######## pc_sequencer ########
==> pc_sequencer/wire_density.png <==
Drawn at 4 px/um. The die is cut into 19 by 19 equal tiles; dark purple is low, yellow is high, scaled to the fullest tile. Values are wire area over tile area, all layers added.
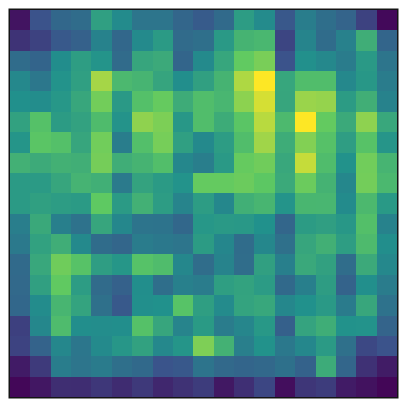

File: config.mk
export PLATFORM = sky130hd
export DESIGN_NAME = pc_sequencer
export DESIGN_NICKNAME = d
export VERILOG_FILES = /design/src/rtl/mips_pkg.sv /design/src/rtl/pc_next_mux.sv /design/src/rtl/pc_sequencer.sv
export SDC_FILE = /design/constraint.sdc
export NUM_CORES = 1
export LEC_CHECK = 0
export CORE_UTILIZATION = 39
export DETAILED_ROUTE_END_ITERATION = 10
export HOLD_SLACK_MARGIN = 0.02
export PLACE_DENSITY_LB_ADDON = 0.05
export SLEW_MARGIN = 25
export SYNTH_ARGS = -nofsm -noshare
export SYNTH_HDL_FRONTEND = slang
export SYNTH_HIERARCHICAL = 1
export SYNTH_SLANG_ARGS = --single-unit
File: constraint.sdc
create_clock -name CLK -period 2 [get_ports CLK]
set_input_delay 0.4 -clock CLK [delete_from_list [all_inputs] [get_ports CLK]]
set_output_delay 0.4 -clock CLK [all_outputs]
set_load 0.05 [all_outputs]
File: src/rtl/mips_pkg.sv
// Shared definitions for the MIPS front-end control blocks: sequencer states,
// address width and the default sequential fetch increment.
package mips_pkg;

  localparam int ADDR_W = 32;
  localparam logic [ADDR_W-1:0] PC_INC_DEF = 32'd4;
  localparam int DRAIN_W = 4;

  typedef enum logic [2:0] {
    ST_WAIT  = 3'd0,
    ST_RUN   = 3'd1,
    ST_STEP  = 3'd2,
    ST_DRAIN = 3'd3,
    ST_DONE  = 3'd4
  } state_e;

endpackage

File: src/rtl/pc_next_mux.sv
// Priority select of the next PC value: JR, then J/JAL, then taken branch,
// then sequential increment. Also flags whether a redirect was chosen.
module pc_next_mux
  import mips_pkg::*;
#(
  parameter logic [ADDR_W-1:0] PC_INC = PC_INC_DEF
) (
  input  logic [ADDR_W-1:0] pc_cur,
  input  logic              branch_taken,
  input  logic [ADDR_W-1:0] branch_target,
  input  logic              jump,
  input  logic [ADDR_W-1:0] jump_target,
  input  logic              jr,
  input  logic [ADDR_W-1:0] jr_target,
  output logic [ADDR_W-1:0] pc_next,
  output logic              redirect
);

  always_comb begin
    pc_next  = pc_cur + PC_INC;
    redirect = 1'b0;
    if (jr) begin
      pc_next  = jr_target;
      redirect = 1'b1;
    end else if (jump) begin
      pc_next  = jump_target;
      redirect = 1'b1;
    end else if (branch_taken) begin
      pc_next  = branch_target;
      redirect = 1'b1;
    end
  end

endmodule

File: src/rtl/pc_sequencer.sv
// Program counter controller: run/step gating, stall handling, redirect
// selection and HALT drain for the MIPS fetch stage.
module pc_sequencer
  import mips_pkg::*;
#(
  parameter logic [ADDR_W-1:0] PC_INC       = PC_INC_DEF,
  parameter int                DRAIN_CYCLES = 4
) (
  input  logic              CLK,
  input  logic              RESET,
  input  logic [ADDR_W-1:0] PC_CUR,
  input  logic              STALL,
  input  logic              BRANCH_TAKEN,
  input  logic [ADDR_W-1:0] BRANCH_TARGET,
  input  logic              JUMP,
  input  logic [ADDR_W-1:0] JUMP_TARGET,
  input  logic              JR,
  input  logic [ADDR_W-1:0] JR_TARGET,
  input  logic              HALT_INSTR,
  input  logic              DBG_MODE,
  input  logic              DBG_RUN,
  input  logic              DBG_STEP,
  output logic [ADDR_W-1:0] PC_NEXT,
  output logic              PC_CTRL,
  output logic              FLUSH_IF,
  output logic              HALTED,
  output logic [ADDR_W-1:0] CYCLE_COUNT,
  output state_e            DBG_STATE
);

  state_e             state;
  logic [DRAIN_W-1:0] drain_cnt;
  logic               enabled;
  logic               accept_halt;
  logic               redirect;

  assign enabled     = !RESET && (state == ST_RUN || state == ST_STEP);
  assign accept_halt = enabled && !STALL && HALT_INSTR;
  assign DBG_STATE   = state;

  // Redirect requests are masked during reset so the PC input shows the
  // plain sequential value.
  pc_next_mux #(.PC_INC(PC_INC)) u_pc_next_mux (
    .pc_cur        (PC_CUR),
    .branch_taken  (BRANCH_TAKEN && !RESET),
    .branch_target (BRANCH_TARGET),
    .jump          (JUMP && !RESET),
    .jump_target   (JUMP_TARGET),
    .jr            (JR && !RESET),
    .jr_target     (JR_TARGET),
    .pc_next       (PC_NEXT),
    .redirect      (redirect)
  );

  assign PC_CTRL  = enabled && !STALL && !HALT_INSTR;
  assign FLUSH_IF = PC_CTRL && redirect;

  always_ff @(posedge CLK or posedge RESET) begin
    if (RESET) begin
      state       <= ST_WAIT;
      drain_cnt   <= '0;
      HALTED      <= 1'b0;
      CYCLE_COUNT <= '0;
    end else begin
      if (enabled) CYCLE_COUNT <= CYCLE_COUNT + 32'd1;
      case (state)
        ST_WAIT: begin
          if (DBG_RUN && !DBG_MODE)      state <= ST_RUN;
          else if (DBG_STEP && DBG_MODE) state <= ST_STEP;
        end
        ST_RUN: begin
          if (accept_halt) begin
            state     <= ST_DRAIN;
            drain_cnt <= DRAIN_W'(DRAIN_CYCLES);
          end
        end
        ST_STEP: begin
          if (accept_halt) begin
            state     <= ST_DRAIN;
            drain_cnt <= DRAIN_W'(DRAIN_CYCLES);
          end else begin
            state <= ST_WAIT;
          end
        end
        // The extra cycle spent at zero makes HALTED rise DRAIN_CYCLES+1
        // edges after the accepting edge.
        ST_DRAIN: begin
          if (drain_cnt == '0) begin
            state  <= ST_DONE;
            HALTED <= 1'b1;
          end else begin
            drain_cnt <= drain_cnt - 1'b1;
          end
        end
        ST_DONE: state <= ST_DONE;
        default: state <= ST_WAIT;
      endcase
    end
  end

endmodule

######## dest_ctrl ########
<file path="config.mk">
export PLATFORM = sky130hd
export DESIGN_NAME = dest_ctrl
export DESIGN_NICKNAME = d
export VERILOG_FILES = /design/src/rtl/dest_ctrl_pkg.sv /design/src/rtl/dest_ctrl_buzz_gen.sv /design/src/rtl/dest_ctrl.sv
export SDC_FILE = /design/constraint.sdc
export NUM_CORES = 1
export LEC_CHECK = 0
export CAP_MARGIN = 15
export CORE_MARGIN = 5
export CORE_UTILIZATION = 40
export CTS_BUF_LIST = sky130_fd_sc_hd__clkbuf_8 sky130_fd_sc_hd__clkbuf_16
export CTS_CLUSTER_DIAMETER = 30
export DETAILED_ROUTE_END_ITERATION = 6
export REMOVE_ABC_BUFFERS = 1
export SLEW_MARGIN = 5
export SYNTH_ARGS = -nofsm -noshare
export SYNTH_HDL_FRONTEND = slang
export SYNTH_SLANG_ARGS = --single-unit
</file>
<file path="constraint.sdc">
create_clock -name clk -period 4.7 [get_ports clk]
set_input_delay 0.705 -clock clk [delete_from_list [all_inputs] [get_ports clk]]
set_output_delay 0.705 -clock clk [all_outputs]
set_load 0.01 [all_outputs]
</file>
<file path="src/rtl/dest_ctrl_pkg.sv">
// Shared types and opcodes for the line-follower destination sequencer.
package dest_ctrl_pkg;
    typedef enum logic [0:0] {IDLE, GO} state_t;

    localparam logic [1:0] OP_STOP = 2'b00;
    localparam logic [1:0] OP_GO   = 2'b01;
endpackage

</file>
<file path="src/rtl/dest_ctrl_buzz_gen.sv">
// Piezo driver: square wave of period 2*BUZZ_HLF while en is high; both outputs low otherwise.
module buzz_gen #(
    parameter int BUZZ_HLF = 12500
) (
    input  logic clk,
    input  logic rst,
    input  logic en,
    output logic buzz,
    output logic buzz_n
);
    localparam int CW = (BUZZ_HLF > 1) ? $clog2(BUZZ_HLF) : 1;

    logic [CW-1:0] cnt_q;
    logic          ph_q;
    logic          act_q;

    always_ff @(posedge clk) begin
        if (rst) begin
            cnt_q <= '0;
            ph_q  <= 1'b0;
            act_q <= 1'b0;
        end else if (!en) begin
            cnt_q <= '0;
            ph_q  <= 1'b0;
            act_q <= 1'b0;
        end else begin
            act_q <= 1'b1;
            if (cnt_q == CW'(BUZZ_HLF - 1)) begin
                cnt_q <= '0;
                ph_q  <= ~ph_q;
            end else begin
                cnt_q <= cnt_q + CW'(1);
            end
        end
    end

    // act_q keeps buzz_n low in the idle state while still giving ~buzz when driving.
    assign buzz   = ph_q;
    assign buzz_n = act_q & ~ph_q;
endmodule

</file>
<file path="src/rtl/dest_ctrl.sv">
// Motion sequencer: drives the robot to a commanded station ID, with no-barcode timeout.
// Optional obstacle buzzer is built when BUZZ_EN is defined.
module dest_ctrl
    import dest_ctrl_pkg::*;
#(
    parameter int TMO_W    = 26,
    parameter int TMO_CYC  = 50000000,
    parameter int BUZZ_HLF = 12500
) (
    input  logic       clk,
    input  logic       rst,
    input  logic       cmd_rdy,
    input  logic [7:0] cmd,
    output logic       clr_cmd_rdy,
    input  logic       ID_vld,
    input  logic [7:0] ID,
    output logic       clr_ID_vld,
    input  logic       OK2Move,
    output logic       go,
    output logic       in_transit,
    output logic       arrived,
    output logic       tmo,
    output logic       buzz,
    output logic       buzz_n
);
    state_t             state_q;
    logic [5:0]         dest_q;
    logic [TMO_W-1:0]   tmo_cnt_q;
    logic               in_transit_q;
    logic               arrived_q;
    logic               tmo_q;

    logic [1:0] op;
    assign op = cmd[7:6];

    // Upper ID bits are always zero on a valid barcode.
    logic id_unused;
    assign id_unused = ^ID[7:6];

    // While moving a pending command shadows the ID so it is judged against the new dest.
    always_comb begin
        clr_cmd_rdy = 1'b0;
        clr_ID_vld  = 1'b0;
        if (!rst) begin
            clr_cmd_rdy = cmd_rdy;
            clr_ID_vld  = (state_q == IDLE) ? ID_vld : (ID_vld & ~cmd_rdy);
        end
    end

    always_ff @(posedge clk) begin
        if (rst) begin
            state_q      <= IDLE;
            dest_q       <= 6'h00;
            tmo_cnt_q    <= '0;
            in_transit_q <= 1'b0;
            arrived_q    <= 1'b0;
            tmo_q        <= 1'b0;
        end else begin
            arrived_q <= 1'b0;
            case (state_q)
                IDLE: begin
                    if (cmd_rdy && op == OP_GO) begin
                        dest_q       <= cmd[5:0];
                        in_transit_q <= 1'b1;
                        tmo_q        <= 1'b0;
                        tmo_cnt_q    <= '0;
                        state_q      <= GO;
                    end
                end
                GO: begin
                    if (cmd_rdy && op == OP_GO) begin
                        dest_q    <= cmd[5:0];
                        tmo_cnt_q <= '0;
                    end else if (cmd_rdy && op == OP_STOP) begin
                        in_transit_q <= 1'b0;
                        state_q      <= IDLE;
                    end else if (ID_vld && !cmd_rdy) begin
                        tmo_cnt_q <= '0;
                        if (ID[5:0] == dest_q) begin
                            in_transit_q <= 1'b0;
                            arrived_q    <= 1'b1;
                            state_q      <= IDLE;
                        end
                    end else if (OK2Move) begin
                        // Count holds at the compare value; leaving GO stops it.
                        if (tmo_cnt_q == TMO_W'(TMO_CYC - 1)) begin
                            in_transit_q <= 1'b0;
                            tmo_q        <= 1'b1;
                            state_q      <= IDLE;
                        end else begin
                            tmo_cnt_q <= tmo_cnt_q + TMO_W'(1);
                        end
                    end
                end
                default: state_q <= IDLE;
            endcase
        end
    end

    assign in_transit = in_transit_q;
    assign arrived    = arrived_q;
    assign tmo        = tmo_q;
    assign go         = in_transit_q & OK2Move;

`ifdef BUZZ_EN
    buzz_gen #(.BUZZ_HLF(BUZZ_HLF)) u_buzz (
        .clk    (clk),
        .rst    (rst),
        .en     (in_transit_q & ~OK2Move),
        .buzz   (buzz),
        .buzz_n (buzz_n)
    );
`else
    logic buzz_unused;
    assign buzz_unused = ^BUZZ_HLF;
    assign buzz        = 1'b0;
    assign buzz_n      = 1'b0;
`endif
endmodule
</file>
######## zoom_uart_rx ########
==> config.mk <==
export PLATFORM = sky130hd
export DESIGN_NAME = zoom_uart_rx
export DESIGN_NICKNAME = d
export VERILOG_FILES = /design/src/rtl/zoom_uart_rx.sv
export SDC_FILE = /design/constraint.sdc
export NUM_CORES = 1
export LEC_CHECK = 0
export CAP_MARGIN = 30
export CORE_ASPECT_RATIO = 1.5
export CORE_MARGIN = 5
export CORE_UTILIZATION = 36
export CTS_CLUSTER_SIZE = 16
export DETAILED_ROUTE_END_ITERATION = 12
export HOLD_SLACK_MARGIN = 0.1
export PLACE_DENSITY = 0.54
export SYNTH_ARGS = -nofsm -noshare
export SYNTH_HDL_FRONTEND = slang
export SYNTH_SLANG_ARGS = --single-unit
==> constraint.sdc <==
create_clock -name clk_i -period 2.6 [get_ports clk_i]
set_clock_uncertainty 0.15 [all_clocks]
set_input_delay 0.52 -clock clk_i [delete_from_list [all_inputs] [get_ports clk_i]]
set_output_delay 0.52 -clock clk_i [all_outputs]
set_load 0.05 [all_outputs]
==> src/rtl/zoom_uart_rx.sv <==
// Oversampled 8N1 UART receiver with a two-flop line synchroniser and a one-entry
// valid/ready holding register, reporting framing errors and overruns as one-cycle pulses.
module zoom_uart_rx #(
    parameter int unsigned CLKS_PER_BIT = 16,
    parameter int unsigned DATA_BITS    = 8
) (
    input  logic                 clk_i,
    input  logic                 rst_i,
    input  logic                 rx_i,
    output logic [DATA_BITS-1:0] rx_data_o,
    output logic                 rx_valid_o,
    input  logic                 rx_ready_i,
    output logic                 frame_err_o,
    output logic                 overrun_o,
    output logic                 busy_o
);

    localparam int unsigned CycW = $clog2(CLKS_PER_BIT);
    localparam int unsigned IdxW = (DATA_BITS > 1) ? $clog2(DATA_BITS) : 1;
    localparam logic [CycW-1:0] CycLast = CycW'(CLKS_PER_BIT - 1);
    localparam logic [CycW-1:0] CycHalf = CycW'(CLKS_PER_BIT / 2 - 1);
    localparam logic [IdxW-1:0] IdxLast = IdxW'(DATA_BITS - 1);

    typedef enum logic [2:0] {StIdle, StStart, StData, StStop, StBreak} state_e;

    state_e               state_q;
    logic                 sync1_q, sync2_q;
    logic [CycW-1:0]      cyc_q;
    logic [IdxW-1:0]      idx_q;
    logic [DATA_BITS-1:0] shreg_q;
    logic [DATA_BITS-1:0] rx_data_q;
    logic                 rx_valid_q;
    logic                 frame_err_q;
    logic                 overrun_q;
    logic                 rx_s;

    assign rx_s = sync2_q;

    always_ff @(posedge clk_i) begin
        if (rst_i) begin
            state_q     <= StIdle;
            sync1_q     <= 1'b1;
            sync2_q     <= 1'b1;
            cyc_q       <= '0;
            idx_q       <= '0;
            shreg_q     <= '0;
            rx_data_q   <= '0;
            rx_valid_q  <= 1'b0;
            frame_err_q <= 1'b0;
            overrun_q   <= 1'b0;
        end else begin
            sync1_q     <= rx_i;
            sync2_q     <= sync1_q;
            frame_err_q <= 1'b0;
            overrun_q   <= 1'b0;
            // A delivery in StStop below overrides this consume.
            if (rx_valid_q && rx_ready_i) begin
                rx_valid_q <= 1'b0;
            end
            unique case (state_q)
                StIdle: begin
                    if (!rx_s) begin
                        state_q <= StStart;
                        cyc_q   <= '0;
                    end
                end
                StStart: begin
                    if (cyc_q == CycHalf) begin
                        cyc_q <= '0;
                        idx_q <= '0;
                        state_q <= rx_s ? StIdle : StData;
                    end else begin
                        cyc_q <= cyc_q + 1'b1;
                    end
                end
                StData: begin
                    if (cyc_q == CycLast) begin
                        cyc_q          <= '0;
                        shreg_q[idx_q] <= rx_s;
                        if (idx_q == IdxLast) begin
                            state_q <= StStop;
                        end else begin
                            idx_q <= idx_q + 1'b1;
                        end
                    end else begin
                        cyc_q <= cyc_q + 1'b1;
                    end
                end
                StStop: begin
                    if (cyc_q == CycLast) begin
                        cyc_q <= '0;
                        if (rx_s) begin
                            state_q <= StIdle;
                            if (!rx_valid_q || rx_ready_i) begin
                                rx_data_q  <= shreg_q;
                                rx_valid_q <= 1'b1;
                            end else begin
                                overrun_q <= 1'b1;
                            end
                        end else begin
                            frame_err_q <= 1'b1;
                            state_q     <= StBreak;
                        end
                    end else begin
                        cyc_q <= cyc_q + 1'b1;
                    end
                end
                StBreak: begin
                    if (rx_s) begin
                        state_q <= StIdle;
                    end
                end
                default: state_q <= StIdle;
            endcase
        end
    end

    assign rx_data_o   = rx_data_q;
    assign rx_valid_o  = rx_valid_q;
    assign frame_err_o = frame_err_q;
    assign overrun_o   = overrun_q;
    assign busy_o      = (state_q != StIdle);

endmodule

######## hazard3_riscv_timer_mc ########
$ cat src/rtl/hazard3_riscv_timer_mc.sv
`default_nettype none
// ============================================================================
// Module      : hazard3_riscv_timer_mc
// Description : APB machine timer. It has a 64-bit mtime with a prescaled
//               tick timebase and N_HARTS mtimecmp comparators. Each
//               comparator drives one registered per-hart level interrupt.
// Revision    : 1.0 - initial release
// ============================================================================
module hazard3_riscv_timer_mc #(
  parameter int N_HARTS     = 2,
  parameter int TICK_IS_NRZ = 0,
  parameter int PRESCALE_W  = 8
) (
  input  logic               clk,
  input  logic               rst_n,
  input  logic [15:0]        paddr,
  input  logic               psel,
  input  logic               penable,
  input  logic               pwrite,
  input  logic [31:0]        pwdata,
  output logic [31:0]        prdata,
  output logic               pready,
  output logic               pslverr,
  input  logic               dbg_halt,
  input  logic               tick,
  output logic [N_HARTS-1:0] timer_irq
);

  // --------------------------------------------------------------------------
  // Register state
  // --------------------------------------------------------------------------
  logic                  en;
  logic [PRESCALE_W-1:0] prescale;
  logic [PRESCALE_W-1:0] pcount;
  logic [63:0]           mtime;
  logic [63:0]           mtimecmp [N_HARTS];

  // --------------------------------------------------------------------------
  // Bus decode
  // --------------------------------------------------------------------------
  logic        wr_en;
  logic        rd_en;
  logic        hit_ctrl;
  logic        hit_pre;
  logic        hit_mtl;
  logic        hit_mth;
  logic [15:0] cmp_off;
  logic [12:0] cmp_idx;
  logic        cmp_hit;
  logic        mapped;
  logic [N_HARTS-1:0] cmp_lo_sel;
  logic [N_HARTS-1:0] cmp_hi_sel;

  assign wr_en    = psel & penable & pwrite;
  assign rd_en    = psel & penable & ~pwrite;
  assign hit_ctrl = (paddr == 16'h0000);
  assign hit_pre  = (paddr == 16'h0004);
  assign hit_mtl  = (paddr == 16'h0008);
  assign hit_mth  = (paddr == 16'h000C);

  // Comparator slots start at 0x10 and take 8 bytes each: low word, then high word
  assign cmp_off  = paddr - 16'h0010;
  assign cmp_idx  = cmp_off[15:3];
  assign cmp_hit  = (paddr >= 16'h0010) && (cmp_off[1:0] == 2'b00) &&
                    (cmp_idx < 13'(N_HARTS));
  assign mapped   = hit_ctrl | hit_pre | hit_mtl | hit_mth | cmp_hit;

  generate
    for (genvar i = 0; i < N_HARTS; i++) begin : g_cmp_sel
      assign cmp_lo_sel[i] = cmp_hit && (cmp_idx == 13'(i)) && !cmp_off[2];
      assign cmp_hi_sel[i] = cmp_hit && (cmp_idx == 13'(i)) &&  cmp_off[2];
    end
  endgenerate

  assign pready  = 1'b1;
  assign pslverr = psel & penable & ~mapped;

  // Read mux; an unmapped address decodes to no source and returns zero
  logic [31:0] rdata;
  always_comb begin
    rdata = 32'h0;
    if (hit_ctrl) rdata = {31'h0, en};
    if (hit_pre)  rdata = 32'(prescale);
    if (hit_mtl)  rdata = mtime[31:0];
    if (hit_mth)  rdata = mtime[63:32];
    for (int i = 0; i < N_HARTS; i++) begin
      if (cmp_lo_sel[i]) rdata = rdata | mtimecmp[i][31:0];
      if (cmp_hi_sel[i]) rdata = rdata | mtimecmp[i][63:32];
    end
  end

  assign prdata = rd_en ? rdata : 32'h0;

  // --------------------------------------------------------------------------
  // Tick timebase
  // --------------------------------------------------------------------------
  logic tick_event;
  logic tick_now;

  generate
    if (TICK_IS_NRZ != 0) begin : g_nrz
      logic sync1;
      logic sync2;
      logic prev;
      // Synchronise the async toggle and detect either edge on it
      always_ff @(posedge clk or negedge rst_n) begin
        if (!rst_n) begin
          sync1 <= 1'b0;
          sync2 <= 1'b0;
          prev  <= 1'b0;
        end else begin
          sync1 <= tick;
          sync2 <= sync1;
          prev  <= sync2;
        end
      end
      assign tick_event = sync2 ^ prev;
    end else begin : g_lvl
      assign tick_event = tick;
    end
  endgenerate

  assign tick_now = tick_event & en & ~dbg_halt;

  // --------------------------------------------------------------------------
  // mtime next-state. A bus write replaces one half. The other half keeps the
  // incremented value, so a carry out of the low word still reaches the high word.
  // --------------------------------------------------------------------------
  logic        pc_wrap;
  logic        mtime_step;
  logic [63:0] mtime_next;

  assign pc_wrap    = (pcount == prescale);
  assign mtime_step = tick_now & pc_wrap;

  always_comb begin
    mtime_next = mtime_step ? (mtime + 64'd1) : mtime;
    if (wr_en && hit_mtl) mtime_next[31:0]  = pwdata;
    if (wr_en && hit_mth) mtime_next[63:32] = pwdata;
  end

  // Control registers, prescaler counter and mtime
  always_ff @(posedge clk or negedge rst_n) begin
    if (!rst_n) begin
      en       <= 1'b1;
      prescale <= '0;
      pcount   <= '0;
      mtime    <= 64'h0;
    end else begin
      if (wr_en && hit_ctrl) en <= pwdata[0];
      if (wr_en && hit_pre) begin
        prescale <= pwdata[PRESCALE_W-1:0];
        pcount   <= '0;
      end else if (tick_now) begin
        pcount   <= pc_wrap ? '0 : pcount + PRESCALE_W'(1);
      end
      mtime <= mtime_next;
    end
  end

  // Comparator registers, loaded one 32-bit half at a time
  always_ff @(posedge clk or negedge rst_n) begin
    if (!rst_n) begin
      for (int i = 0; i < N_HARTS; i++) mtimecmp[i] <= 64'hFFFF_FFFF_FFFF_FFFF;
    end else begin
      for (int i = 0; i < N_HARTS; i++) begin
        if (wr_en && cmp_lo_sel[i]) mtimecmp[i][31:0]  <= pwdata;
        if (wr_en && cmp_hi_sel[i]) mtimecmp[i][63:32] <= pwdata;
      end
    end
  end

  // Per-hart interrupt, registered from the currently visible register values
  always_ff @(posedge clk or negedge rst_n) begin
    if (!rst_n) begin
      timer_irq <= '0;
    end else begin
      for (int i = 0; i < N_HARTS; i++) timer_irq[i] <= (mtime >= mtimecmp[i]);
    end
  end

endmodule
`default_nettype wire
$ cat config.mk
export PLATFORM = sky130hd
export DESIGN_NAME = hazard3_riscv_timer_mc
export DESIGN_NICKNAME = d
export VERILOG_FILES = /design/src/rtl/hazard3_riscv_timer_mc.sv
export SDC_FILE = /design/constraint.sdc
export NUM_CORES = 1
export LEC_CHECK = 0
export CORE_UTILIZATION = 65
export DETAILED_ROUTE_END_ITERATION = 8
export DONT_BUFFER_PORTS = 1
export PLACE_DENSITY = 0.83
export SKIP_LAST_GASP = 1
export SYNTH_ARGS = -nofsm -noshare
export SYNTH_HDL_FRONTEND = slang
export SYNTH_SLANG_ARGS = --single-unit
$ cat constraint.sdc
create_clock -name clk -period 3.4 [get_ports clk]
set_input_delay 0.51 -clock clk [delete_from_list [all_inputs] [get_ports clk]]
set_output_delay 0.51 -clock clk [all_outputs]
set_load 0.02 [all_outputs]
==> pc_sequencer/drive_strength.png <==
Drawn at 3 px/um.
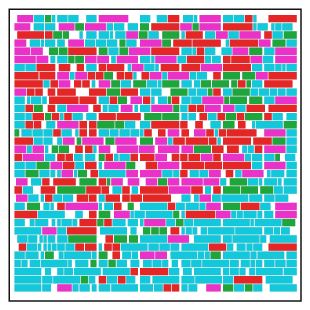
size	color	cells	share
drive 1 or less	cyan	362	51%
drive 6 and up	magenta	98	14%
drive 3 to 4	red	161	23%
drive 2	green	93	13%

About pc_sequencer/wire_density.png:
tiles over half the peak	54%
fullest tile	0.97
mean over tiles	0.49
nearly empty tiles	0.60%

==> reports/results.txt, pc_sequencer <==
Hold WC Path Type = input port to asynchronous set/reset pin
total routed wirelength = 24,900 um
YS chip area = 3500 sq um
post-route cell area = 8200 sq um
WP depth = 8
number of global-route vias before repair = 5,177
outcome = finished, violations left
layout overhead on the synthesized area = 134%
Final Total Pwr = 5.03 mW
Rel. slew slack = 63.2%
Simple-Gate Area Share = 27.9%
antenna violations before repair = 2
distinct lib cells = 58
pwr dens = 613 nW/um^2
CTS tree = yes
post-synth top area cell = dfrtp_1
min setup slack post-route = -519 ps
clock network power = 762 uW
final setup vio count = 33
failing checks = setup timing
final core utilization = 94.1%
first-pass GRT wire length = 28,600 um
[pc_sequencer: final cells by class]
cell class	count	area, sq um	share of cell area, %
clock inverter	2	38.8	0.473
sequential	40	1000	12.2
clock buffer	6	82.6	1.01
tap	108	135	1.65
antenna	3	7.51	0.0915
timing repair buffer	324	3510	42.8
inverter	10	41.3	0.503
multi-input combinational	332	3390	41.3
[pc_sequencer: flip-flops by register name, summed over array words and instances, names as in the netlist]
register / cells
DBG_STATE: 3
CYCLE_COUNT: 32
drain_cnt: 4
HALTED: 1
[pc_sequencer: final timing paths]
check	slack [ps]	endpoint	startpoint
worst max-delay path	-520	PC_NEXT[25]	PC_CUR[21]
worst min-delay path	230	DBG_STATE[1]$_DFFE_PP0P_	RESET
worst max register to register	210	drain_cnt[2]$_DFFE_PP0P_	drain_cnt[1]$_DFFE_PP0P_
worst min register to register	510	drain_cnt[0]$_DFFE_PP0P_	drain_cnt[0]$_DFFE_PP0P_
max in group asynchronous	1190	CYCLE_COUNT[30]$_DFFE_PP0N_	RESET
min in group CLK	510	drain_cnt[0]$_DFFE_PP0P_	drain_cnt[0]$_DFFE_PP0P_
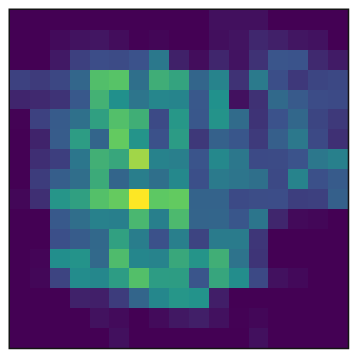
(dest_ctrl/wire_density.png)
Drawn at 4 px/um. The die is cut into 17 by 17 equal tiles; dark purple is low, yellow is high, scaled to the fullest tile. Values are wire area over tile area, all layers added.
tiles over half the peak	14%
mean over tiles	0.13
nearly empty tiles	29%
emptiest ninth of the die	south-east

==> dest_ctrl/final_clocks.png <==
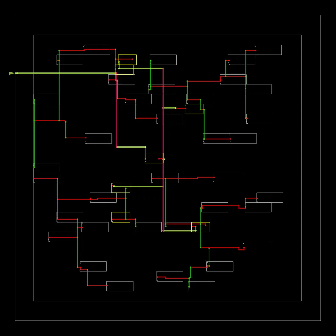
Flop Count: 36
clock latency (worst-skew pair): 290 ps
Layout clock buffers: 7

==> reports/results.txt, dest_ctrl <==
outcome = completed
routed length on met2 = 2560 um
Synthesized registers = 36
DRC Markers = 0
Reg2Reg Depth = 7
Leakage = 0.815 nW
Max-area cell class = combinational gates
Sequential Power Share = 49.3%
post-DP HPWL = 3890 um
number of global-route vias before repair = 2,026
num rows = 27
setup bufs post-CTS = 0
Hold Path Depth = 2
clk buf depth = 2
GRT busiest layer = met2
maximum clock rate = 315 MHz
crit path DRT = 3990 ps
[dest_ctrl: cells in the final DEF (no fill, tap or decap), types with 3 or more instances in the layout]
cell type,instances
a31oi_1,12
or2_2,3
o21ai_0,3
and2_1,3
o31ai_1,6
nor3_1,5
a21oi_1,15
o21ai_1,7
a41oi_1,3
clkdlybuf4s50_1,24
nand2_1,29
and4_1,4
buf_4,4
nand3_1,18
nand4b_1,3
nor4_1,8
and3_1,5
o211ai_1,12
nor2_1,11
a21oi_2,6
a32o_1,3
nand4_1,8
o21ai_2,4
ha_1,4
xor2_1,4
clkbuf_8,7
dfxtp_1,36
inv_1,5
[dest_ctrl: flip-flops by register name, indices dropped and copies added, names as in the netlist]
register	flops
arrived	1
dest_q	6
in_transit	1
state_q	1
tmo	1
tmo_cnt_q	26
[dest_ctrl: cell families after synthesis]
group                      count (synthesis)  share of synthesized area, %
and+or+nand+nor                          116                          29.7
AOI/OAI and AO/OA                         82                          27.3
DFF                                       36                          32.5
adders and majority gates                  4                          2.26
buffers and inverters                     25                          5.65
xor gates and xnor gates                   6                          2.37
other                                      1                         0.169
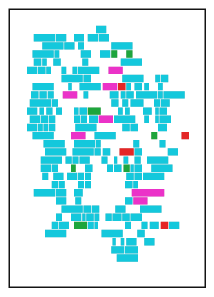
(zoom_uart_rx/drive_strength.png)
Drawn at 3 px/um.
size	color	cells	share
drive 1 or less	cyan	165	90%
drive 3 to 4	red	4	2.2%
drive 2	green	7	3.8%
drive 6 and up	magenta	7	3.8%

==> reports/results.txt, zoom_uart_rx <==
post-DP HPWL = 2610 um
routing usage on met1 = 16.2%
Vias per Instance = 5.77
distinct lib cells = 44
Slew @ Worst Pin = 679 ps
Register Area = 621 sq um
Top Layer Used = met4
Vias = 1,333
Sink Count = 31
Num CTS Buffers = 5
Repair and plain buffers = 17
post-DR wirelength/cell = 16.1 um
logic area = 878 sq um
final setup vio count = 0
crit path DRT = 1930 ps
Final Total Pwr = 1.01 mW
outcome = completed
layout overhead on the synthesized area = 14.1%
Mapped Area = 1620 sq um
die area = 5970 sq um
clk buf depth = 2
YS chip area = 1620 sq um
Worst Path Arrival = 1450 ps
antenna violations before repair = 0
number of logic gates = 124
Max-area cell class = combinational gates
Non-clk invs = 3
Pre-Repair DR Iteration Count = 4
DRT met1 WL = 1550 um
number of global-route vias before repair = 1,324
CP startpoint kind = flop
routing usage on met2 = 22.7%
CTS Root Cell = clkbuf_8
Tcrit/Tclk final = 81.7%
die width = 64.8 um
Yosys top cell by instances = dfxtp_1
num rows = 30
zoom_uart_rx: state kept, by name, indices dropped and copies added (netlist names):
signal	count
shreg_q	8
rx_s	1
overrun_o	1
rx_valid_o	1
sync1_q	1
idx_q	3
frame_err_o	1
rx_data_o	8
cyc_q	4
state_q	3
zoom_uart_rx: critical path: stages (launching register included):
cell	delay [ps]
dfxtp_1	520
or3_1	450
buf_4	200
zoom_uart_rx: logic make-up after synthesis:
| logic type | Yosys count | share of synthesized area [%] |
|---|---|---|
| and+or+nand+nor | 74 | 31.2 |
| DFF | 31 | 38.3 |
| muxes | 11 | 6.79 |
| buffers and inverters | 23 | 7.56 |
| adders and majority gates | 3 | 2.32 |
| AOI/OAI and AO/OA | 36 | 13.9 |
zoom_uart_rx: power by group:
part | internal, mW | switching, mW | total [mW]
clock | 0.310 | 0.177 | 0.487
combinational | 0.0173 | 0.0198 | 0.0371
sequential | 0.478 | 0.00679 | 0.485
total | 0.805 | 0.204 | 1.01
zoom_uart_rx: metrics by stage:
step | cells | instance area (sq um)
global placement | 223 | 1730
detailed placement | 223 | 1730
global route | 231 | 1850
floorplan | 178 | 1620
CTS | 231 | 1850
finish | 231 | 1850
==> hazard3_riscv_timer_mc/drive_strength.png <==
Drawn at 2 px/um.
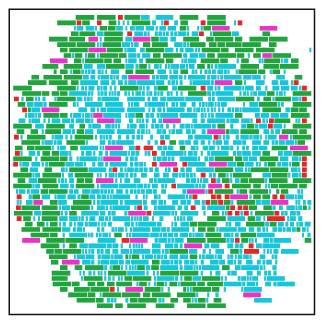
size	color	cells	share
drive 2	green	324	21%
drive 1 or less	cyan	1,113	72%
drive 3 to 4	red	66	4.3%
drive 6 and up	magenta	33	2.1%

==> hazard3_riscv_timer_mc/cell_classes.png <==
Drawn at 3 px/um.
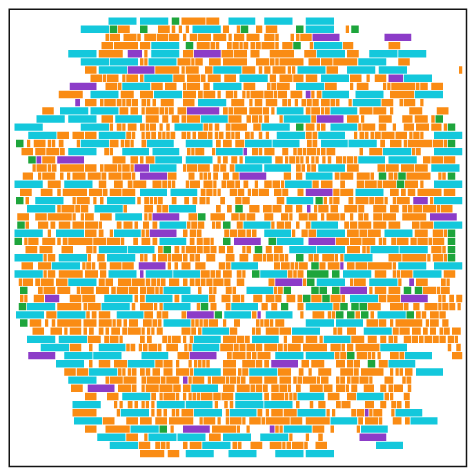
class	color	cells	share of their area
all other logic	orange	1,218	57%
clock drivers and dummy loads	purple	44	5.1%
other buffers and delay cells	green	63	3.1%
flip-flops	cyan	211	35%

==> reports/results.txt, hazard3_riscv_timer_mc <==
outcome = finished, violations left
failing checks = DRC, hold timing
CP peak stage delay = 410 ps
post-synth top area cell = dfstp_2
Placer Congestion = 0.946
cell breakdown of the critical path = inv_1, ha_1, nor3b_1, nand3_1, a2bb2oi_1, nor4bb_4, buf_4, a222oi_1, nor2_1, buf_4
CP startpoint kind = input port
Num CTS Buffers = 24
layout overhead on the synthesized area = 9.87%
Non-Filler Instances = 1,816
worst reg2reg endpoint = mtime[56]$_DFFE_PN0P_
DRC Markers = 17
number of global-route vias before repair = 12,300
Rel. slew slack = 42.2%
# diodes = 0
max-cap viol count = 0
Sink Count = 211
Nets at Floorplan = 1,678
YS chip area = 14,600 sq um
worst hold margin = -320 ps
Leakage = 6.70 nW
final setup vio count = 0
ys async rst share = 100%
pwr dens = 325 nW/um^2
crit path DRT = 2890 ps
setup bufs post-CTS = 0
min setup slack post-route = 275 ps
Vias per Instance = 6.73
met3 Resource Use GR = 6.02%
Tmin final = 3130 ps
final core utilization = 73.1%
first-pass GRT wire length = 65,800 um
Worst Clk Skew = 10.9 ps
H-tree lvl count = 1
worst r2r src = mtime[2]$_DFFE_PN0P_
DRT met1 WL = 16,700 um
Seq/Total Area, Yosys = 37.2%
routed length on met2 = 19,300 um
MUX share of area = 16.1%
endpoints failing hold = 151
Crit Path Max Fanout = 24
CTS resizes = 0
antenna violations before repair = 0
crit-path most repeated cell = buf_4
clock latency (worst-skew pair) = 520 ps
-- hazard3_riscv_timer_mc: how the worst min path moves through the flow --
stage               startpoint               endpoint  slack, ps  cells past startpoint
global placement         rst_n  pcount[2]$_DFFE_PN0P_        220                      0
detailed placement       rst_n  pcount[4]$_DFFE_PN0P_        220                      0
finish                   rst_n   mtime[0]$_DFFE_PN0P_       -320                      0
CTS                      rst_n  pcount[4]$_DFFE_PN0P_       -320                      0
global route             rst_n  pcount[6]$_DFFE_PN0P_       -330                      0
floorplan                rst_n   mtime[0]$_DFFE_PN0P_        210                      0
-- hazard3_riscv_timer_mc: power breakdown --
part / internal (mW) / leakage (nW) / switching (mW)
clock: 1.57 / 0.401 / 1.06
sequential: 2.52 / 2.46 / 0.000595
combinational: 0.0317 / 3.84 / 0.0257
-- hazard3_riscv_timer_mc: final cells by class --
cell class	instances	area (sq um)
clock inverter	7	60.1
timing repair buffer	63	485
multi-input combinational	1080	8460
sequential	211	5440
clock buffer	37	742
fill	1475	5900
inverter	138	518
tap	280	350
-- hazard3_riscv_timer_mc: flip-flops by register name, summed over array words and instances (netlist names) --
name	cells
mtimecmp	128
pcount	8
prescale	8
timer_irq	2
mtime	64
en	1

######## pi1_rstseq ########
==> pi1_rstseq/drive_strength.png <==
Drawn at 3 px/um.
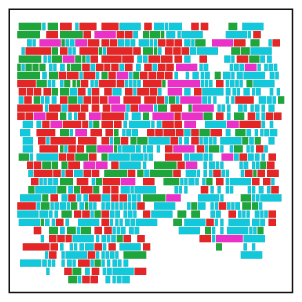

## src/rtl/pi1_rstseq.sv

```systemverilog
// Staged reset/power sequencer: releases STAGECOUNT reset outputs in order and
// decodes the devtbl software reset pair into cold, warm and power-off actions.
//
// state   | meaning
// HOLD    | waiting for lock, hold_i low and no warm request; counter reloaded
// COUNT   | counting down the release delay of the current stage
// WAITRDY | delay expired, waiting for ready_i of the current stage
// RUN     | all stages released
// COLD    | driving the coldrst_o pulse
// OFF     | power-off latched; only rst_i leaves
module pi1_rstseq #(
  parameter int                    STAGECOUNT  = 3,
  parameter int                    STAGECYCLES = 65535,
  parameter logic [STAGECOUNT-1:0] WARMMASK    = {STAGECOUNT{1'b1}},
  parameter int                    COLDPULSE   = 16,
  parameter int                    TIMEOUT     = 1048575
) (
  input  logic                  clk_i,
  input  logic                  rst_i,
  input  logic                  lock_i,
  input  logic                  hold_i,
  input  logic [1:0]            swrst_i,
  input  logic [STAGECOUNT-1:0] ready_i,
  output logic [STAGECOUNT-1:0] rst_o,
  output logic                  coldrst_o,
  output logic                  pwroff_o,
  output logic                  err_o,
  output logic                  busy_o
);

  localparam int CW = $clog2(STAGECYCLES + 1);
  localparam int SW = (STAGECOUNT > 1) ? $clog2(STAGECOUNT) : 1;
  localparam int TW = (TIMEOUT > 0) ? $clog2(TIMEOUT + 1) : 1;
  localparam int PW = $clog2(COLDPULSE + 1);

  localparam logic [CW-1:0]         CNT_LOAD   = CW'(STAGECYCLES);
  localparam logic [SW-1:0]         LAST_STAGE = SW'(STAGECOUNT - 1);
  localparam logic [TW-1:0]         TO_MAX     = TW'(TIMEOUT);
  localparam logic [TW-1:0]         TO_PRE     = TW'(TIMEOUT - 1);
  localparam logic [PW-1:0]         PULSE_LOAD = PW'(COLDPULSE - 1);
  localparam logic [STAGECOUNT-1:0] ALL_ONES   = '1;

  typedef enum logic [2:0] {
    S_HOLD, S_COUNT, S_WAITRDY, S_RUN, S_COLD, S_OFF
  } state_t;

  state_t                  state_q, state_n;
  logic [SW-1:0]           stage_q, stage_n;
  logic [CW-1:0]           cnt_q, cnt_n;
  logic [TW-1:0]           tocnt_q, tocnt_n;
  logic [PW-1:0]           coldcnt_q, coldcnt_n;
  logic [STAGECOUNT-1:0]   rst_q, rst_n;
  logic                    coldrst_q, coldrst_n;
  logic                    pwroff_q, pwroff_n;
  logic                    err_q, err_n;
  logic                    swblk_q, swblk_n;
  logic                    swrst_ign, req_off, req_cold, req_warm, adv;

  always_ff @(posedge clk_i) begin
    if (rst_i) begin
      state_q   <= S_HOLD;
      stage_q   <= '0;
      cnt_q     <= CNT_LOAD;
      tocnt_q   <= '0;
      coldcnt_q <= '0;
      rst_q     <= ALL_ONES;
      coldrst_q <= 1'b0;
      pwroff_q  <= 1'b0;
      err_q     <= 1'b0;
      swblk_q   <= 1'b0;
    end else begin
      state_q   <= state_n;
      stage_q   <= stage_n;
      cnt_q     <= cnt_n;
      tocnt_q   <= tocnt_n;
      coldcnt_q <= coldcnt_n;
      rst_q     <= rst_n;
      coldrst_q <= coldrst_n;
      pwroff_q  <= pwroff_n;
      err_q     <= err_n;
      swblk_q   <= swblk_n;
    end
  end

  always_comb begin
    state_n   = state_q;
    stage_n   = stage_q;
    cnt_n     = cnt_q;
    tocnt_n   = tocnt_q;
    coldcnt_n = coldcnt_q;
    rst_n     = rst_q;
    coldrst_n = coldrst_q;
    pwroff_n  = pwroff_q;
    err_n     = err_q;
    adv       = 1'b0;

    // After a cold reset the request pair must pass through 2'b00 before it counts again
    swrst_ign = swblk_q && (swrst_i != 2'b00);
    swblk_n   = swrst_ign;
    req_off   = !swrst_ign && (swrst_i == 2'b01);
    req_cold  = !swrst_ign && (swrst_i == 2'b11);
    req_warm  = hold_i || (!swrst_ign && (swrst_i == 2'b10));

    if (state_q == S_OFF) begin
      swblk_n = swblk_q;
    end else if (!lock_i) begin
      state_n   = S_HOLD;
      rst_n     = ALL_ONES;
      tocnt_n   = '0;
      coldrst_n = 1'b0;
      if (req_off) pwroff_n = 1'b1;
    end else if (req_off) begin
      state_n   = S_OFF;
      rst_n     = ALL_ONES;
      coldrst_n = 1'b0;
      pwroff_n  = 1'b1;
    end else if (req_cold) begin
      state_n   = S_COLD;
      rst_n     = ALL_ONES;
      tocnt_n   = '0;
      coldrst_n = 1'b1;
      coldcnt_n = PULSE_LOAD;
      swblk_n   = 1'b1;
    end else if (state_q == S_COLD) begin
      if (coldcnt_q == '0) begin
        coldrst_n = 1'b0;
        state_n   = S_HOLD;
      end else begin
        coldcnt_n = coldcnt_q - 1'b1;
      end
    end else if (req_warm) begin
      state_n = S_HOLD;
      rst_n   = rst_q | WARMMASK;
      tocnt_n = '0;
    end else begin
      case (state_q)
        S_HOLD: begin
          cnt_n   = CNT_LOAD;
          stage_n = '0;
          if (!swrst_ign) state_n = S_COUNT;
        end
        S_COUNT: begin
          // A stage left released by a warm reset is stepped over
          if (!rst_q[stage_q]) begin
            adv = 1'b1;
          end else if (cnt_q != '0) begin
            cnt_n = cnt_q - 1'b1;
          end else if (ready_i[stage_q]) begin
            rst_n[stage_q] = 1'b0;
            adv            = 1'b1;
          end else begin
            state_n = S_WAITRDY;
          end
        end
        S_WAITRDY: begin
          if (ready_i[stage_q]) begin
            rst_n[stage_q] = 1'b0;
            tocnt_n        = '0;
            adv            = 1'b1;
          end else if (tocnt_q != TO_MAX) begin
            tocnt_n = tocnt_q + 1'b1;
            if (tocnt_q == TO_PRE) err_n = 1'b1;
          end
        end
        default: ;
      endcase

      if (adv) begin
        cnt_n = CNT_LOAD;
        if (stage_q == LAST_STAGE) begin
          state_n = S_RUN;
        end else begin
          stage_n = stage_q + 1'b1;
          state_n = S_COUNT;
        end
      end
    end
  end

  assign rst_o     = rst_q;
  assign coldrst_o = coldrst_q;
  assign pwroff_o  = pwroff_q;
  assign err_o     = err_q;
  assign busy_o    = (state_q != S_RUN);

endmodule
```

## config.mk

```make
export PLATFORM = sky130hd
export DESIGN_NAME = pi1_rstseq
export DESIGN_NICKNAME = d
export VERILOG_FILES = /design/src/rtl/pi1_rstseq.sv
export SDC_FILE = /design/constraint.sdc
export NUM_CORES = 1
export LEC_CHECK = 0
export ABC_AREA = 1
export CORE_MARGIN = 2
export CORE_UTILIZATION = 45
export DETAILED_ROUTE_END_ITERATION = 10
export GPL_TIMING_DRIVEN = 1
export HOLD_SLACK_MARGIN = 0.1
export PLACE_DENSITY = 0.67
export SYNTH_ARGS = -nofsm -noshare
export SYNTH_HDL_FRONTEND = slang
export SYNTH_SLANG_ARGS = --single-unit
```

## constraint.sdc

```tcl
create_clock -name clk_i -period 1.85 [get_ports clk_i]
set_clock_uncertainty 0.2 [all_clocks]
set_input_delay 0.185 -clock clk_i [delete_from_list [all_inputs] [get_ports clk_i]]
set_output_delay 0.185 -clock clk_i [all_outputs]
set_load 0.05 [all_outputs]
```

######## instr_prefetch_queue ########
===== src/rtl/instr_prefetch_queue.sv =====
// Instruction prefetch FIFO feeding an instruction register; the IR is split
// into decode fields for the control unit, register file and sign extender.
//
// Ports:
//   clk, reset      clock; asynchronous active-low reset
//   MEM_VALID/DATA  fetched word from the memory read port
//   MEM_READY       queue can accept a word this cycle
//   IR_LOAD         pop the head of the queue into the IR
//   FLUSH           drop every queued word (branch/jump redirect)
//   IR_VALID        IR holds a word that was actually popped
//   UNDERFLOW       one-cycle pulse after an IR_LOAD that found nothing
//   COUNT           number of queued words, 0..DEPTH
//   OPCODE..IMM16   fixed bit fields of the IR
//
// Build option: define IQ_BYPASS_EN to let an IR_LOAD on an empty queue
// take MEM_DATA directly into the IR instead of raising UNDERFLOW.
module instr_prefetch_queue #(
   parameter int DEPTH  = 4,
   parameter int ADDR_W = 2
) (
   input  logic              clk,
   input  logic              reset,
   input  logic              MEM_VALID,
   input  logic [31:0]       MEM_DATA,
   output logic              MEM_READY,
   input  logic              IR_LOAD,
   input  logic              FLUSH,
   output logic              IR_VALID,
   output logic              UNDERFLOW,
   output logic [ADDR_W:0]   COUNT,
   output logic [5:0]        OPCODE,
   output logic [4:0]        RS,
   output logic [4:0]        RT,
   output logic [4:0]        RD,
   output logic [4:0]        SHAMT,
   output logic [5:0]        FUNCT,
   output logic [15:0]       IMM16
);

   localparam logic [ADDR_W:0] FULL_CNT = (ADDR_W+1)'(DEPTH);

   logic [31:0]     mem_q [DEPTH];
   logic [ADDR_W:0] wr_q, wr_d;
   logic [ADDR_W:0] rd_q, rd_d;
   logic [31:0]     ir_q, ir_d;
   logic            vld_q, vld_d;
   logic            uf_q, uf_d;

   logic [ADDR_W:0] cnt;
   logic            full;
   logic            empty;
   logic            byp;
   logic            push;
   logic            pop;
   logic            starve;

   // The extra wrap bit keeps full (difference DEPTH) apart from empty (0).
   assign cnt   = wr_q - rd_q;
   assign full  = (cnt == FULL_CNT);
   assign empty = (cnt == '0);

   // Held low during reset so memory cannot hand over a word that is lost.
   assign MEM_READY = !full && !FLUSH && reset;

`ifdef IQ_BYPASS_EN
   assign byp = IR_LOAD && empty && MEM_VALID && !FLUSH;
`else
   assign byp = 1'b0;
`endif

   // A bypassed word goes straight to the IR and never occupies a slot.
   assign push   = MEM_VALID && MEM_READY && !byp;
   assign pop    = IR_LOAD && !empty && !FLUSH;
   assign starve = IR_LOAD && empty && !FLUSH && !byp;

   always_comb begin
      ir_d  = ir_q;
      vld_d = vld_q;
      uf_d  = starve;
      if (pop) begin
         ir_d  = mem_q[rd_q[ADDR_W-1:0]];
         vld_d = 1'b1;
      end else if (byp) begin
         ir_d  = MEM_DATA;
         vld_d = 1'b1;
      end else if (starve) begin
         vld_d = 1'b0;
      end
      // FLUSH leaves the IR alone so the in-flight instruction completes.
      if (FLUSH) begin
         wr_d = '0;
         rd_d = '0;
      end else begin
         wr_d = wr_q + {{ADDR_W{1'b0}}, push};
         rd_d = rd_q + {{ADDR_W{1'b0}}, pop};
      end
   end

   always_ff @(posedge clk or negedge reset) begin
      if (!reset) begin
         wr_q  <= '0;
         rd_q  <= '0;
         ir_q  <= '0;
         vld_q <= 1'b0;
         uf_q  <= 1'b0;
      end else begin
         wr_q  <= wr_d;
         rd_q  <= rd_d;
         ir_q  <= ir_d;
         vld_q <= vld_d;
         uf_q  <= uf_d;
      end
   end

   // Storage needs no reset: slots are only read after being written.
   always_ff @(posedge clk) begin
      if (push) mem_q[wr_q[ADDR_W-1:0]] <= MEM_DATA;
   end

   assign COUNT     = cnt;
   assign IR_VALID  = vld_q;
   assign UNDERFLOW = uf_q;
   assign OPCODE    = ir_q[31:26];
   assign RS        = ir_q[25:21];
   assign RT        = ir_q[20:16];
   assign RD        = ir_q[15:11];
   assign SHAMT     = ir_q[10:6];
   assign FUNCT     = ir_q[5:0];
   assign IMM16     = ir_q[15:0];

endmodule

===== config.mk =====
export PLATFORM = sky130hd
export DESIGN_NAME = instr_prefetch_queue
export DESIGN_NICKNAME = d
export VERILOG_FILES = /design/src/rtl/instr_prefetch_queue.sv
export SDC_FILE = /design/constraint.sdc
export NUM_CORES = 1
export LEC_CHECK = 0
export CAP_MARGIN = 20
export CORE_MARGIN = 2
export CORE_UTILIZATION = 30
export DETAILED_ROUTE_END_ITERATION = 10
export PLACE_DENSITY = 0.5
export REMOVE_ABC_BUFFERS = 1
export SETUP_SLACK_MARGIN = 0.05
export SLEW_MARGIN = 20
export SYNTH_ARGS = -nofsm -noshare
export SYNTH_HDL_FRONTEND = slang
export SYNTH_SLANG_ARGS = --single-unit

===== constraint.sdc =====
create_clock -name clk -period 5.3 [get_ports clk]
set_input_delay 1.06 -clock clk [delete_from_list [all_inputs] [get_ports clk]]
set_output_delay 1.06 -clock clk [all_outputs]
set_load 0.05 [all_outputs]

==> pi1_rstseq/wire_density.png <==
Drawn at 4 px/um. The die is cut into 19 by 19 equal tiles; dark purple is low, yellow is high, scaled to the fullest tile. Values are wire area over tile area, all layers added.
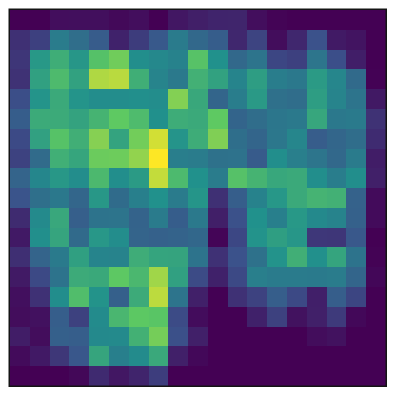
nearly empty tiles	14%
fullest tile	0.75
tiles over half the peak	27%
mean over tiles	0.26
emptiest ninth of the die	south-east

==> pi1_rstseq/final_clocks.png <==
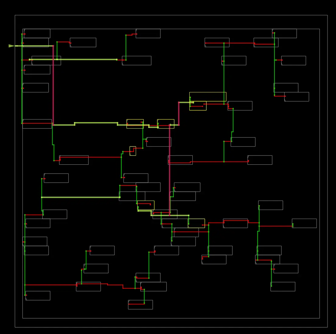
clock latency (worst-skew pair): 310 ps
clock network power: 795 uW
Layout clock buffers: 5

Notes on pi1_rstseq/drive_strength.png above:
size	color	cells	share
drive 3 to 4	red	200	27%
drive 6 and up	magenta	32	4.3%
drive 1 or less	cyan	392	53%
drive 2	green	112	15%

==> reports/results.txt, pi1_rstseq <==
outcome = finished, violations left
failing checks = setup timing
DRC Markers = 0
Setup crit end = stage_q[1]$_SDFFE_PP0P_
# diodes = 0
min setup slack post-route = -168 ps
final setup vio count = 47
final core utilization = 75.4%
Reg2Reg Depth = 11
Num CTS Buffers = 5
most frequent cells after synthesis = 137 x nand2_1, 83 x nor2_1, 61 x nand3_1
Vias per Instance = 5.56
crit path DRT = 1860 ps
WP depth = 11
CP startpoint kind = flop
==> pi1_rstseq: cell usage in the layout (no fill, tap or decap), drive strengths merged <==
master | netlist | routed
clkinvlp | 0 | 1
nand2 | 149 | 149
clkinv | 3 | 4
dlymetal6s2s | 0 | 1
clkdlybuf4s50 | 0 | 6
a21boi | 1 | 1
ha | 5 | 5
o21bai | 6 | 6
a221oi | 1 | 1
xor2 | 5 | 5
nand4 | 15 | 15
nor3 | 15 | 15
bufinv | 0 | 1
o31ai | 1 | 1
nand3 | 64 | 64
nor2 | 93 | 94
dfxtp | 53 | 53
a21oi | 31 | 31
clkbuf | 4 | 6
buf | 7 | 161
and2 | 1 | 1
o21ai | 34 | 34
a31oi | 6 | 6
o211a | 1 | 1
nor3b | 1 | 1
dlygate4sd2 | 0 | 1
nand3b | 1 | 1
xnor2 | 1 | 1
inv | 71 | 70
==> pi1_rstseq: report_power, final <==
group,total [mW],internal (mW),switching [mW]
clock network,0.795,0.395,0.401
registers,1.22,1.18,0.0338
logic,0.860,0.368,0.491
==> instr_prefetch_queue/wire_density.png <==
Drawn at 2 px/um. The die is cut into 30 by 30 equal tiles; dark purple is low, yellow is high, scaled to the fullest tile. Values are wire area over tile area, all layers added.
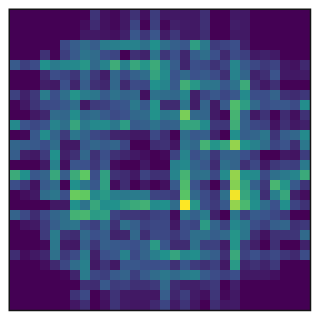
mean over tiles	0.083
fullest tile	0.38
tiles over half the peak	7.8%
nearly empty tiles	20%

==> instr_prefetch_queue/cell_classes.png <==
Drawn at 3 px/um.
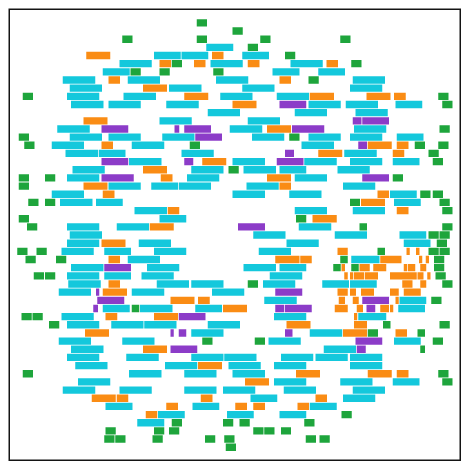
class	color	cells	share of their area
other buffers and delay cells	green	98	12%
clock drivers and dummy loads	purple	32	7.5%
all other logic	orange	99	18%
flip-flops	cyan	168	63%

==> reports/results.txt, instr_prefetch_queue <==
most frequent cells after synthesis = 128 x edfxtp_1, 40 x dfrtp_1, 32 x mux4_2
Mapped Area = 6380 sq um
most used logic cell in the final layout = edfxtp_1
post-DP HPWL = 6740 um
Synth warnings = 0
Fill cells = 1,961
main flop type = edfxtp_1
total routed wirelength = 12,000 um
final setup vio count = 0
initial drt markers = 143
YS chip area = 6380 sq um
Placer Congestion = 0.665
Sequential Power Share = 39.5%
clock latency (worst-skew pair) = 420 ps
comb pwr = 1.33 mW
Die Span Y = 150 um
crit path capture type = output pin
max-cap viol count = 0
max-slew violation count = 0
Setup crit end = MEM_READY
# Cells Yosys = 293
aoi share = 0.510%
Tmin final = 3960 ps
outcome = completed
grt ovf = 0
r2r setup slk = 2140 ps
clock network power = 1.20 mW
worst reg2reg endpoint = rd_q[1]$_DFF_PN0_
Critical Path Start = rd_q[1]$_DFF_PN0_
MUX share of area = 16.9%
die area = 22,400 sq um
number of global-route vias before repair = 3,131
placeable core area = 21,000 sq um
Sink Count = 168
Tot GR Track Use = 11.4%
die width = 150 um
switching power total = 1.45 mW
dominant logic cell types in the final layout = 128 x edfxtp_1, 89 x clkdlybuf4s50_1, 38 x dfrtp_1
Worst Path Arrival = 2900 ps
layout overhead on the synthesized area = 26.9%
==> instr_prefetch_queue: metrics by stage <==
stage / std cells / setup TNS [ps] / utilization, % / power, mW
2_1_floorplan: 267 / -30140 / - / 2.53
3_3_place_gp: 640 / 0 / 35.9 / 3.02
3_5_place_dp: 640 / 0 / 35.9 / 3.03
4_1_cts: 672 / 0 / 38.6 / 4.24
5_1_grt: 672 / 0 / 38.6 / 4.35
6_report: 672 / 0 / 38.6 / 4.18
==> instr_prefetch_queue: cell type report <==
cell class,instances,area [sq um],share of cell area (%)
well taps,275,344,4.25
multi-input cells,92,1340,16.6
inverters,7,26.3,0.325
flip-flops and latches,168,4850,59.9
clock buffers,18,429,5.30
repair buffers,98,956,11.8
clock inverters,14,150,1.85
==> instr_prefetch_queue: critical path, stage by stage, from the launching register on <==
cell,delay [ps]
dfrtp_2,390
buf_4,300
fa_1,470
xor3_2,300
a31oi_1,190
clkdlybuf4s50_1,820
==> instr_prefetch_queue: per-layer routing <==
| metal | track usage (%) | wire length [um] |
|---|---|---|
| met1 | 14.5 | 5450 |
| met2 | 18.2 | 5940 |
| met3 | 3.75 | 509 |
| met4 | 3.92 | 139 |
| met5 | 0 | 0 |

==> gallery <==
Met3 routing.
picture 1
Drawn at 4 px/um.
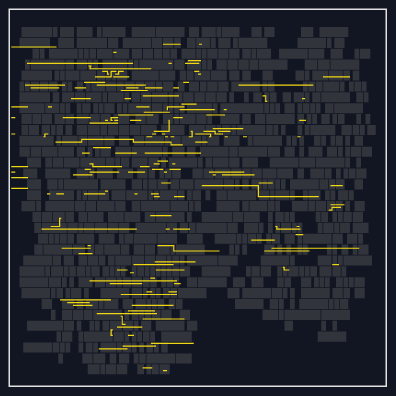
picture 2
Drawn at 2 px/um.
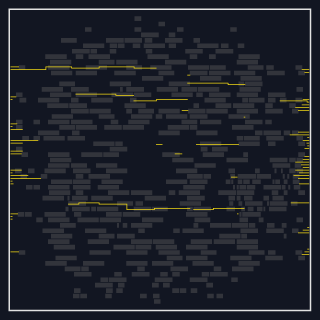
Of these, largest die: picture 2
For pi1_rstseq, see picture 1.
For instr_prefetch_queue, see picture 2.

Key to picture 1:
longest straight run	26.2 um
share of all routed wire	5.5%
wire length on this layer	758 um


######## match_controller ########
==> src/rtl/cricket_pkg.sv <==
// -----------------------------------------------------------------------------
// cricket_pkg
// Shared types and constants for the T20 match controller.
//   match_state_t : controller FSM states (IDLE, INN1, BREAK, INN2, DONE)
//   winner_t      : published result encoding (NONE=00, T1=01, T2=10, TIE=11)
//   RUNS_W/WKT_W/BALL_W : tally widths; MAX_RUNS_PER_BALL : cap on runs_scored
// -----------------------------------------------------------------------------
package cricket_pkg;

    localparam int RUNS_W            = 8;
    localparam int WKT_W             = 4;
    localparam int BALL_W            = 7;
    localparam int MAX_RUNS_PER_BALL = 6;

    typedef enum logic [2:0] {
        ST_IDLE  = 3'd0,
        ST_INN1  = 3'd1,
        ST_BREAK = 3'd2,
        ST_INN2  = 3'd3,
        ST_DONE  = 3'd4
    } match_state_t;

    typedef enum logic [1:0] {
        WIN_NONE = 2'b00,
        WIN_T1   = 2'b01,
        WIN_T2   = 2'b10,
        WIN_TIE  = 2'b11
    } winner_t;

endpackage

==> src/rtl/innings_tally.sv <==
// -----------------------------------------------------------------------------
// innings_tally
// One team's runs / wickets / legal-ball tally.
//   clk, rst      : clock, asynchronous active-low reset
//   clear         : synchronous clear of all three tallies (new match)
//   en            : apply the presented delivery on this edge
//   runs_scored   : runs off the bat, 7 is treated as 6
//   is_extra      : wide/no-ball, +1 penalty run, ball and wicket not counted
//   is_wicket     : wicket on a legal delivery
//   runs/wickets/balls : current tallies (runs saturate, balls and wickets cap)
// -----------------------------------------------------------------------------
module innings_tally
    import cricket_pkg::*;
#(
    parameter int MAX_BALLS   = 120,
    parameter int MAX_WICKETS = 10
) (
    input  logic              clk,
    input  logic              rst,
    input  logic              clear,
    input  logic              en,
    input  logic [2:0]        runs_scored,
    input  logic              is_extra,
    input  logic              is_wicket,
    output logic [RUNS_W-1:0] runs,
    output logic [WKT_W-1:0]  wickets,
    output logic [BALL_W-1:0] balls
);

    // Total runs credited for one delivery, including the extra's penalty run.
    function automatic logic [3:0] delivery_runs(input logic [2:0] rs, input logic extra);
        logic [3:0] r;
        r = (rs == 3'd7) ? 4'(MAX_RUNS_PER_BALL) : {1'b0, rs};
        return extra ? r + 4'd1 : r;
    endfunction

    // Saturating add onto the running total.
    function automatic logic [RUNS_W-1:0] sat_runs(input logic [RUNS_W-1:0] cur,
                                                   input logic [3:0]        add);
        logic [RUNS_W:0] sum;
        sum = {1'b0, cur} + (RUNS_W+1)'(add);
        return sum[RUNS_W] ? {RUNS_W{1'b1}} : sum[RUNS_W-1:0];
    endfunction

    always_ff @(posedge clk or negedge rst) begin
        if (!rst) begin
            runs    <= '0;
            wickets <= '0;
            balls   <= '0;
        end else if (clear) begin
            runs    <= '0;
            wickets <= '0;
            balls   <= '0;
        end else if (en) begin
            runs <= sat_runs(runs, delivery_runs(runs_scored, is_extra));
            if (!is_extra) begin
                if (balls != BALL_W'(MAX_BALLS))
                    balls <= balls + BALL_W'(1);
                if (is_wicket && (wickets != WKT_W'(MAX_WICKETS)))
                    wickets <= wickets + WKT_W'(1);
            end
        end
    end

endmodule

==> src/rtl/match_controller.sv <==
// -----------------------------------------------------------------------------
// match_controller
// Sequences a T20 match: IDLE -> INN1 -> BREAK -> INN2 -> DONE.
//   clk, rst            : clock, asynchronous active-low reset
//   start               : begin (or restart) a match, honoured in IDLE/DONE
//   ball_valid, runs_scored, is_extra, is_wicket : one delivery per cycle
//   ball_ack            : registered acknowledge of an accepted delivery
//   team1_*/team_1_ball, team2_*/team_2_ball : per-team tallies
//   batting_team        : 0 = team 1, 1 = team 2
//   target              : team1_runs+1 once innings 1 has ended, else 0
//   innings_over        : one-cycle pulse when an innings ends
//   game_over, winner   : DONE flag and result (cricket_pkg::winner_t)
// -----------------------------------------------------------------------------
module match_controller
    import cricket_pkg::*;
#(
    parameter int MAX_BALLS    = 120,
    parameter int MAX_WICKETS  = 10,
    parameter int BREAK_CYCLES = 16
) (
    input  logic              clk,
    input  logic              rst,
    input  logic              start,
    input  logic              ball_valid,
    input  logic [2:0]        runs_scored,
    input  logic              is_extra,
    input  logic              is_wicket,
    output logic              ball_ack,
    output logic [RUNS_W-1:0] team1_runs,
    output logic [WKT_W-1:0]  team1_wickets,
    output logic [BALL_W-1:0] team_1_ball,
    output logic [RUNS_W-1:0] team2_runs,
    output logic [WKT_W-1:0]  team2_wickets,
    output logic [BALL_W-1:0] team_2_ball,
    output logic              batting_team,
    output logic [8:0]        target,
    output logic              innings_over,
    output logic              game_over,
    output logic [1:0]        winner
);

    localparam int CNT_W = $clog2(BREAK_CYCLES) + 1;

    match_state_t     state;
    winner_t          win_q;
    logic [CNT_W-1:0] brk_cnt;

    logic begin_match, t1_limit, t2_limit, chase, inn1_end, inn2_end;
    logic accept, en1, en2;

    function automatic winner_t decide_winner(input logic [RUNS_W-1:0] r1,
                                              input logic [RUNS_W-1:0] r2);
        if (r1 > r2)      return WIN_T1;
        else if (r1 < r2) return WIN_T2;
        else              return WIN_TIE;
    endfunction

    assign begin_match = start && ((state == ST_IDLE) || (state == ST_DONE));

    // End conditions look at the tallies already updated by the last delivery,
    // so the innings closes one cycle after the ending ball.
    assign t1_limit = (team_1_ball == BALL_W'(MAX_BALLS)) || (team1_wickets == WKT_W'(MAX_WICKETS));
    assign t2_limit = (team_2_ball == BALL_W'(MAX_BALLS)) || (team2_wickets == WKT_W'(MAX_WICKETS));
    assign chase    = ({1'b0, team2_runs} >= target);
    assign inn1_end = (state == ST_INN1) && t1_limit;
    assign inn2_end = (state == ST_INN2) && (chase || t2_limit);

    // Deliveries arriving in the closing cycle of an innings are dropped.
    assign accept = ball_valid && (((state == ST_INN1) && !inn1_end) ||
                                   ((state == ST_INN2) && !inn2_end));
    assign en1    = accept && (state == ST_INN1);
    assign en2    = accept && (state == ST_INN2);

    innings_tally #(.MAX_BALLS(MAX_BALLS), .MAX_WICKETS(MAX_WICKETS)) u_team1 (
        .clk         (clk),
        .rst         (rst),
        .clear       (begin_match),
        .en          (en1),
        .runs_scored (runs_scored),
        .is_extra    (is_extra),
        .is_wicket   (is_wicket),
        .runs        (team1_runs),
        .wickets     (team1_wickets),
        .balls       (team_1_ball)
    );

    innings_tally #(.MAX_BALLS(MAX_BALLS), .MAX_WICKETS(MAX_WICKETS)) u_team2 (
        .clk         (clk),
        .rst         (rst),
        .clear       (begin_match),
        .en          (en2),
        .runs_scored (runs_scored),
        .is_extra    (is_extra),
        .is_wicket   (is_wicket),
        .runs        (team2_runs),
        .wickets     (team2_wickets),
        .balls       (team_2_ball)
    );

    always_ff @(posedge clk or negedge rst) begin
        if (!rst) begin
            state        <= ST_IDLE;
            win_q        <= WIN_NONE;
            brk_cnt      <= '0;
            batting_team <= 1'b0;
            target       <= '0;
            ball_ack     <= 1'b0;
            innings_over <= 1'b0;
        end else begin
            ball_ack     <= accept;
            innings_over <= 1'b0;
            case (state)
                ST_IDLE, ST_DONE: begin
                    if (begin_match) begin
                        state        <= ST_INN1;
                        batting_team <= 1'b0;
                        target       <= '0;
                        win_q        <= WIN_NONE;
                    end
                end
                ST_INN1: begin
                    if (inn1_end) begin
                        state        <= ST_BREAK;
                        target       <= {1'b0, team1_runs} + 9'd1;
                        brk_cnt      <= '0;
                        innings_over <= 1'b1;
                    end
                end
                ST_BREAK: begin
                    if (brk_cnt == CNT_W'(BREAK_CYCLES - 1)) begin
                        state        <= ST_INN2;
                        batting_team <= 1'b1;
                    end else begin
                        brk_cnt <= brk_cnt + CNT_W'(1);
                    end
                end
                ST_INN2: begin
                    // A chase always leaves team 2 ahead, so the plain score
                    // comparison already gives the chase priority over limits.
                    if (inn2_end) begin
                        state        <= ST_DONE;
                        innings_over <= 1'b1;
                        win_q        <= decide_winner(team1_runs, team2_runs);
                    end
                end
                default: state <= ST_IDLE;
            endcase
        end
    end

    assign game_over = (state == ST_DONE);
    assign winner    = win_q;

endmodule

==> config.mk <==
export PLATFORM = sky130hd
export DESIGN_NAME = match_controller
export DESIGN_NICKNAME = d
export VERILOG_FILES = /design/src/rtl/cricket_pkg.sv /design/src/rtl/innings_tally.sv /design/src/rtl/match_controller.sv
export SDC_FILE = /design/constraint.sdc
export NUM_CORES = 1
export LEC_CHECK = 0
export CAP_MARGIN = 10
export CORE_UTILIZATION = 45
export CTS_CLUSTER_DIAMETER = 200
export DETAILED_ROUTE_END_ITERATION = 6
export PLACE_DENSITY_LB_ADDON = 0.08
export SLEW_MARGIN = 20
export SYNTH_ARGS = -nofsm -noshare
export SYNTH_HDL_FRONTEND = slang
export SYNTH_SLANG_ARGS = --single-unit
==> constraint.sdc <==
create_clock -name clk -period 2.45 [get_ports clk]
set_clock_uncertainty 0.1 [all_clocks]
set_input_delay 0.735 -clock clk [delete_from_list [all_inputs] [get_ports clk]]
set_output_delay 0.735 -clock clk [all_outputs]
set_load 0.02 [all_outputs]
######## axis_dest_framer ########
**src/rtl/axis_dest_framer.sv**
```systemverilog
// axis_dest_framer: wraps each input packet in a header / data / optional trailer frame.
// Trailer beat and word count exist only when AXIS_DEST_FRAMER_TRAILER_EN is defined.
module axis_dest_framer #(
    parameter int          NUM_DEST   = 6,
    parameter int          DATA_WIDTH = 128,
    parameter logic [15:0] HDR_MAGIC  = 16'hA55A,
    parameter logic [15:0] TRL_MAGIC  = 16'h5AA5
) (
    input  logic                  s_axis_clk,
    input  logic                  s_axis_rst,
    input  logic                  s_axis_tvalid,
    output logic                  s_axis_tready,
    input  logic [DATA_WIDTH-1:0] s_axis_tdata,
    input  logic                  s_axis_tlast,
    input  logic [NUM_DEST-1:0]   s_axis_tdest,
    output logic                  m_axis_tvalid,
    input  logic                  m_axis_tready,
    output logic [DATA_WIDTH-1:0] m_axis_tdata,
    output logic                  m_axis_tlast,
    output logic [NUM_DEST-1:0]   m_axis_tdest
);
`ifdef AXIS_DEST_FRAMER_TRAILER_EN
    typedef enum logic [1:0] {IDLE, HEADER, DATA, TRAILER} state_t;
`else
    typedef enum logic [1:0] {IDLE, HEADER, DATA} state_t;
`endif
    localparam int IW = NUM_DEST > 1 ? $clog2(NUM_DEST) : 1;
    state_t                state_q, state_d;
    logic [NUM_DEST-1:0]   cur_dest_q, cur_dest_d;
    logic [31:0]           seq_q [NUM_DEST];
    logic [31:0]           seq_d [NUM_DEST];
    logic                  vld_q, vld_d;
    logic [DATA_WIDTH-1:0] data_q, data_d;
    logic                  last_q, last_d;
    logic [NUM_DEST-1:0]   tdest_q, tdest_d;
    logic                  m_fire, free, in_rng_s, in_rng_c;
    logic [IW-1:0]         s_idx, c_idx;
`ifdef AXIS_DEST_FRAMER_TRAILER_EN
    logic [31:0]           wcnt_q, wcnt_d;
`endif
    assign m_fire   = vld_q & m_axis_tready;
    assign free     = ~vld_q | m_axis_tready;
    assign in_rng_s = 32'(s_axis_tdest) < 32'(NUM_DEST);
    assign in_rng_c = 32'(cur_dest_q) < 32'(NUM_DEST);
    assign s_idx    = s_axis_tdest[IW-1:0];
    assign c_idx    = cur_dest_q[IW-1:0];
    assign m_axis_tvalid = vld_q;
    assign m_axis_tdata  = data_q;
    assign m_axis_tlast  = last_q;
    assign m_axis_tdest  = tdest_q;

    always_comb begin
        state_d       = state_q;
        cur_dest_d    = cur_dest_q;
        seq_d         = seq_q;
        vld_d         = vld_q & ~m_axis_tready;
        data_d        = data_q;
        last_d        = last_q;
        tdest_d       = tdest_q;
        s_axis_tready = 1'b0;
`ifdef AXIS_DEST_FRAMER_TRAILER_EN
        wcnt_d        = wcnt_q;
`endif
        case (state_q)
            IDLE: if (s_axis_tvalid && free) begin
                cur_dest_d = s_axis_tdest;
                tdest_d    = s_axis_tdest;
                vld_d      = 1'b1;
                last_d     = 1'b0;
                data_d     = DATA_WIDTH'({HDR_MAGIC, 16'(s_axis_tdest),
                                          in_rng_s ? seq_q[s_idx] : 32'hFFFF_FFFF});
                state_d    = HEADER;
            end
            HEADER: if (m_fire) begin
                if (in_rng_c) seq_d[c_idx] = seq_q[c_idx] + 32'd1;
`ifdef AXIS_DEST_FRAMER_TRAILER_EN
                wcnt_d = '0;
`endif
                state_d = DATA;
            end
            DATA: begin
                s_axis_tready = free;
                if (s_axis_tvalid && free) begin
                    vld_d  = 1'b1;
                    data_d = s_axis_tdata;
`ifdef AXIS_DEST_FRAMER_TRAILER_EN
                    wcnt_d = wcnt_q + 32'(wcnt_q != '1);
                    last_d = 1'b0;
                    if (s_axis_tlast) state_d = TRAILER;
`else
                    last_d = s_axis_tlast;
                    if (s_axis_tlast) state_d = IDLE;
`endif
                end
            end
`ifdef AXIS_DEST_FRAMER_TRAILER_EN
            // a held beat with tlast set can only be the trailer itself
            TRAILER: if (vld_q && last_q) begin
                if (m_axis_tready) state_d = IDLE;
            end else if (free) begin
                vld_d  = 1'b1;
                last_d = 1'b1;
                data_d = DATA_WIDTH'({TRL_MAGIC, 16'(cur_dest_q), wcnt_q});
            end
`endif
            default: state_d = IDLE;
        endcase
    end

    always_ff @(posedge s_axis_clk) begin
        if (s_axis_rst) begin
            state_q    <= IDLE;
            cur_dest_q <= '0;
            for (int i = 0; i < NUM_DEST; i++) seq_q[i] <= '0;
            vld_q      <= 1'b0;
            data_q     <= '0;
            last_q     <= 1'b0;
            tdest_q    <= '0;
`ifdef AXIS_DEST_FRAMER_TRAILER_EN
            wcnt_q     <= '0;
`endif
        end else begin
            state_q    <= state_d;
            cur_dest_q <= cur_dest_d;
            seq_q      <= seq_d;
            vld_q      <= vld_d;
            data_q     <= data_d;
            last_q     <= last_d;
            tdest_q    <= tdest_d;
`ifdef AXIS_DEST_FRAMER_TRAILER_EN
            wcnt_q     <= wcnt_d;
`endif
        end
    end
endmodule

```
**config.mk**
```make
export PLATFORM = sky130hd
export DESIGN_NAME = axis_dest_framer
export DESIGN_NICKNAME = d
export VERILOG_FILES = /design/src/rtl/axis_dest_framer.sv
export SDC_FILE = /design/constraint.sdc
export NUM_CORES = 1
export LEC_CHECK = 0
export CORE_MARGIN = 8
export CORE_UTILIZATION = 57
export CTS_CLUSTER_SIZE = 8
export DETAILED_ROUTE_END_ITERATION = 7
export PLACE_DENSITY_LB_ADDON = 0.12
export RECOVER_POWER = 50
export SLEW_MARGIN = 20
export SYNTH_ARGS = -nofsm -noshare
export SYNTH_HDL_FRONTEND = slang
export SYNTH_SLANG_ARGS = --single-unit
```
**constraint.sdc**
```tcl
create_clock -name s_axis_clk -period 9.17 [get_ports s_axis_clk]
set_input_delay 2.751 -clock s_axis_clk [delete_from_list [all_inputs] [get_ports s_axis_clk]]
set_output_delay 2.751 -clock s_axis_clk [all_outputs]
set_load 0.1 [all_outputs]
```
######## conv3x3_frame_scheduler ########
===== src/rtl/conv3x3_frame_scheduler_pkg.sv =====
// conv3x3_frame_scheduler_pkg: shared frame geometry and scheduler state encoding
package conv3x3_frame_scheduler_pkg;
  localparam int DATA_WIDTH = 8;
  localparam int IMG_WIDTH = 28;
  localparam int IN_PIX = IMG_WIDTH * IMG_WIDTH;
  localparam int OUT_PIX = (IMG_WIDTH - 2) * (IMG_WIDTH - 2);
  typedef enum logic [2:0] {S_IDLE, S_FLUSH, S_FEED, S_DRAIN, S_DONE} state_t;
endpackage


===== src/rtl/conv3x3_frame_scheduler_out_writer.sv =====
// conv3x3_frame_scheduler_out_writer: counts engine outputs per frame and drives the registered destination write port
//   clear/clear_err: restart out_cnt for a new frame / drop the sticky overflow flag
//   en/kill: capture window and same-cycle write suppression
//   full: out_cnt has reached OUT_PIX; ovf: an output arrived while full
module conv3x3_frame_scheduler_out_writer #(
  parameter int DATA_WIDTH = 8,
  parameter int ADDR_W = 16,
  parameter int OUT_PIX = 676
) (
  input  logic                  clk,
  input  logic                  rst,
  input  logic                  clear,
  input  logic                  clear_err,
  input  logic                  en,
  input  logic                  kill,
  input  logic [ADDR_W-1:0]     base,
  input  logic                  valid,
  input  logic [DATA_WIDTH-1:0] pixel,
  output logic                  full,
  output logic                  ovf,
  output logic                  wr_en,
  output logic [ADDR_W-1:0]     wr_addr,
  output logic [DATA_WIDTH-1:0] wr_data
);
  localparam int CW = $clog2(OUT_PIX + 1);
  logic [CW-1:0] cnt;
  logic wr_q, take;
  assign full = cnt == CW'(OUT_PIX);
  assign take = en & valid & ~full;
  assign wr_en = wr_q & ~kill;
  always_ff @(posedge clk) begin
    if (rst) begin
      cnt <= '0;
      ovf <= 1'b0;
      wr_q <= 1'b0;
      wr_addr <= '0;
      wr_data <= '0;
    end else begin
      wr_q <= take;
      if (take) begin
        wr_addr <= base + ADDR_W'(cnt);
        wr_data <= pixel;
      end
      cnt <= clear ? '0 : cnt + CW'(take);
      ovf <= ~clear_err & (ovf | (en & valid & full));
    end
  end
endmodule


===== src/rtl/conv3x3_frame_scheduler.sv =====
// conv3x3_frame_scheduler: streams a batch of frames from a source RAM through a 3x3 conv engine into a destination RAM
//   start/abort/num_frames: batch control; busy/done/error: batch status
//   src_rd_*: 1-cycle-latency source RAM read port
//   eng_*: engine reset, pixel stream in, result stream out
//   dst_wr_*: destination RAM write port
module conv3x3_frame_scheduler #(
  parameter int DATA_WIDTH = conv3x3_frame_scheduler_pkg::DATA_WIDTH,
  parameter int IMG_WIDTH = conv3x3_frame_scheduler_pkg::IMG_WIDTH,
  parameter int ADDR_W = 16,
  parameter int FRAME_W = 8,
  parameter int FLUSH_CYC = 2,
  parameter int DRAIN_TIMEOUT = 4096
) (
  input  logic                  clk,
  input  logic                  rst,
  input  logic                  start,
  input  logic                  abort,
  input  logic [FRAME_W-1:0]    num_frames,
  output logic                  busy,
  output logic                  done,
  output logic                  error,
  output logic                  src_rd_en,
  output logic [ADDR_W-1:0]     src_rd_addr,
  input  logic [DATA_WIDTH-1:0] src_rd_data,
  output logic                  eng_rst_n,
  output logic                  eng_valid_in,
  output logic [DATA_WIDTH-1:0] eng_pixel_in,
  input  logic                  eng_valid_out,
  input  logic [DATA_WIDTH-1:0] eng_pixel_out,
  output logic                  dst_wr_en,
  output logic [ADDR_W-1:0]     dst_wr_addr,
  output logic [DATA_WIDTH-1:0] dst_wr_data
);
  import conv3x3_frame_scheduler_pkg::*;
  localparam int N_IN = IMG_WIDTH * IMG_WIDTH;
  localparam int N_OUT = (IMG_WIDTH - 2) * (IMG_WIDTH - 2);
  localparam int PW = $clog2(N_IN);
  localparam int CW = $clog2(DRAIN_TIMEOUT + 1);
  state_t state_q, state_d;
  logic [PW-1:0] pix_cnt;
  logic [CW-1:0] cyc;
  logic [FRAME_W-1:0] nf_q, frame_idx;
  logic [ADDR_W-1:0] src_base, dst_base;
  logic err_q, rd_q, zero_done, eng_rst_q, full, ovf;
  logic idle, flush, feed, drain, accept, frame_end, timeout;
  always_comb begin
    idle = state_q == S_IDLE;
    flush = state_q == S_FLUSH;
    feed = state_q == S_FEED;
    drain = state_q == S_DRAIN;
    accept = idle & start & ~abort;
    frame_end = drain & full;
    timeout = drain & ~full & (cyc == CW'(DRAIN_TIMEOUT - 1));
    state_d = abort ? S_IDLE :
              idle  ? ((start && num_frames != '0) ? S_FLUSH : S_IDLE) :
              flush ? ((cyc == CW'(FLUSH_CYC - 1)) ? S_FEED : S_FLUSH) :
              feed  ? ((pix_cnt == PW'(N_IN - 1)) ? S_DRAIN : S_FEED) :
              drain ? (frame_end ? ((frame_idx + 1'b1 < nf_q) ? S_FLUSH : S_DONE) :
                       timeout ? S_DONE : S_DRAIN) :
              S_IDLE;
  end
  // cyc counts cycles spent in the current state: flush length and drain watchdog share it
  always_ff @(posedge clk) begin
    if (rst) begin
      state_q <= S_IDLE;
      cyc <= '0;
      pix_cnt <= '0;
      nf_q <= '0;
      frame_idx <= '0;
      src_base <= '0;
      dst_base <= '0;
      err_q <= 1'b0;
      rd_q <= 1'b0;
      zero_done <= 1'b0;
      eng_rst_q <= 1'b0;
    end else begin
      state_q <= state_d;
      cyc <= (state_d == state_q) ? cyc + 1'b1 : '0;
      pix_cnt <= feed ? pix_cnt + 1'b1 : '0;
      rd_q <= src_rd_en;
      eng_rst_q <= ~abort & (state_d != S_FLUSH);
      zero_done <= accept & (num_frames == '0);
      if (accept) begin
        nf_q <= num_frames;
        frame_idx <= '0;
        src_base <= '0;
        dst_base <= '0;
        err_q <= 1'b0;
      end
      if (frame_end) begin
        frame_idx <= frame_idx + 1'b1;
        src_base <= src_base + ADDR_W'(N_IN);
        dst_base <= dst_base + ADDR_W'(N_OUT);
      end
      if (timeout) err_q <= 1'b1;
    end
  end
  assign busy = ~idle;
  assign done = (state_q == S_DONE) | zero_done;
  assign error = err_q | ovf;
  assign src_rd_en = feed & ~abort;
  assign src_rd_addr = src_base + ADDR_W'(pix_cnt);
  assign eng_rst_n = eng_rst_q;
  assign eng_valid_in = rd_q & ~abort;
  assign eng_pixel_in = eng_valid_in ? src_rd_data : '0;
  conv3x3_frame_scheduler_out_writer #(
    .DATA_WIDTH(DATA_WIDTH),
    .ADDR_W(ADDR_W),
    .OUT_PIX(N_OUT)
  ) u_writer (
    .clk(clk),
    .rst(rst),
    .clear(flush),
    .clear_err(accept),
    .en((feed | drain) & ~abort),
    .kill(abort),
    .base(dst_base),
    .valid(eng_valid_out),
    .pixel(eng_pixel_out),
    .full(full),
    .ovf(ovf),
    .wr_en(dst_wr_en),
    .wr_addr(dst_wr_addr),
    .wr_data(dst_wr_data)
  );
endmodule


===== config.mk =====
export PLATFORM = sky130hd
export DESIGN_NAME = conv3x3_frame_scheduler
export DESIGN_NICKNAME = d
export VERILOG_FILES = /design/src/rtl/conv3x3_frame_scheduler_pkg.sv /design/src/rtl/conv3x3_frame_scheduler_out_writer.sv /design/src/rtl/conv3x3_frame_scheduler.sv
export SDC_FILE = /design/constraint.sdc
export NUM_CORES = 1
export LEC_CHECK = 0
export ABC_AREA = 1
export CAP_MARGIN = 15
export CORE_UTILIZATION = 50
export CTS_CLUSTER_SIZE = 30
export DETAILED_ROUTE_END_ITERATION = 6
export DONT_BUFFER_PORTS = 1
export HOLD_SLACK_MARGIN = 0.1
export PLACE_DENSITY = 0.7
export SKIP_CTS_REPAIR_TIMING = 1
export SYNTH_ARGS = -nofsm -noshare
export SYNTH_HDL_FRONTEND = slang
export SYNTH_SLANG_ARGS = --single-unit
export TNS_END_PERCENT = 1

===== constraint.sdc =====
create_clock -name clk -period 4.05 [get_ports clk]
set_clock_uncertainty 0.1 [all_clocks]
set_input_delay 0.6075 -clock clk [delete_from_list [all_inputs] [get_ports clk]]
set_output_delay 0.6075 -clock clk [all_outputs]
set_load 0.005 [all_outputs]

######## step_ctrl ########
<file path="config.mk">
export PLATFORM = sky130hd
export DESIGN_NAME = step_ctrl
export DESIGN_NICKNAME = d
export VERILOG_FILES = /design/src/rtl/step_ctrl.sv
export SDC_FILE = /design/constraint.sdc
export NUM_CORES = 1
export LEC_CHECK = 0
export ABC_CLOCK_PERIOD_IN_PS = 1900
export CAP_MARGIN = 10
export CORE_MARGIN = 5
export CORE_UTILIZATION = 49
export CTS_BUF_LIST = sky130_fd_sc_hd__clkbuf_16
export CTS_CLUSTER_SIZE = 40
export DETAILED_ROUTE_END_ITERATION = 16
export PLACE_DENSITY = 0.84
export SYNTH_ARGS = -nofsm -noshare
export SYNTH_HDL_FRONTEND = slang
export SYNTH_SLANG_ARGS = --single-unit
export TNS_END_PERCENT = 100
</file>
<file path="constraint.sdc">
create_clock -name clk_i -period 1.9 [get_ports clk_i]
set_clock_uncertainty 0.2 [all_clocks]
set_input_delay 0.285 -clock clk_i [delete_from_list [all_inputs] [get_ports clk_i]]
set_output_delay 0.285 -clock clk_i [all_outputs]
set_load 0.03 [all_outputs]
</file>
<file path="src/rtl/step_ctrl.sv">
// step_ctrl: processor single-step / free-run controller.
//
// Generates a one-cycle step_o enable. In free-run mode (mode_i = 0) a step
// is issued for every rising edge of the slow tick_i. In manual mode
// (mode_i = 1) a step is issued once per debounced press of btn_i.
// All raw inputs pass through 2-flop synchronizers before use.
//
// Optional feature: define STEP_COUNT_EN to build a wrapping step counter on
// count_o. Without it, count_o is tied to zero and no counter flops exist.
//
// Parameters:
//   DEBOUNCE_CYCLES  clk_i cycles btn_i must be stable before a level change
//   CNT_W            width of count_o
// Ports:
//   clk_i      system clock, rising edge
//   rst_ni     asynchronous active-low reset
//   tick_i     slow divided clock, asynchronous to clk_i
//   btn_i      raw step pushbutton, active-high, bouncing
//   mode_i     raw slide switch: 0 = free-run, 1 = manual single-step
//   step_o     one-cycle processor-advance enable
//   btn_lvl_o  debounced button level
//   count_o    number of step_o pulses issued (STEP_COUNT_EN only)
module step_ctrl #(
    parameter int unsigned DEBOUNCE_CYCLES = 1_000_000,
    parameter int unsigned CNT_W           = 16
) (
    input  logic             clk_i,
    input  logic             rst_ni,
    input  logic             tick_i,
    input  logic             btn_i,
    input  logic             mode_i,
    output logic             step_o,
    output logic             btn_lvl_o,
    output logic [CNT_W-1:0] count_o
);

    localparam int unsigned   DW       = $clog2(DEBOUNCE_CYCLES + 1);
    localparam logic [DW-1:0] CNT_MAX  = DW'(DEBOUNCE_CYCLES);
    localparam logic [DW-1:0] CNT_LAST = DW'(DEBOUNCE_CYCLES - 1);

    typedef enum logic [1:0] {
        IDLE,
        PRESS_WAIT,
        PRESSED,
        RELEASE_WAIT
    } state_e;

    // Synchronizers and edge-detect history
    logic [1:0] tick_sync_q, btn_sync_q, mode_sync_q;
    logic       tick_prev_q, mode_prev_q;
    logic [1:0] vld_q;      // fills with ones once the synchronizers hold real samples
    logic       armed_q;    // a genuine low tick has been seen since reset

    logic       tick_s, btn_s, mode_s;
    logic       tick_rise, mode_chg;

    state_e        state_q, state_d;
    logic [DW-1:0] deb_cnt_q, deb_cnt_d, deb_cnt_inc;
    logic          press_acc;
    logic          step_q, step_d;

    assign tick_s = tick_sync_q[1];
    assign btn_s  = btn_sync_q[1];
    assign mode_s = mode_sync_q[1];

    always_ff @(posedge clk_i or negedge rst_ni) begin
        if (!rst_ni) begin
            tick_sync_q <= '0;
            btn_sync_q  <= '0;
            mode_sync_q <= '0;
            tick_prev_q <= 1'b0;
            mode_prev_q <= 1'b0;
            vld_q       <= '0;
            armed_q     <= 1'b0;
        end else begin
            tick_sync_q <= {tick_sync_q[0], tick_i};
            btn_sync_q  <= {btn_sync_q[0], btn_i};
            mode_sync_q <= {mode_sync_q[0], mode_i};
            tick_prev_q <= tick_s;
            mode_prev_q <= mode_s;
            vld_q       <= {vld_q[0], 1'b1};
            armed_q     <= armed_q | (vld_q[1] & ~tick_s);
        end
    end

    // A tick already high at reset release looks like a 0->1 edge against the
    // reset value of tick_prev_q; armed_q withholds edges until a real low.
    assign tick_rise = tick_s & ~tick_prev_q & armed_q;
    assign mode_chg  = mode_s ^ mode_prev_q;

    // Debounce FSM: state register
    always_ff @(posedge clk_i or negedge rst_ni) begin
        if (!rst_ni) begin
            state_q   <= IDLE;
            deb_cnt_q <= '0;
        end else begin
            state_q   <= state_d;
            deb_cnt_q <= deb_cnt_d;
        end
    end

    assign deb_cnt_inc = (deb_cnt_q == CNT_MAX) ? deb_cnt_q : deb_cnt_q + DW'(1);

    // Debounce FSM: next state. The sample that leaves IDLE/PRESSED counts as
    // the first of the DEBOUNCE_CYCLES stable samples.
    always_comb begin
        state_d   = state_q;
        deb_cnt_d = deb_cnt_q;
        press_acc = 1'b0;
        unique case (state_q)
            IDLE: begin
                if (btn_s) begin
                    state_d   = PRESS_WAIT;
                    deb_cnt_d = DW'(1);
                end
            end
            PRESS_WAIT: begin
                if (!btn_s) begin
                    state_d   = IDLE;
                    deb_cnt_d = '0;
                end else if (deb_cnt_q >= CNT_LAST) begin
                    state_d   = PRESSED;
                    deb_cnt_d = '0;
                    press_acc = 1'b1;
                end else begin
                    deb_cnt_d = deb_cnt_inc;
                end
            end
            PRESSED: begin
                if (!btn_s) begin
                    state_d   = RELEASE_WAIT;
                    deb_cnt_d = DW'(1);
                end
            end
            RELEASE_WAIT: begin
                if (btn_s) begin
                    state_d   = PRESSED;
                    deb_cnt_d = '0;
                end else if (deb_cnt_q >= CNT_LAST) begin
                    state_d   = IDLE;
                    deb_cnt_d = '0;
                end else begin
                    deb_cnt_d = deb_cnt_inc;
                end
            end
            default: begin
                state_d   = IDLE;
                deb_cnt_d = '0;
            end
        endcase
    end

    // Debounce FSM: outputs
    always_comb begin
        btn_lvl_o = (state_q == PRESSED) || (state_q == RELEASE_WAIT);
    end

    // Step source selected by synchronized mode; any edge in a mode-change
    // cycle is dropped rather than deferred.
    always_comb begin
        step_d = 1'b0;
        if (!mode_chg && !step_q) begin
            step_d = mode_s ? press_acc : tick_rise;
        end
    end

    always_ff @(posedge clk_i or negedge rst_ni) begin
        if (!rst_ni) begin
            step_q <= 1'b0;
        end else begin
            step_q <= step_d;
        end
    end

    assign step_o = step_q;

`ifdef STEP_COUNT_EN
    logic [CNT_W-1:0] count_q;

    always_ff @(posedge clk_i or negedge rst_ni) begin
        if (!rst_ni) begin
            count_q <= '0;
        end else if (step_q) begin
            count_q <= count_q + CNT_W'(1);
        end
    end

    assign count_o = count_q;
`else
    assign count_o = '0;
`endif

endmodule

</file>
==> conv3x3_frame_scheduler/final_clocks.png <==
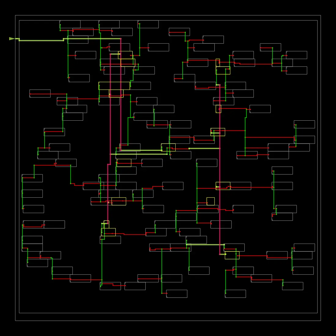
clock latency (worst-skew pair): 370 ps
clock network power: 676 uW
Sink Count: 108
Flop Count: 108
Layout clock buffers: 12

==> conv3x3_frame_scheduler/drive_strength.png <==
Drawn at 2 px/um.
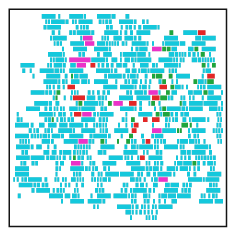
size	color	cells	share
drive 2	green	39	5.0%
drive 6 and up	magenta	12	1.5%
drive 3 to 4	red	15	1.9%
drive 1 or less	cyan	710	91%

==> reports/results.txt, conv3x3_frame_scheduler <==
r2r setup slk = 1240 ps
layout overhead on the synthesized area = 5.36%
crit-path most repeated cell = nand2_1
Vias per Instance = 5.24
endpoints failing hold = 0
outcome = completed
Slew @ Worst Pin = 516 ps
MUX share of area = 0%
Tot GR Track Use = 21.6%
number of global-route vias before repair = 4,516
Synth area leaders = dfxtp_1 39%, nand2_1 9.1%, nor2_1 7.1%
distinct lib cells = 39
Nets at Floorplan = 838
worst hold endpoint = src_base[13]$_SDFFE_PP0P_
aoi share = 13.1%
maximum clock rate = 339 MHz
Sequential Power Share = 59.0%
post-DP HPWL = 9090 um
die area = 11,600 sq um
num rows = 38
post-DR wirelength/cell = 13.2 um
Top cell area share = 38.6%
Worst Path Arrival = 2250 ps
Port Buf Inserts = 0
most flop-heavy register = u_writer.wr_addr
post-route ant nets = 0
Mapped Area = 5610 sq um
main flop type = dfxtp_1
max-slew violation count = 0
Largest regs = u_writer.wr_addr (16), dst_base (14), cyc (13)
Tmin final = 2950 ps
Fill cells = 1,045
Critical Path Start = pix_cnt[5]$_SDFF_PP0_
pwr dens = 309 nW/um^2
DRC Markers = 0
max-cap viol count = 0
## conv3x3_frame_scheduler: power groups by stage
stage                     Sequential (mW)  Combinational (mW)  Clock, mW
final                                1.08              0.0726      0.676
after global routing                 1.08              0.0822      0.738
after CTS                            1.08              0.0729      0.694
after detailed placement             1.10              0.0728          0
after global placement               1.10              0.0706          0
after floorplan                      1.10              0.0601          0
## conv3x3_frame_scheduler: per-stage QoR
stage          power (mW)  cell area [sq um]  hold slack [ps]  cells  setup WS [ps]
6_report             1.83               5910              196    916           1100
5_1_grt              1.90               5910              181    916            800
4_1_cts              1.84               5910              180    916           1070
3_5_place_dp         1.17               5700              349    900           1260
3_3_place_gp         1.17               5700              339    900           1390
2_1_floorplan        1.16               5610              321    780           1390
## conv3x3_frame_scheduler: layer usage
metal / wire length [um] / vias to the layer above / GRT usage [%]
met5: 0 / - / 0
met1: 5450 / 2207 / 25.7
met2: 5810 / 91 / 37.9
met3: 531 / 21 / 3.81
li1: - / 2479 / -
met4: 281 / 0 / 9.49
## conv3x3_frame_scheduler: logic make-up after synthesis
family / Yosys count
simple gates: 347
compound gates: 139
buf+inv: 126
flops: 108
xor+xnor: 31
fa+ha+maj: 29
==> axis_dest_framer/wire_density.png <==
Drawn at 2 px/um. The die is cut into 36 by 36 equal tiles; dark purple is low, yellow is high, scaled to the fullest tile. Values are wire area over tile area, all layers added.
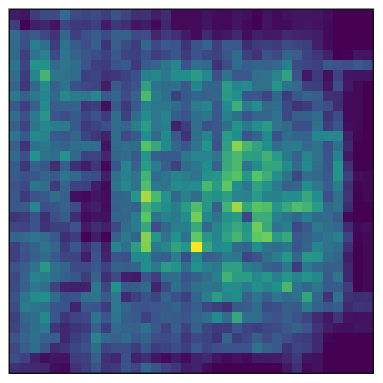
densest ninth of the die	center
tiles over half the peak	9.6%
emptiest ninth of the die	north-east
fullest tile	0.96

==> reports/results.txt, axis_dest_framer <==
most frequent cells after synthesis = 373 x nand2_1, 330 x dfxtp_1, 205 x a21oi_1
Placer Congestion = 0.856
CTS resizes = 0
share of cells above drive strength 1 = 7.43%
num rows = 60
# Cells Yosys = 1,836
Sequential Power Share = 42.7%
Sequential Power = 1.48 mW
Rel. slew slack = -97.1%
endpoints failing hold = 0
Nets at Floorplan = 1,976
FP Core Util = 57.9%
post-route cell area = 19,400 sq um
failing checks = capacitance limit, slew limit
worst r2r src = m_axis_tdest[0]$_SDFFE_PP0P_
comb pwr = 480 uW
clk buf depth = 3
max-slew violation count = 118
Top cell area share = 42.4%
distinct lib cells = 81
I/O pin total = 276
switching share of power = 27.7%
total routed wirelength = 52,200 um
largest net degree at the start of global routing = 210
WP depth = 9
crit path DRT = 9590 ps
clock network power = 1.51 mW
main flop type = dfxtp_1
CP startpoint kind = flop
max-cap viol count = 5
DRC Markers = 0
Avg Cell Area, Syn = 8.48 sq um
final setup vio count = 0
layout overhead on the synthesized area = 24.9%
most used logic cell in the final layout = nand2_1
Num CTS Buffers = 47
combinational share of power = 13.9%
CP peak stage delay = 2180 ps
clock latency (worst-skew pair) = 540 ps
outcome = finished, violations left
cell breakdown of the critical path = clkbuf_1, nor2b_1, a32o_1, o22ai_1, nor4b_1, nand4_1, nand2_1, o31ai_2, a211o_1
-- axis_dest_framer: logic make-up after synthesis --
group / after synthesis / synth area share (%)
simple gates: 668 / 18.6
fa+ha+maj: 1 / 0.0803
buf+inv: 196 / 5.43
flops: 330 / 42.4
mux: 133 / 11.5
compound gates: 480 / 20.4
xor+xnor: 28 / 1.62
-- axis_dest_framer: sequential cells by signal, indices dropped and copies added (netlist names) --
register       flops
seq_q            192
m_axis_tdata     128
m_axis_tdest       6
state_q            2
m_axis_tlast       1
m_axis_tvalid      1
-- axis_dest_framer: metal layers --
metal	wire length [um]	up-vias	global-route usage [%]	share of wire [%]
li1	-	6913	-	-
met1	20000	7146	36.2	38
met2	24500	791	49.9	47
met3	5790	136	9.33	11
met4	1860	0	13.2	3.6
met5	0	-	0	0
-- axis_dest_framer: final cells by class --
class,instances,area (sq um)
tap,341,427
timing repair buffer,300,2940
inverter,42,158
fill,2102,7430
clock inverter,4,35.0
sequential,330,6610
multi-input combinational,1310,8100
clock buffer,47,1180
antenna,2,5.00
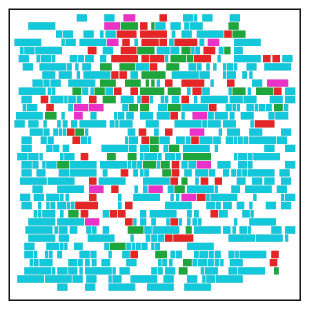
(match_controller/drive_strength.png)
Drawn at 3 px/um.
size	color	cells	share
drive 2	green	50	9.0%
drive 6 and up	magenta	15	2.7%
drive 3 to 4	red	66	12%
drive 1 or less	cyan	424	76%

==> reports/results.txt, match_controller <==
outcome = finished, violations left
most flop-heavy register = target
FP Core Util = 46.3%
min setup slack post-route = -96.6 ps
die area = 9300 sq um
post-route ant nets = 0
# diodes = 0
maximum vdd drop = 0.389 mV
Top Layer Used = met4
Seq/Total Area, Yosys = 37.4%
failing checks = setup timing
Avg Cell Area, Syn = 9.06 sq um
final setup vio count = 8
first-pass GRT wire length = 17,400 um
Register Area = 1500 sq um
share of cells above drive strength 1 = 23.6%
## match_controller: metrics by stage
step	hold slack [ps]	area, sq um	setup slack [ps]	std cells	util, %
final	245	5520	-96.6	663	63.6
after global routing	258	5520	-178	663	63.6
after CTS	249	5390	-116	663	62.1
after detailed placement	398	5120	-866	642	59.0
after global placement	389	5120	-825	642	59.0
after floorplan	339	4100	-221	444	-
## match_controller: kinds of logic (layout without fill, tap and decap cells)
family	count (synthesis)	after routing	share of synthesized area, %
and+or+nand+nor	163	163	21.5
AOI/OAI and AO/OA	91	91	15.1
DFF	60	60	37.4
buffers and inverters	54	165	5.24
adders and majority gates	38	38	12.2
xor gates and xnor gates	19	19	4.14
muxes	17	17	4.36
other	1	2	0.0934
## match_controller: cell usage after synthesis (all sizes together) (3+ instances only)
cell / number
mux2: 4
a31oi: 5
dfrtp: 60
nand2b: 8
nand4: 11
nor2b: 5
clkbuf: 12
o211ai: 3
nor3: 11
a211oi: 7
and3: 8
buf: 4
xor2: 4
and2: 4
nand3: 18
nand2: 46
a21oi: 26
mux2i: 13
o31ai: 8
inv: 38
xnor2: 15
nand4b: 6
nor2: 31
nor3b: 3
o21ai: 19
ha: 36
nor4: 3
a21o: 5
==> step_ctrl/wire_density.png <==
Drawn at 4 px/um. The die is cut into 14 by 14 equal tiles; dark purple is low, yellow is high, scaled to the fullest tile. Values are wire area over tile area, all layers added.
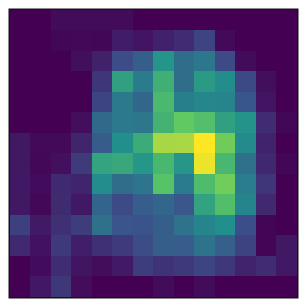
tiles over half the peak	14%
nearly empty tiles	27%
fullest tile	0.78
mean over tiles	0.16
emptiest ninth of the die	north-west
densest ninth of the die	center

==> step_ctrl/cell_classes.png <==
Drawn at 6 px/um.
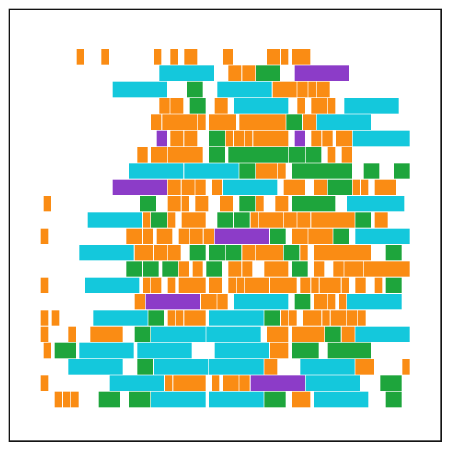
class	color	cells	share of their area
clock drivers and dummy loads	purple	7	5.6%
other buffers and delay cells	green	48	19%
all other logic	orange	148	41%
flip-flops	cyan	34	35%

==> reports/results.txt, step_ctrl <==
min setup slack post-route = -123 ps
DRC Markers = 0
CTS tree = yes
Synth Instances = 193
worst hold margin = 143 ps
final setup vio count = 17
Non-Filler Instances = 285
RSZ-0062 raised after global routing = yes
outcome = finished, violations left
crit path capture type = flop
antenna violations before repair = 0
tool warnings = 29
setup bufs post-CTS = 4
failing checks = setup timing
Synth warnings = 0
==> step_ctrl: Yosys cell counts, types with 4 or more instances <==
cell type  number
nor2_1         11
dfrtp_1        34
and3_1          6
buf_6           5
nand3_1        12
nor4_1          4
buf_4          17
nand2_1        20
nand4_1         9
a21oi_1         7
a31oi_1         9
inv_1           5
o21ai_0         7
==> step_ctrl: final cells by class <==
class / instances / area share, %
Inverter: 5 / 0.753
Tap cell: 48 / 2.41
Clock inverter: 2 / 0.402
Clock buffer: 5 / 5.02
Timing Repair Buffer: 48 / 18.1
Multi-Input combinational cell: 143 / 39.1
Sequential cell: 34 / 34.3
==> step_ctrl: critical path: stages (launching register included) <==
cell and delay, ps:
dfrtp_2 430, nor4_4 310, nand3b_1 210, a21oi_4 220, buf_12 150, nand2_4 110
o311ai_4 290
==> step_ctrl: state kept, by name, indices dropped and copies added (netlist names), named ones only <==
name / count
mode_prev_q: 1
btn_sync_q: 2
armed_q: 1
state_q: 1
mode_sync_q: 2
vld_q: 2
step_o: 1
tick_sync_q: 2
tick_prev_q: 1
deb_cnt_q: 20


## Gallery

Met3 routing.
Plate I
Drawn at 4 px/um.
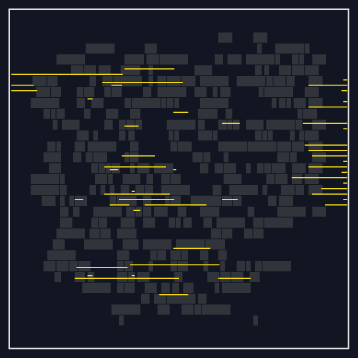
Plate II
Drawn at 4 px/um.
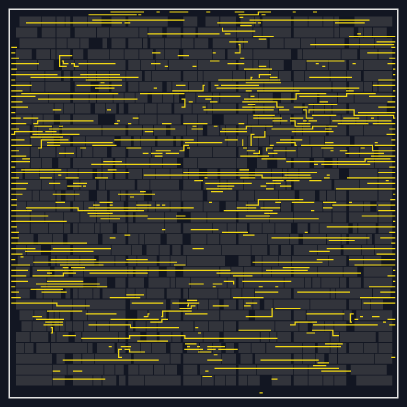
Plate III
Drawn at 3 px/um.
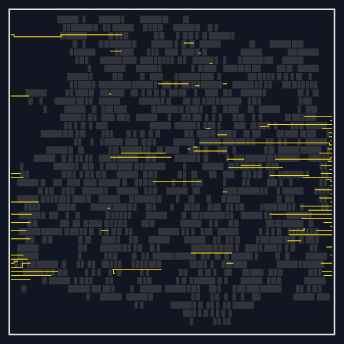
Plate IV
Drawn at 4 px/um.
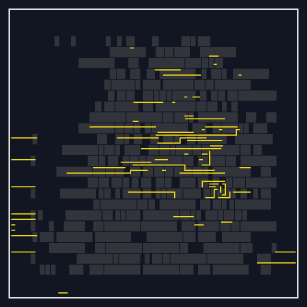
Plate V
Drawn at 2 px/um.
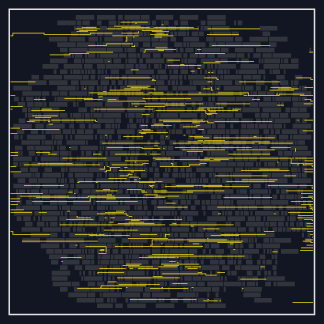
Plate VI
Drawn at 4 px/um.
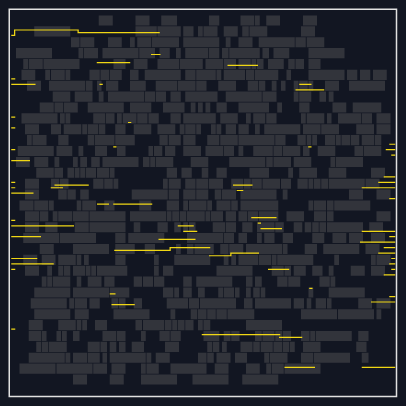
- match_controller = Plate VI
- conv3x3_frame_scheduler = Plate III
- dest_ctrl = Plate I
- step_ctrl = Plate IV
- hazard3_riscv_timer_mc = Plate V
- pc_sequencer = Plate II

Key to Plate II:
main direction	horizontal
wire length on this layer	2,740 um
nets with wire on the layer	295
share of all routed wire	11%
longest straight run	48.1 um


==> notes/layouts.md <==
Pictures saved along the way, in no particular order.

Wiring heat map.
panel A
Drawn at 3 px/um. The die is cut into 22 by 22 equal tiles; dark purple is low, yellow is high, scaled to the fullest tile. Values are wire area over tile area, all layers added.
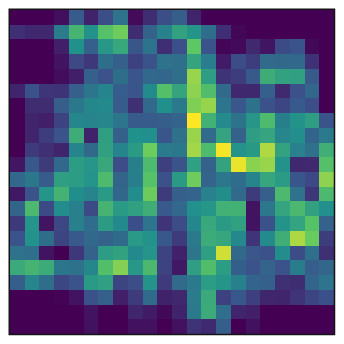
panel B
Drawn at 2 px/um. The die is cut into 30 by 30 equal tiles; dark purple is low, yellow is high, scaled to the fullest tile. Values are wire area over tile area, all layers added.
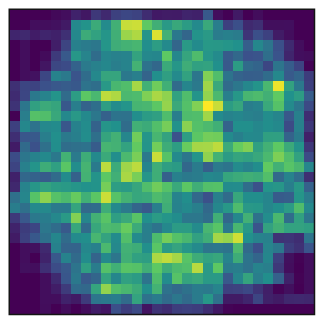
panel C
Drawn at 4 px/um. The die is cut into 19 by 19 equal tiles; dark purple is low, yellow is high, scaled to the fullest tile. Values are wire area over tile area, all layers added.
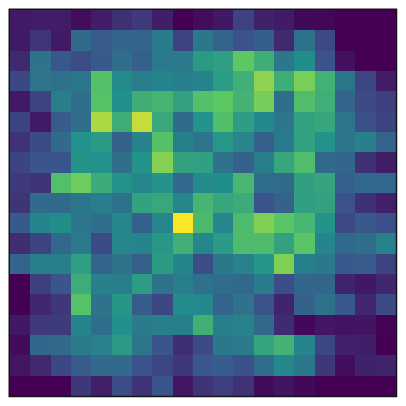
panel D
Drawn at 4 px/um. The die is cut into 13 by 18 equal tiles; dark purple is low, yellow is high, scaled to the fullest tile. Values are wire area over tile area, all layers added.
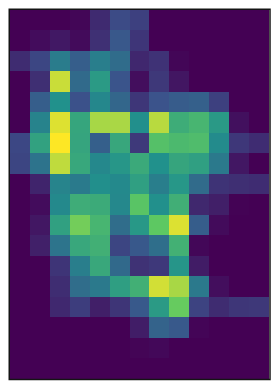
For conv3x3_frame_scheduler, see panel A.
For hazard3_riscv_timer_mc, see panel B.
For zoom_uart_rx, see panel D.
For match_controller, see panel C.

Key to panel C:
fullest tile	0.51
densest ninth of the die	center
mean over tiles	0.18

Power and IR drop assume default switching activity.
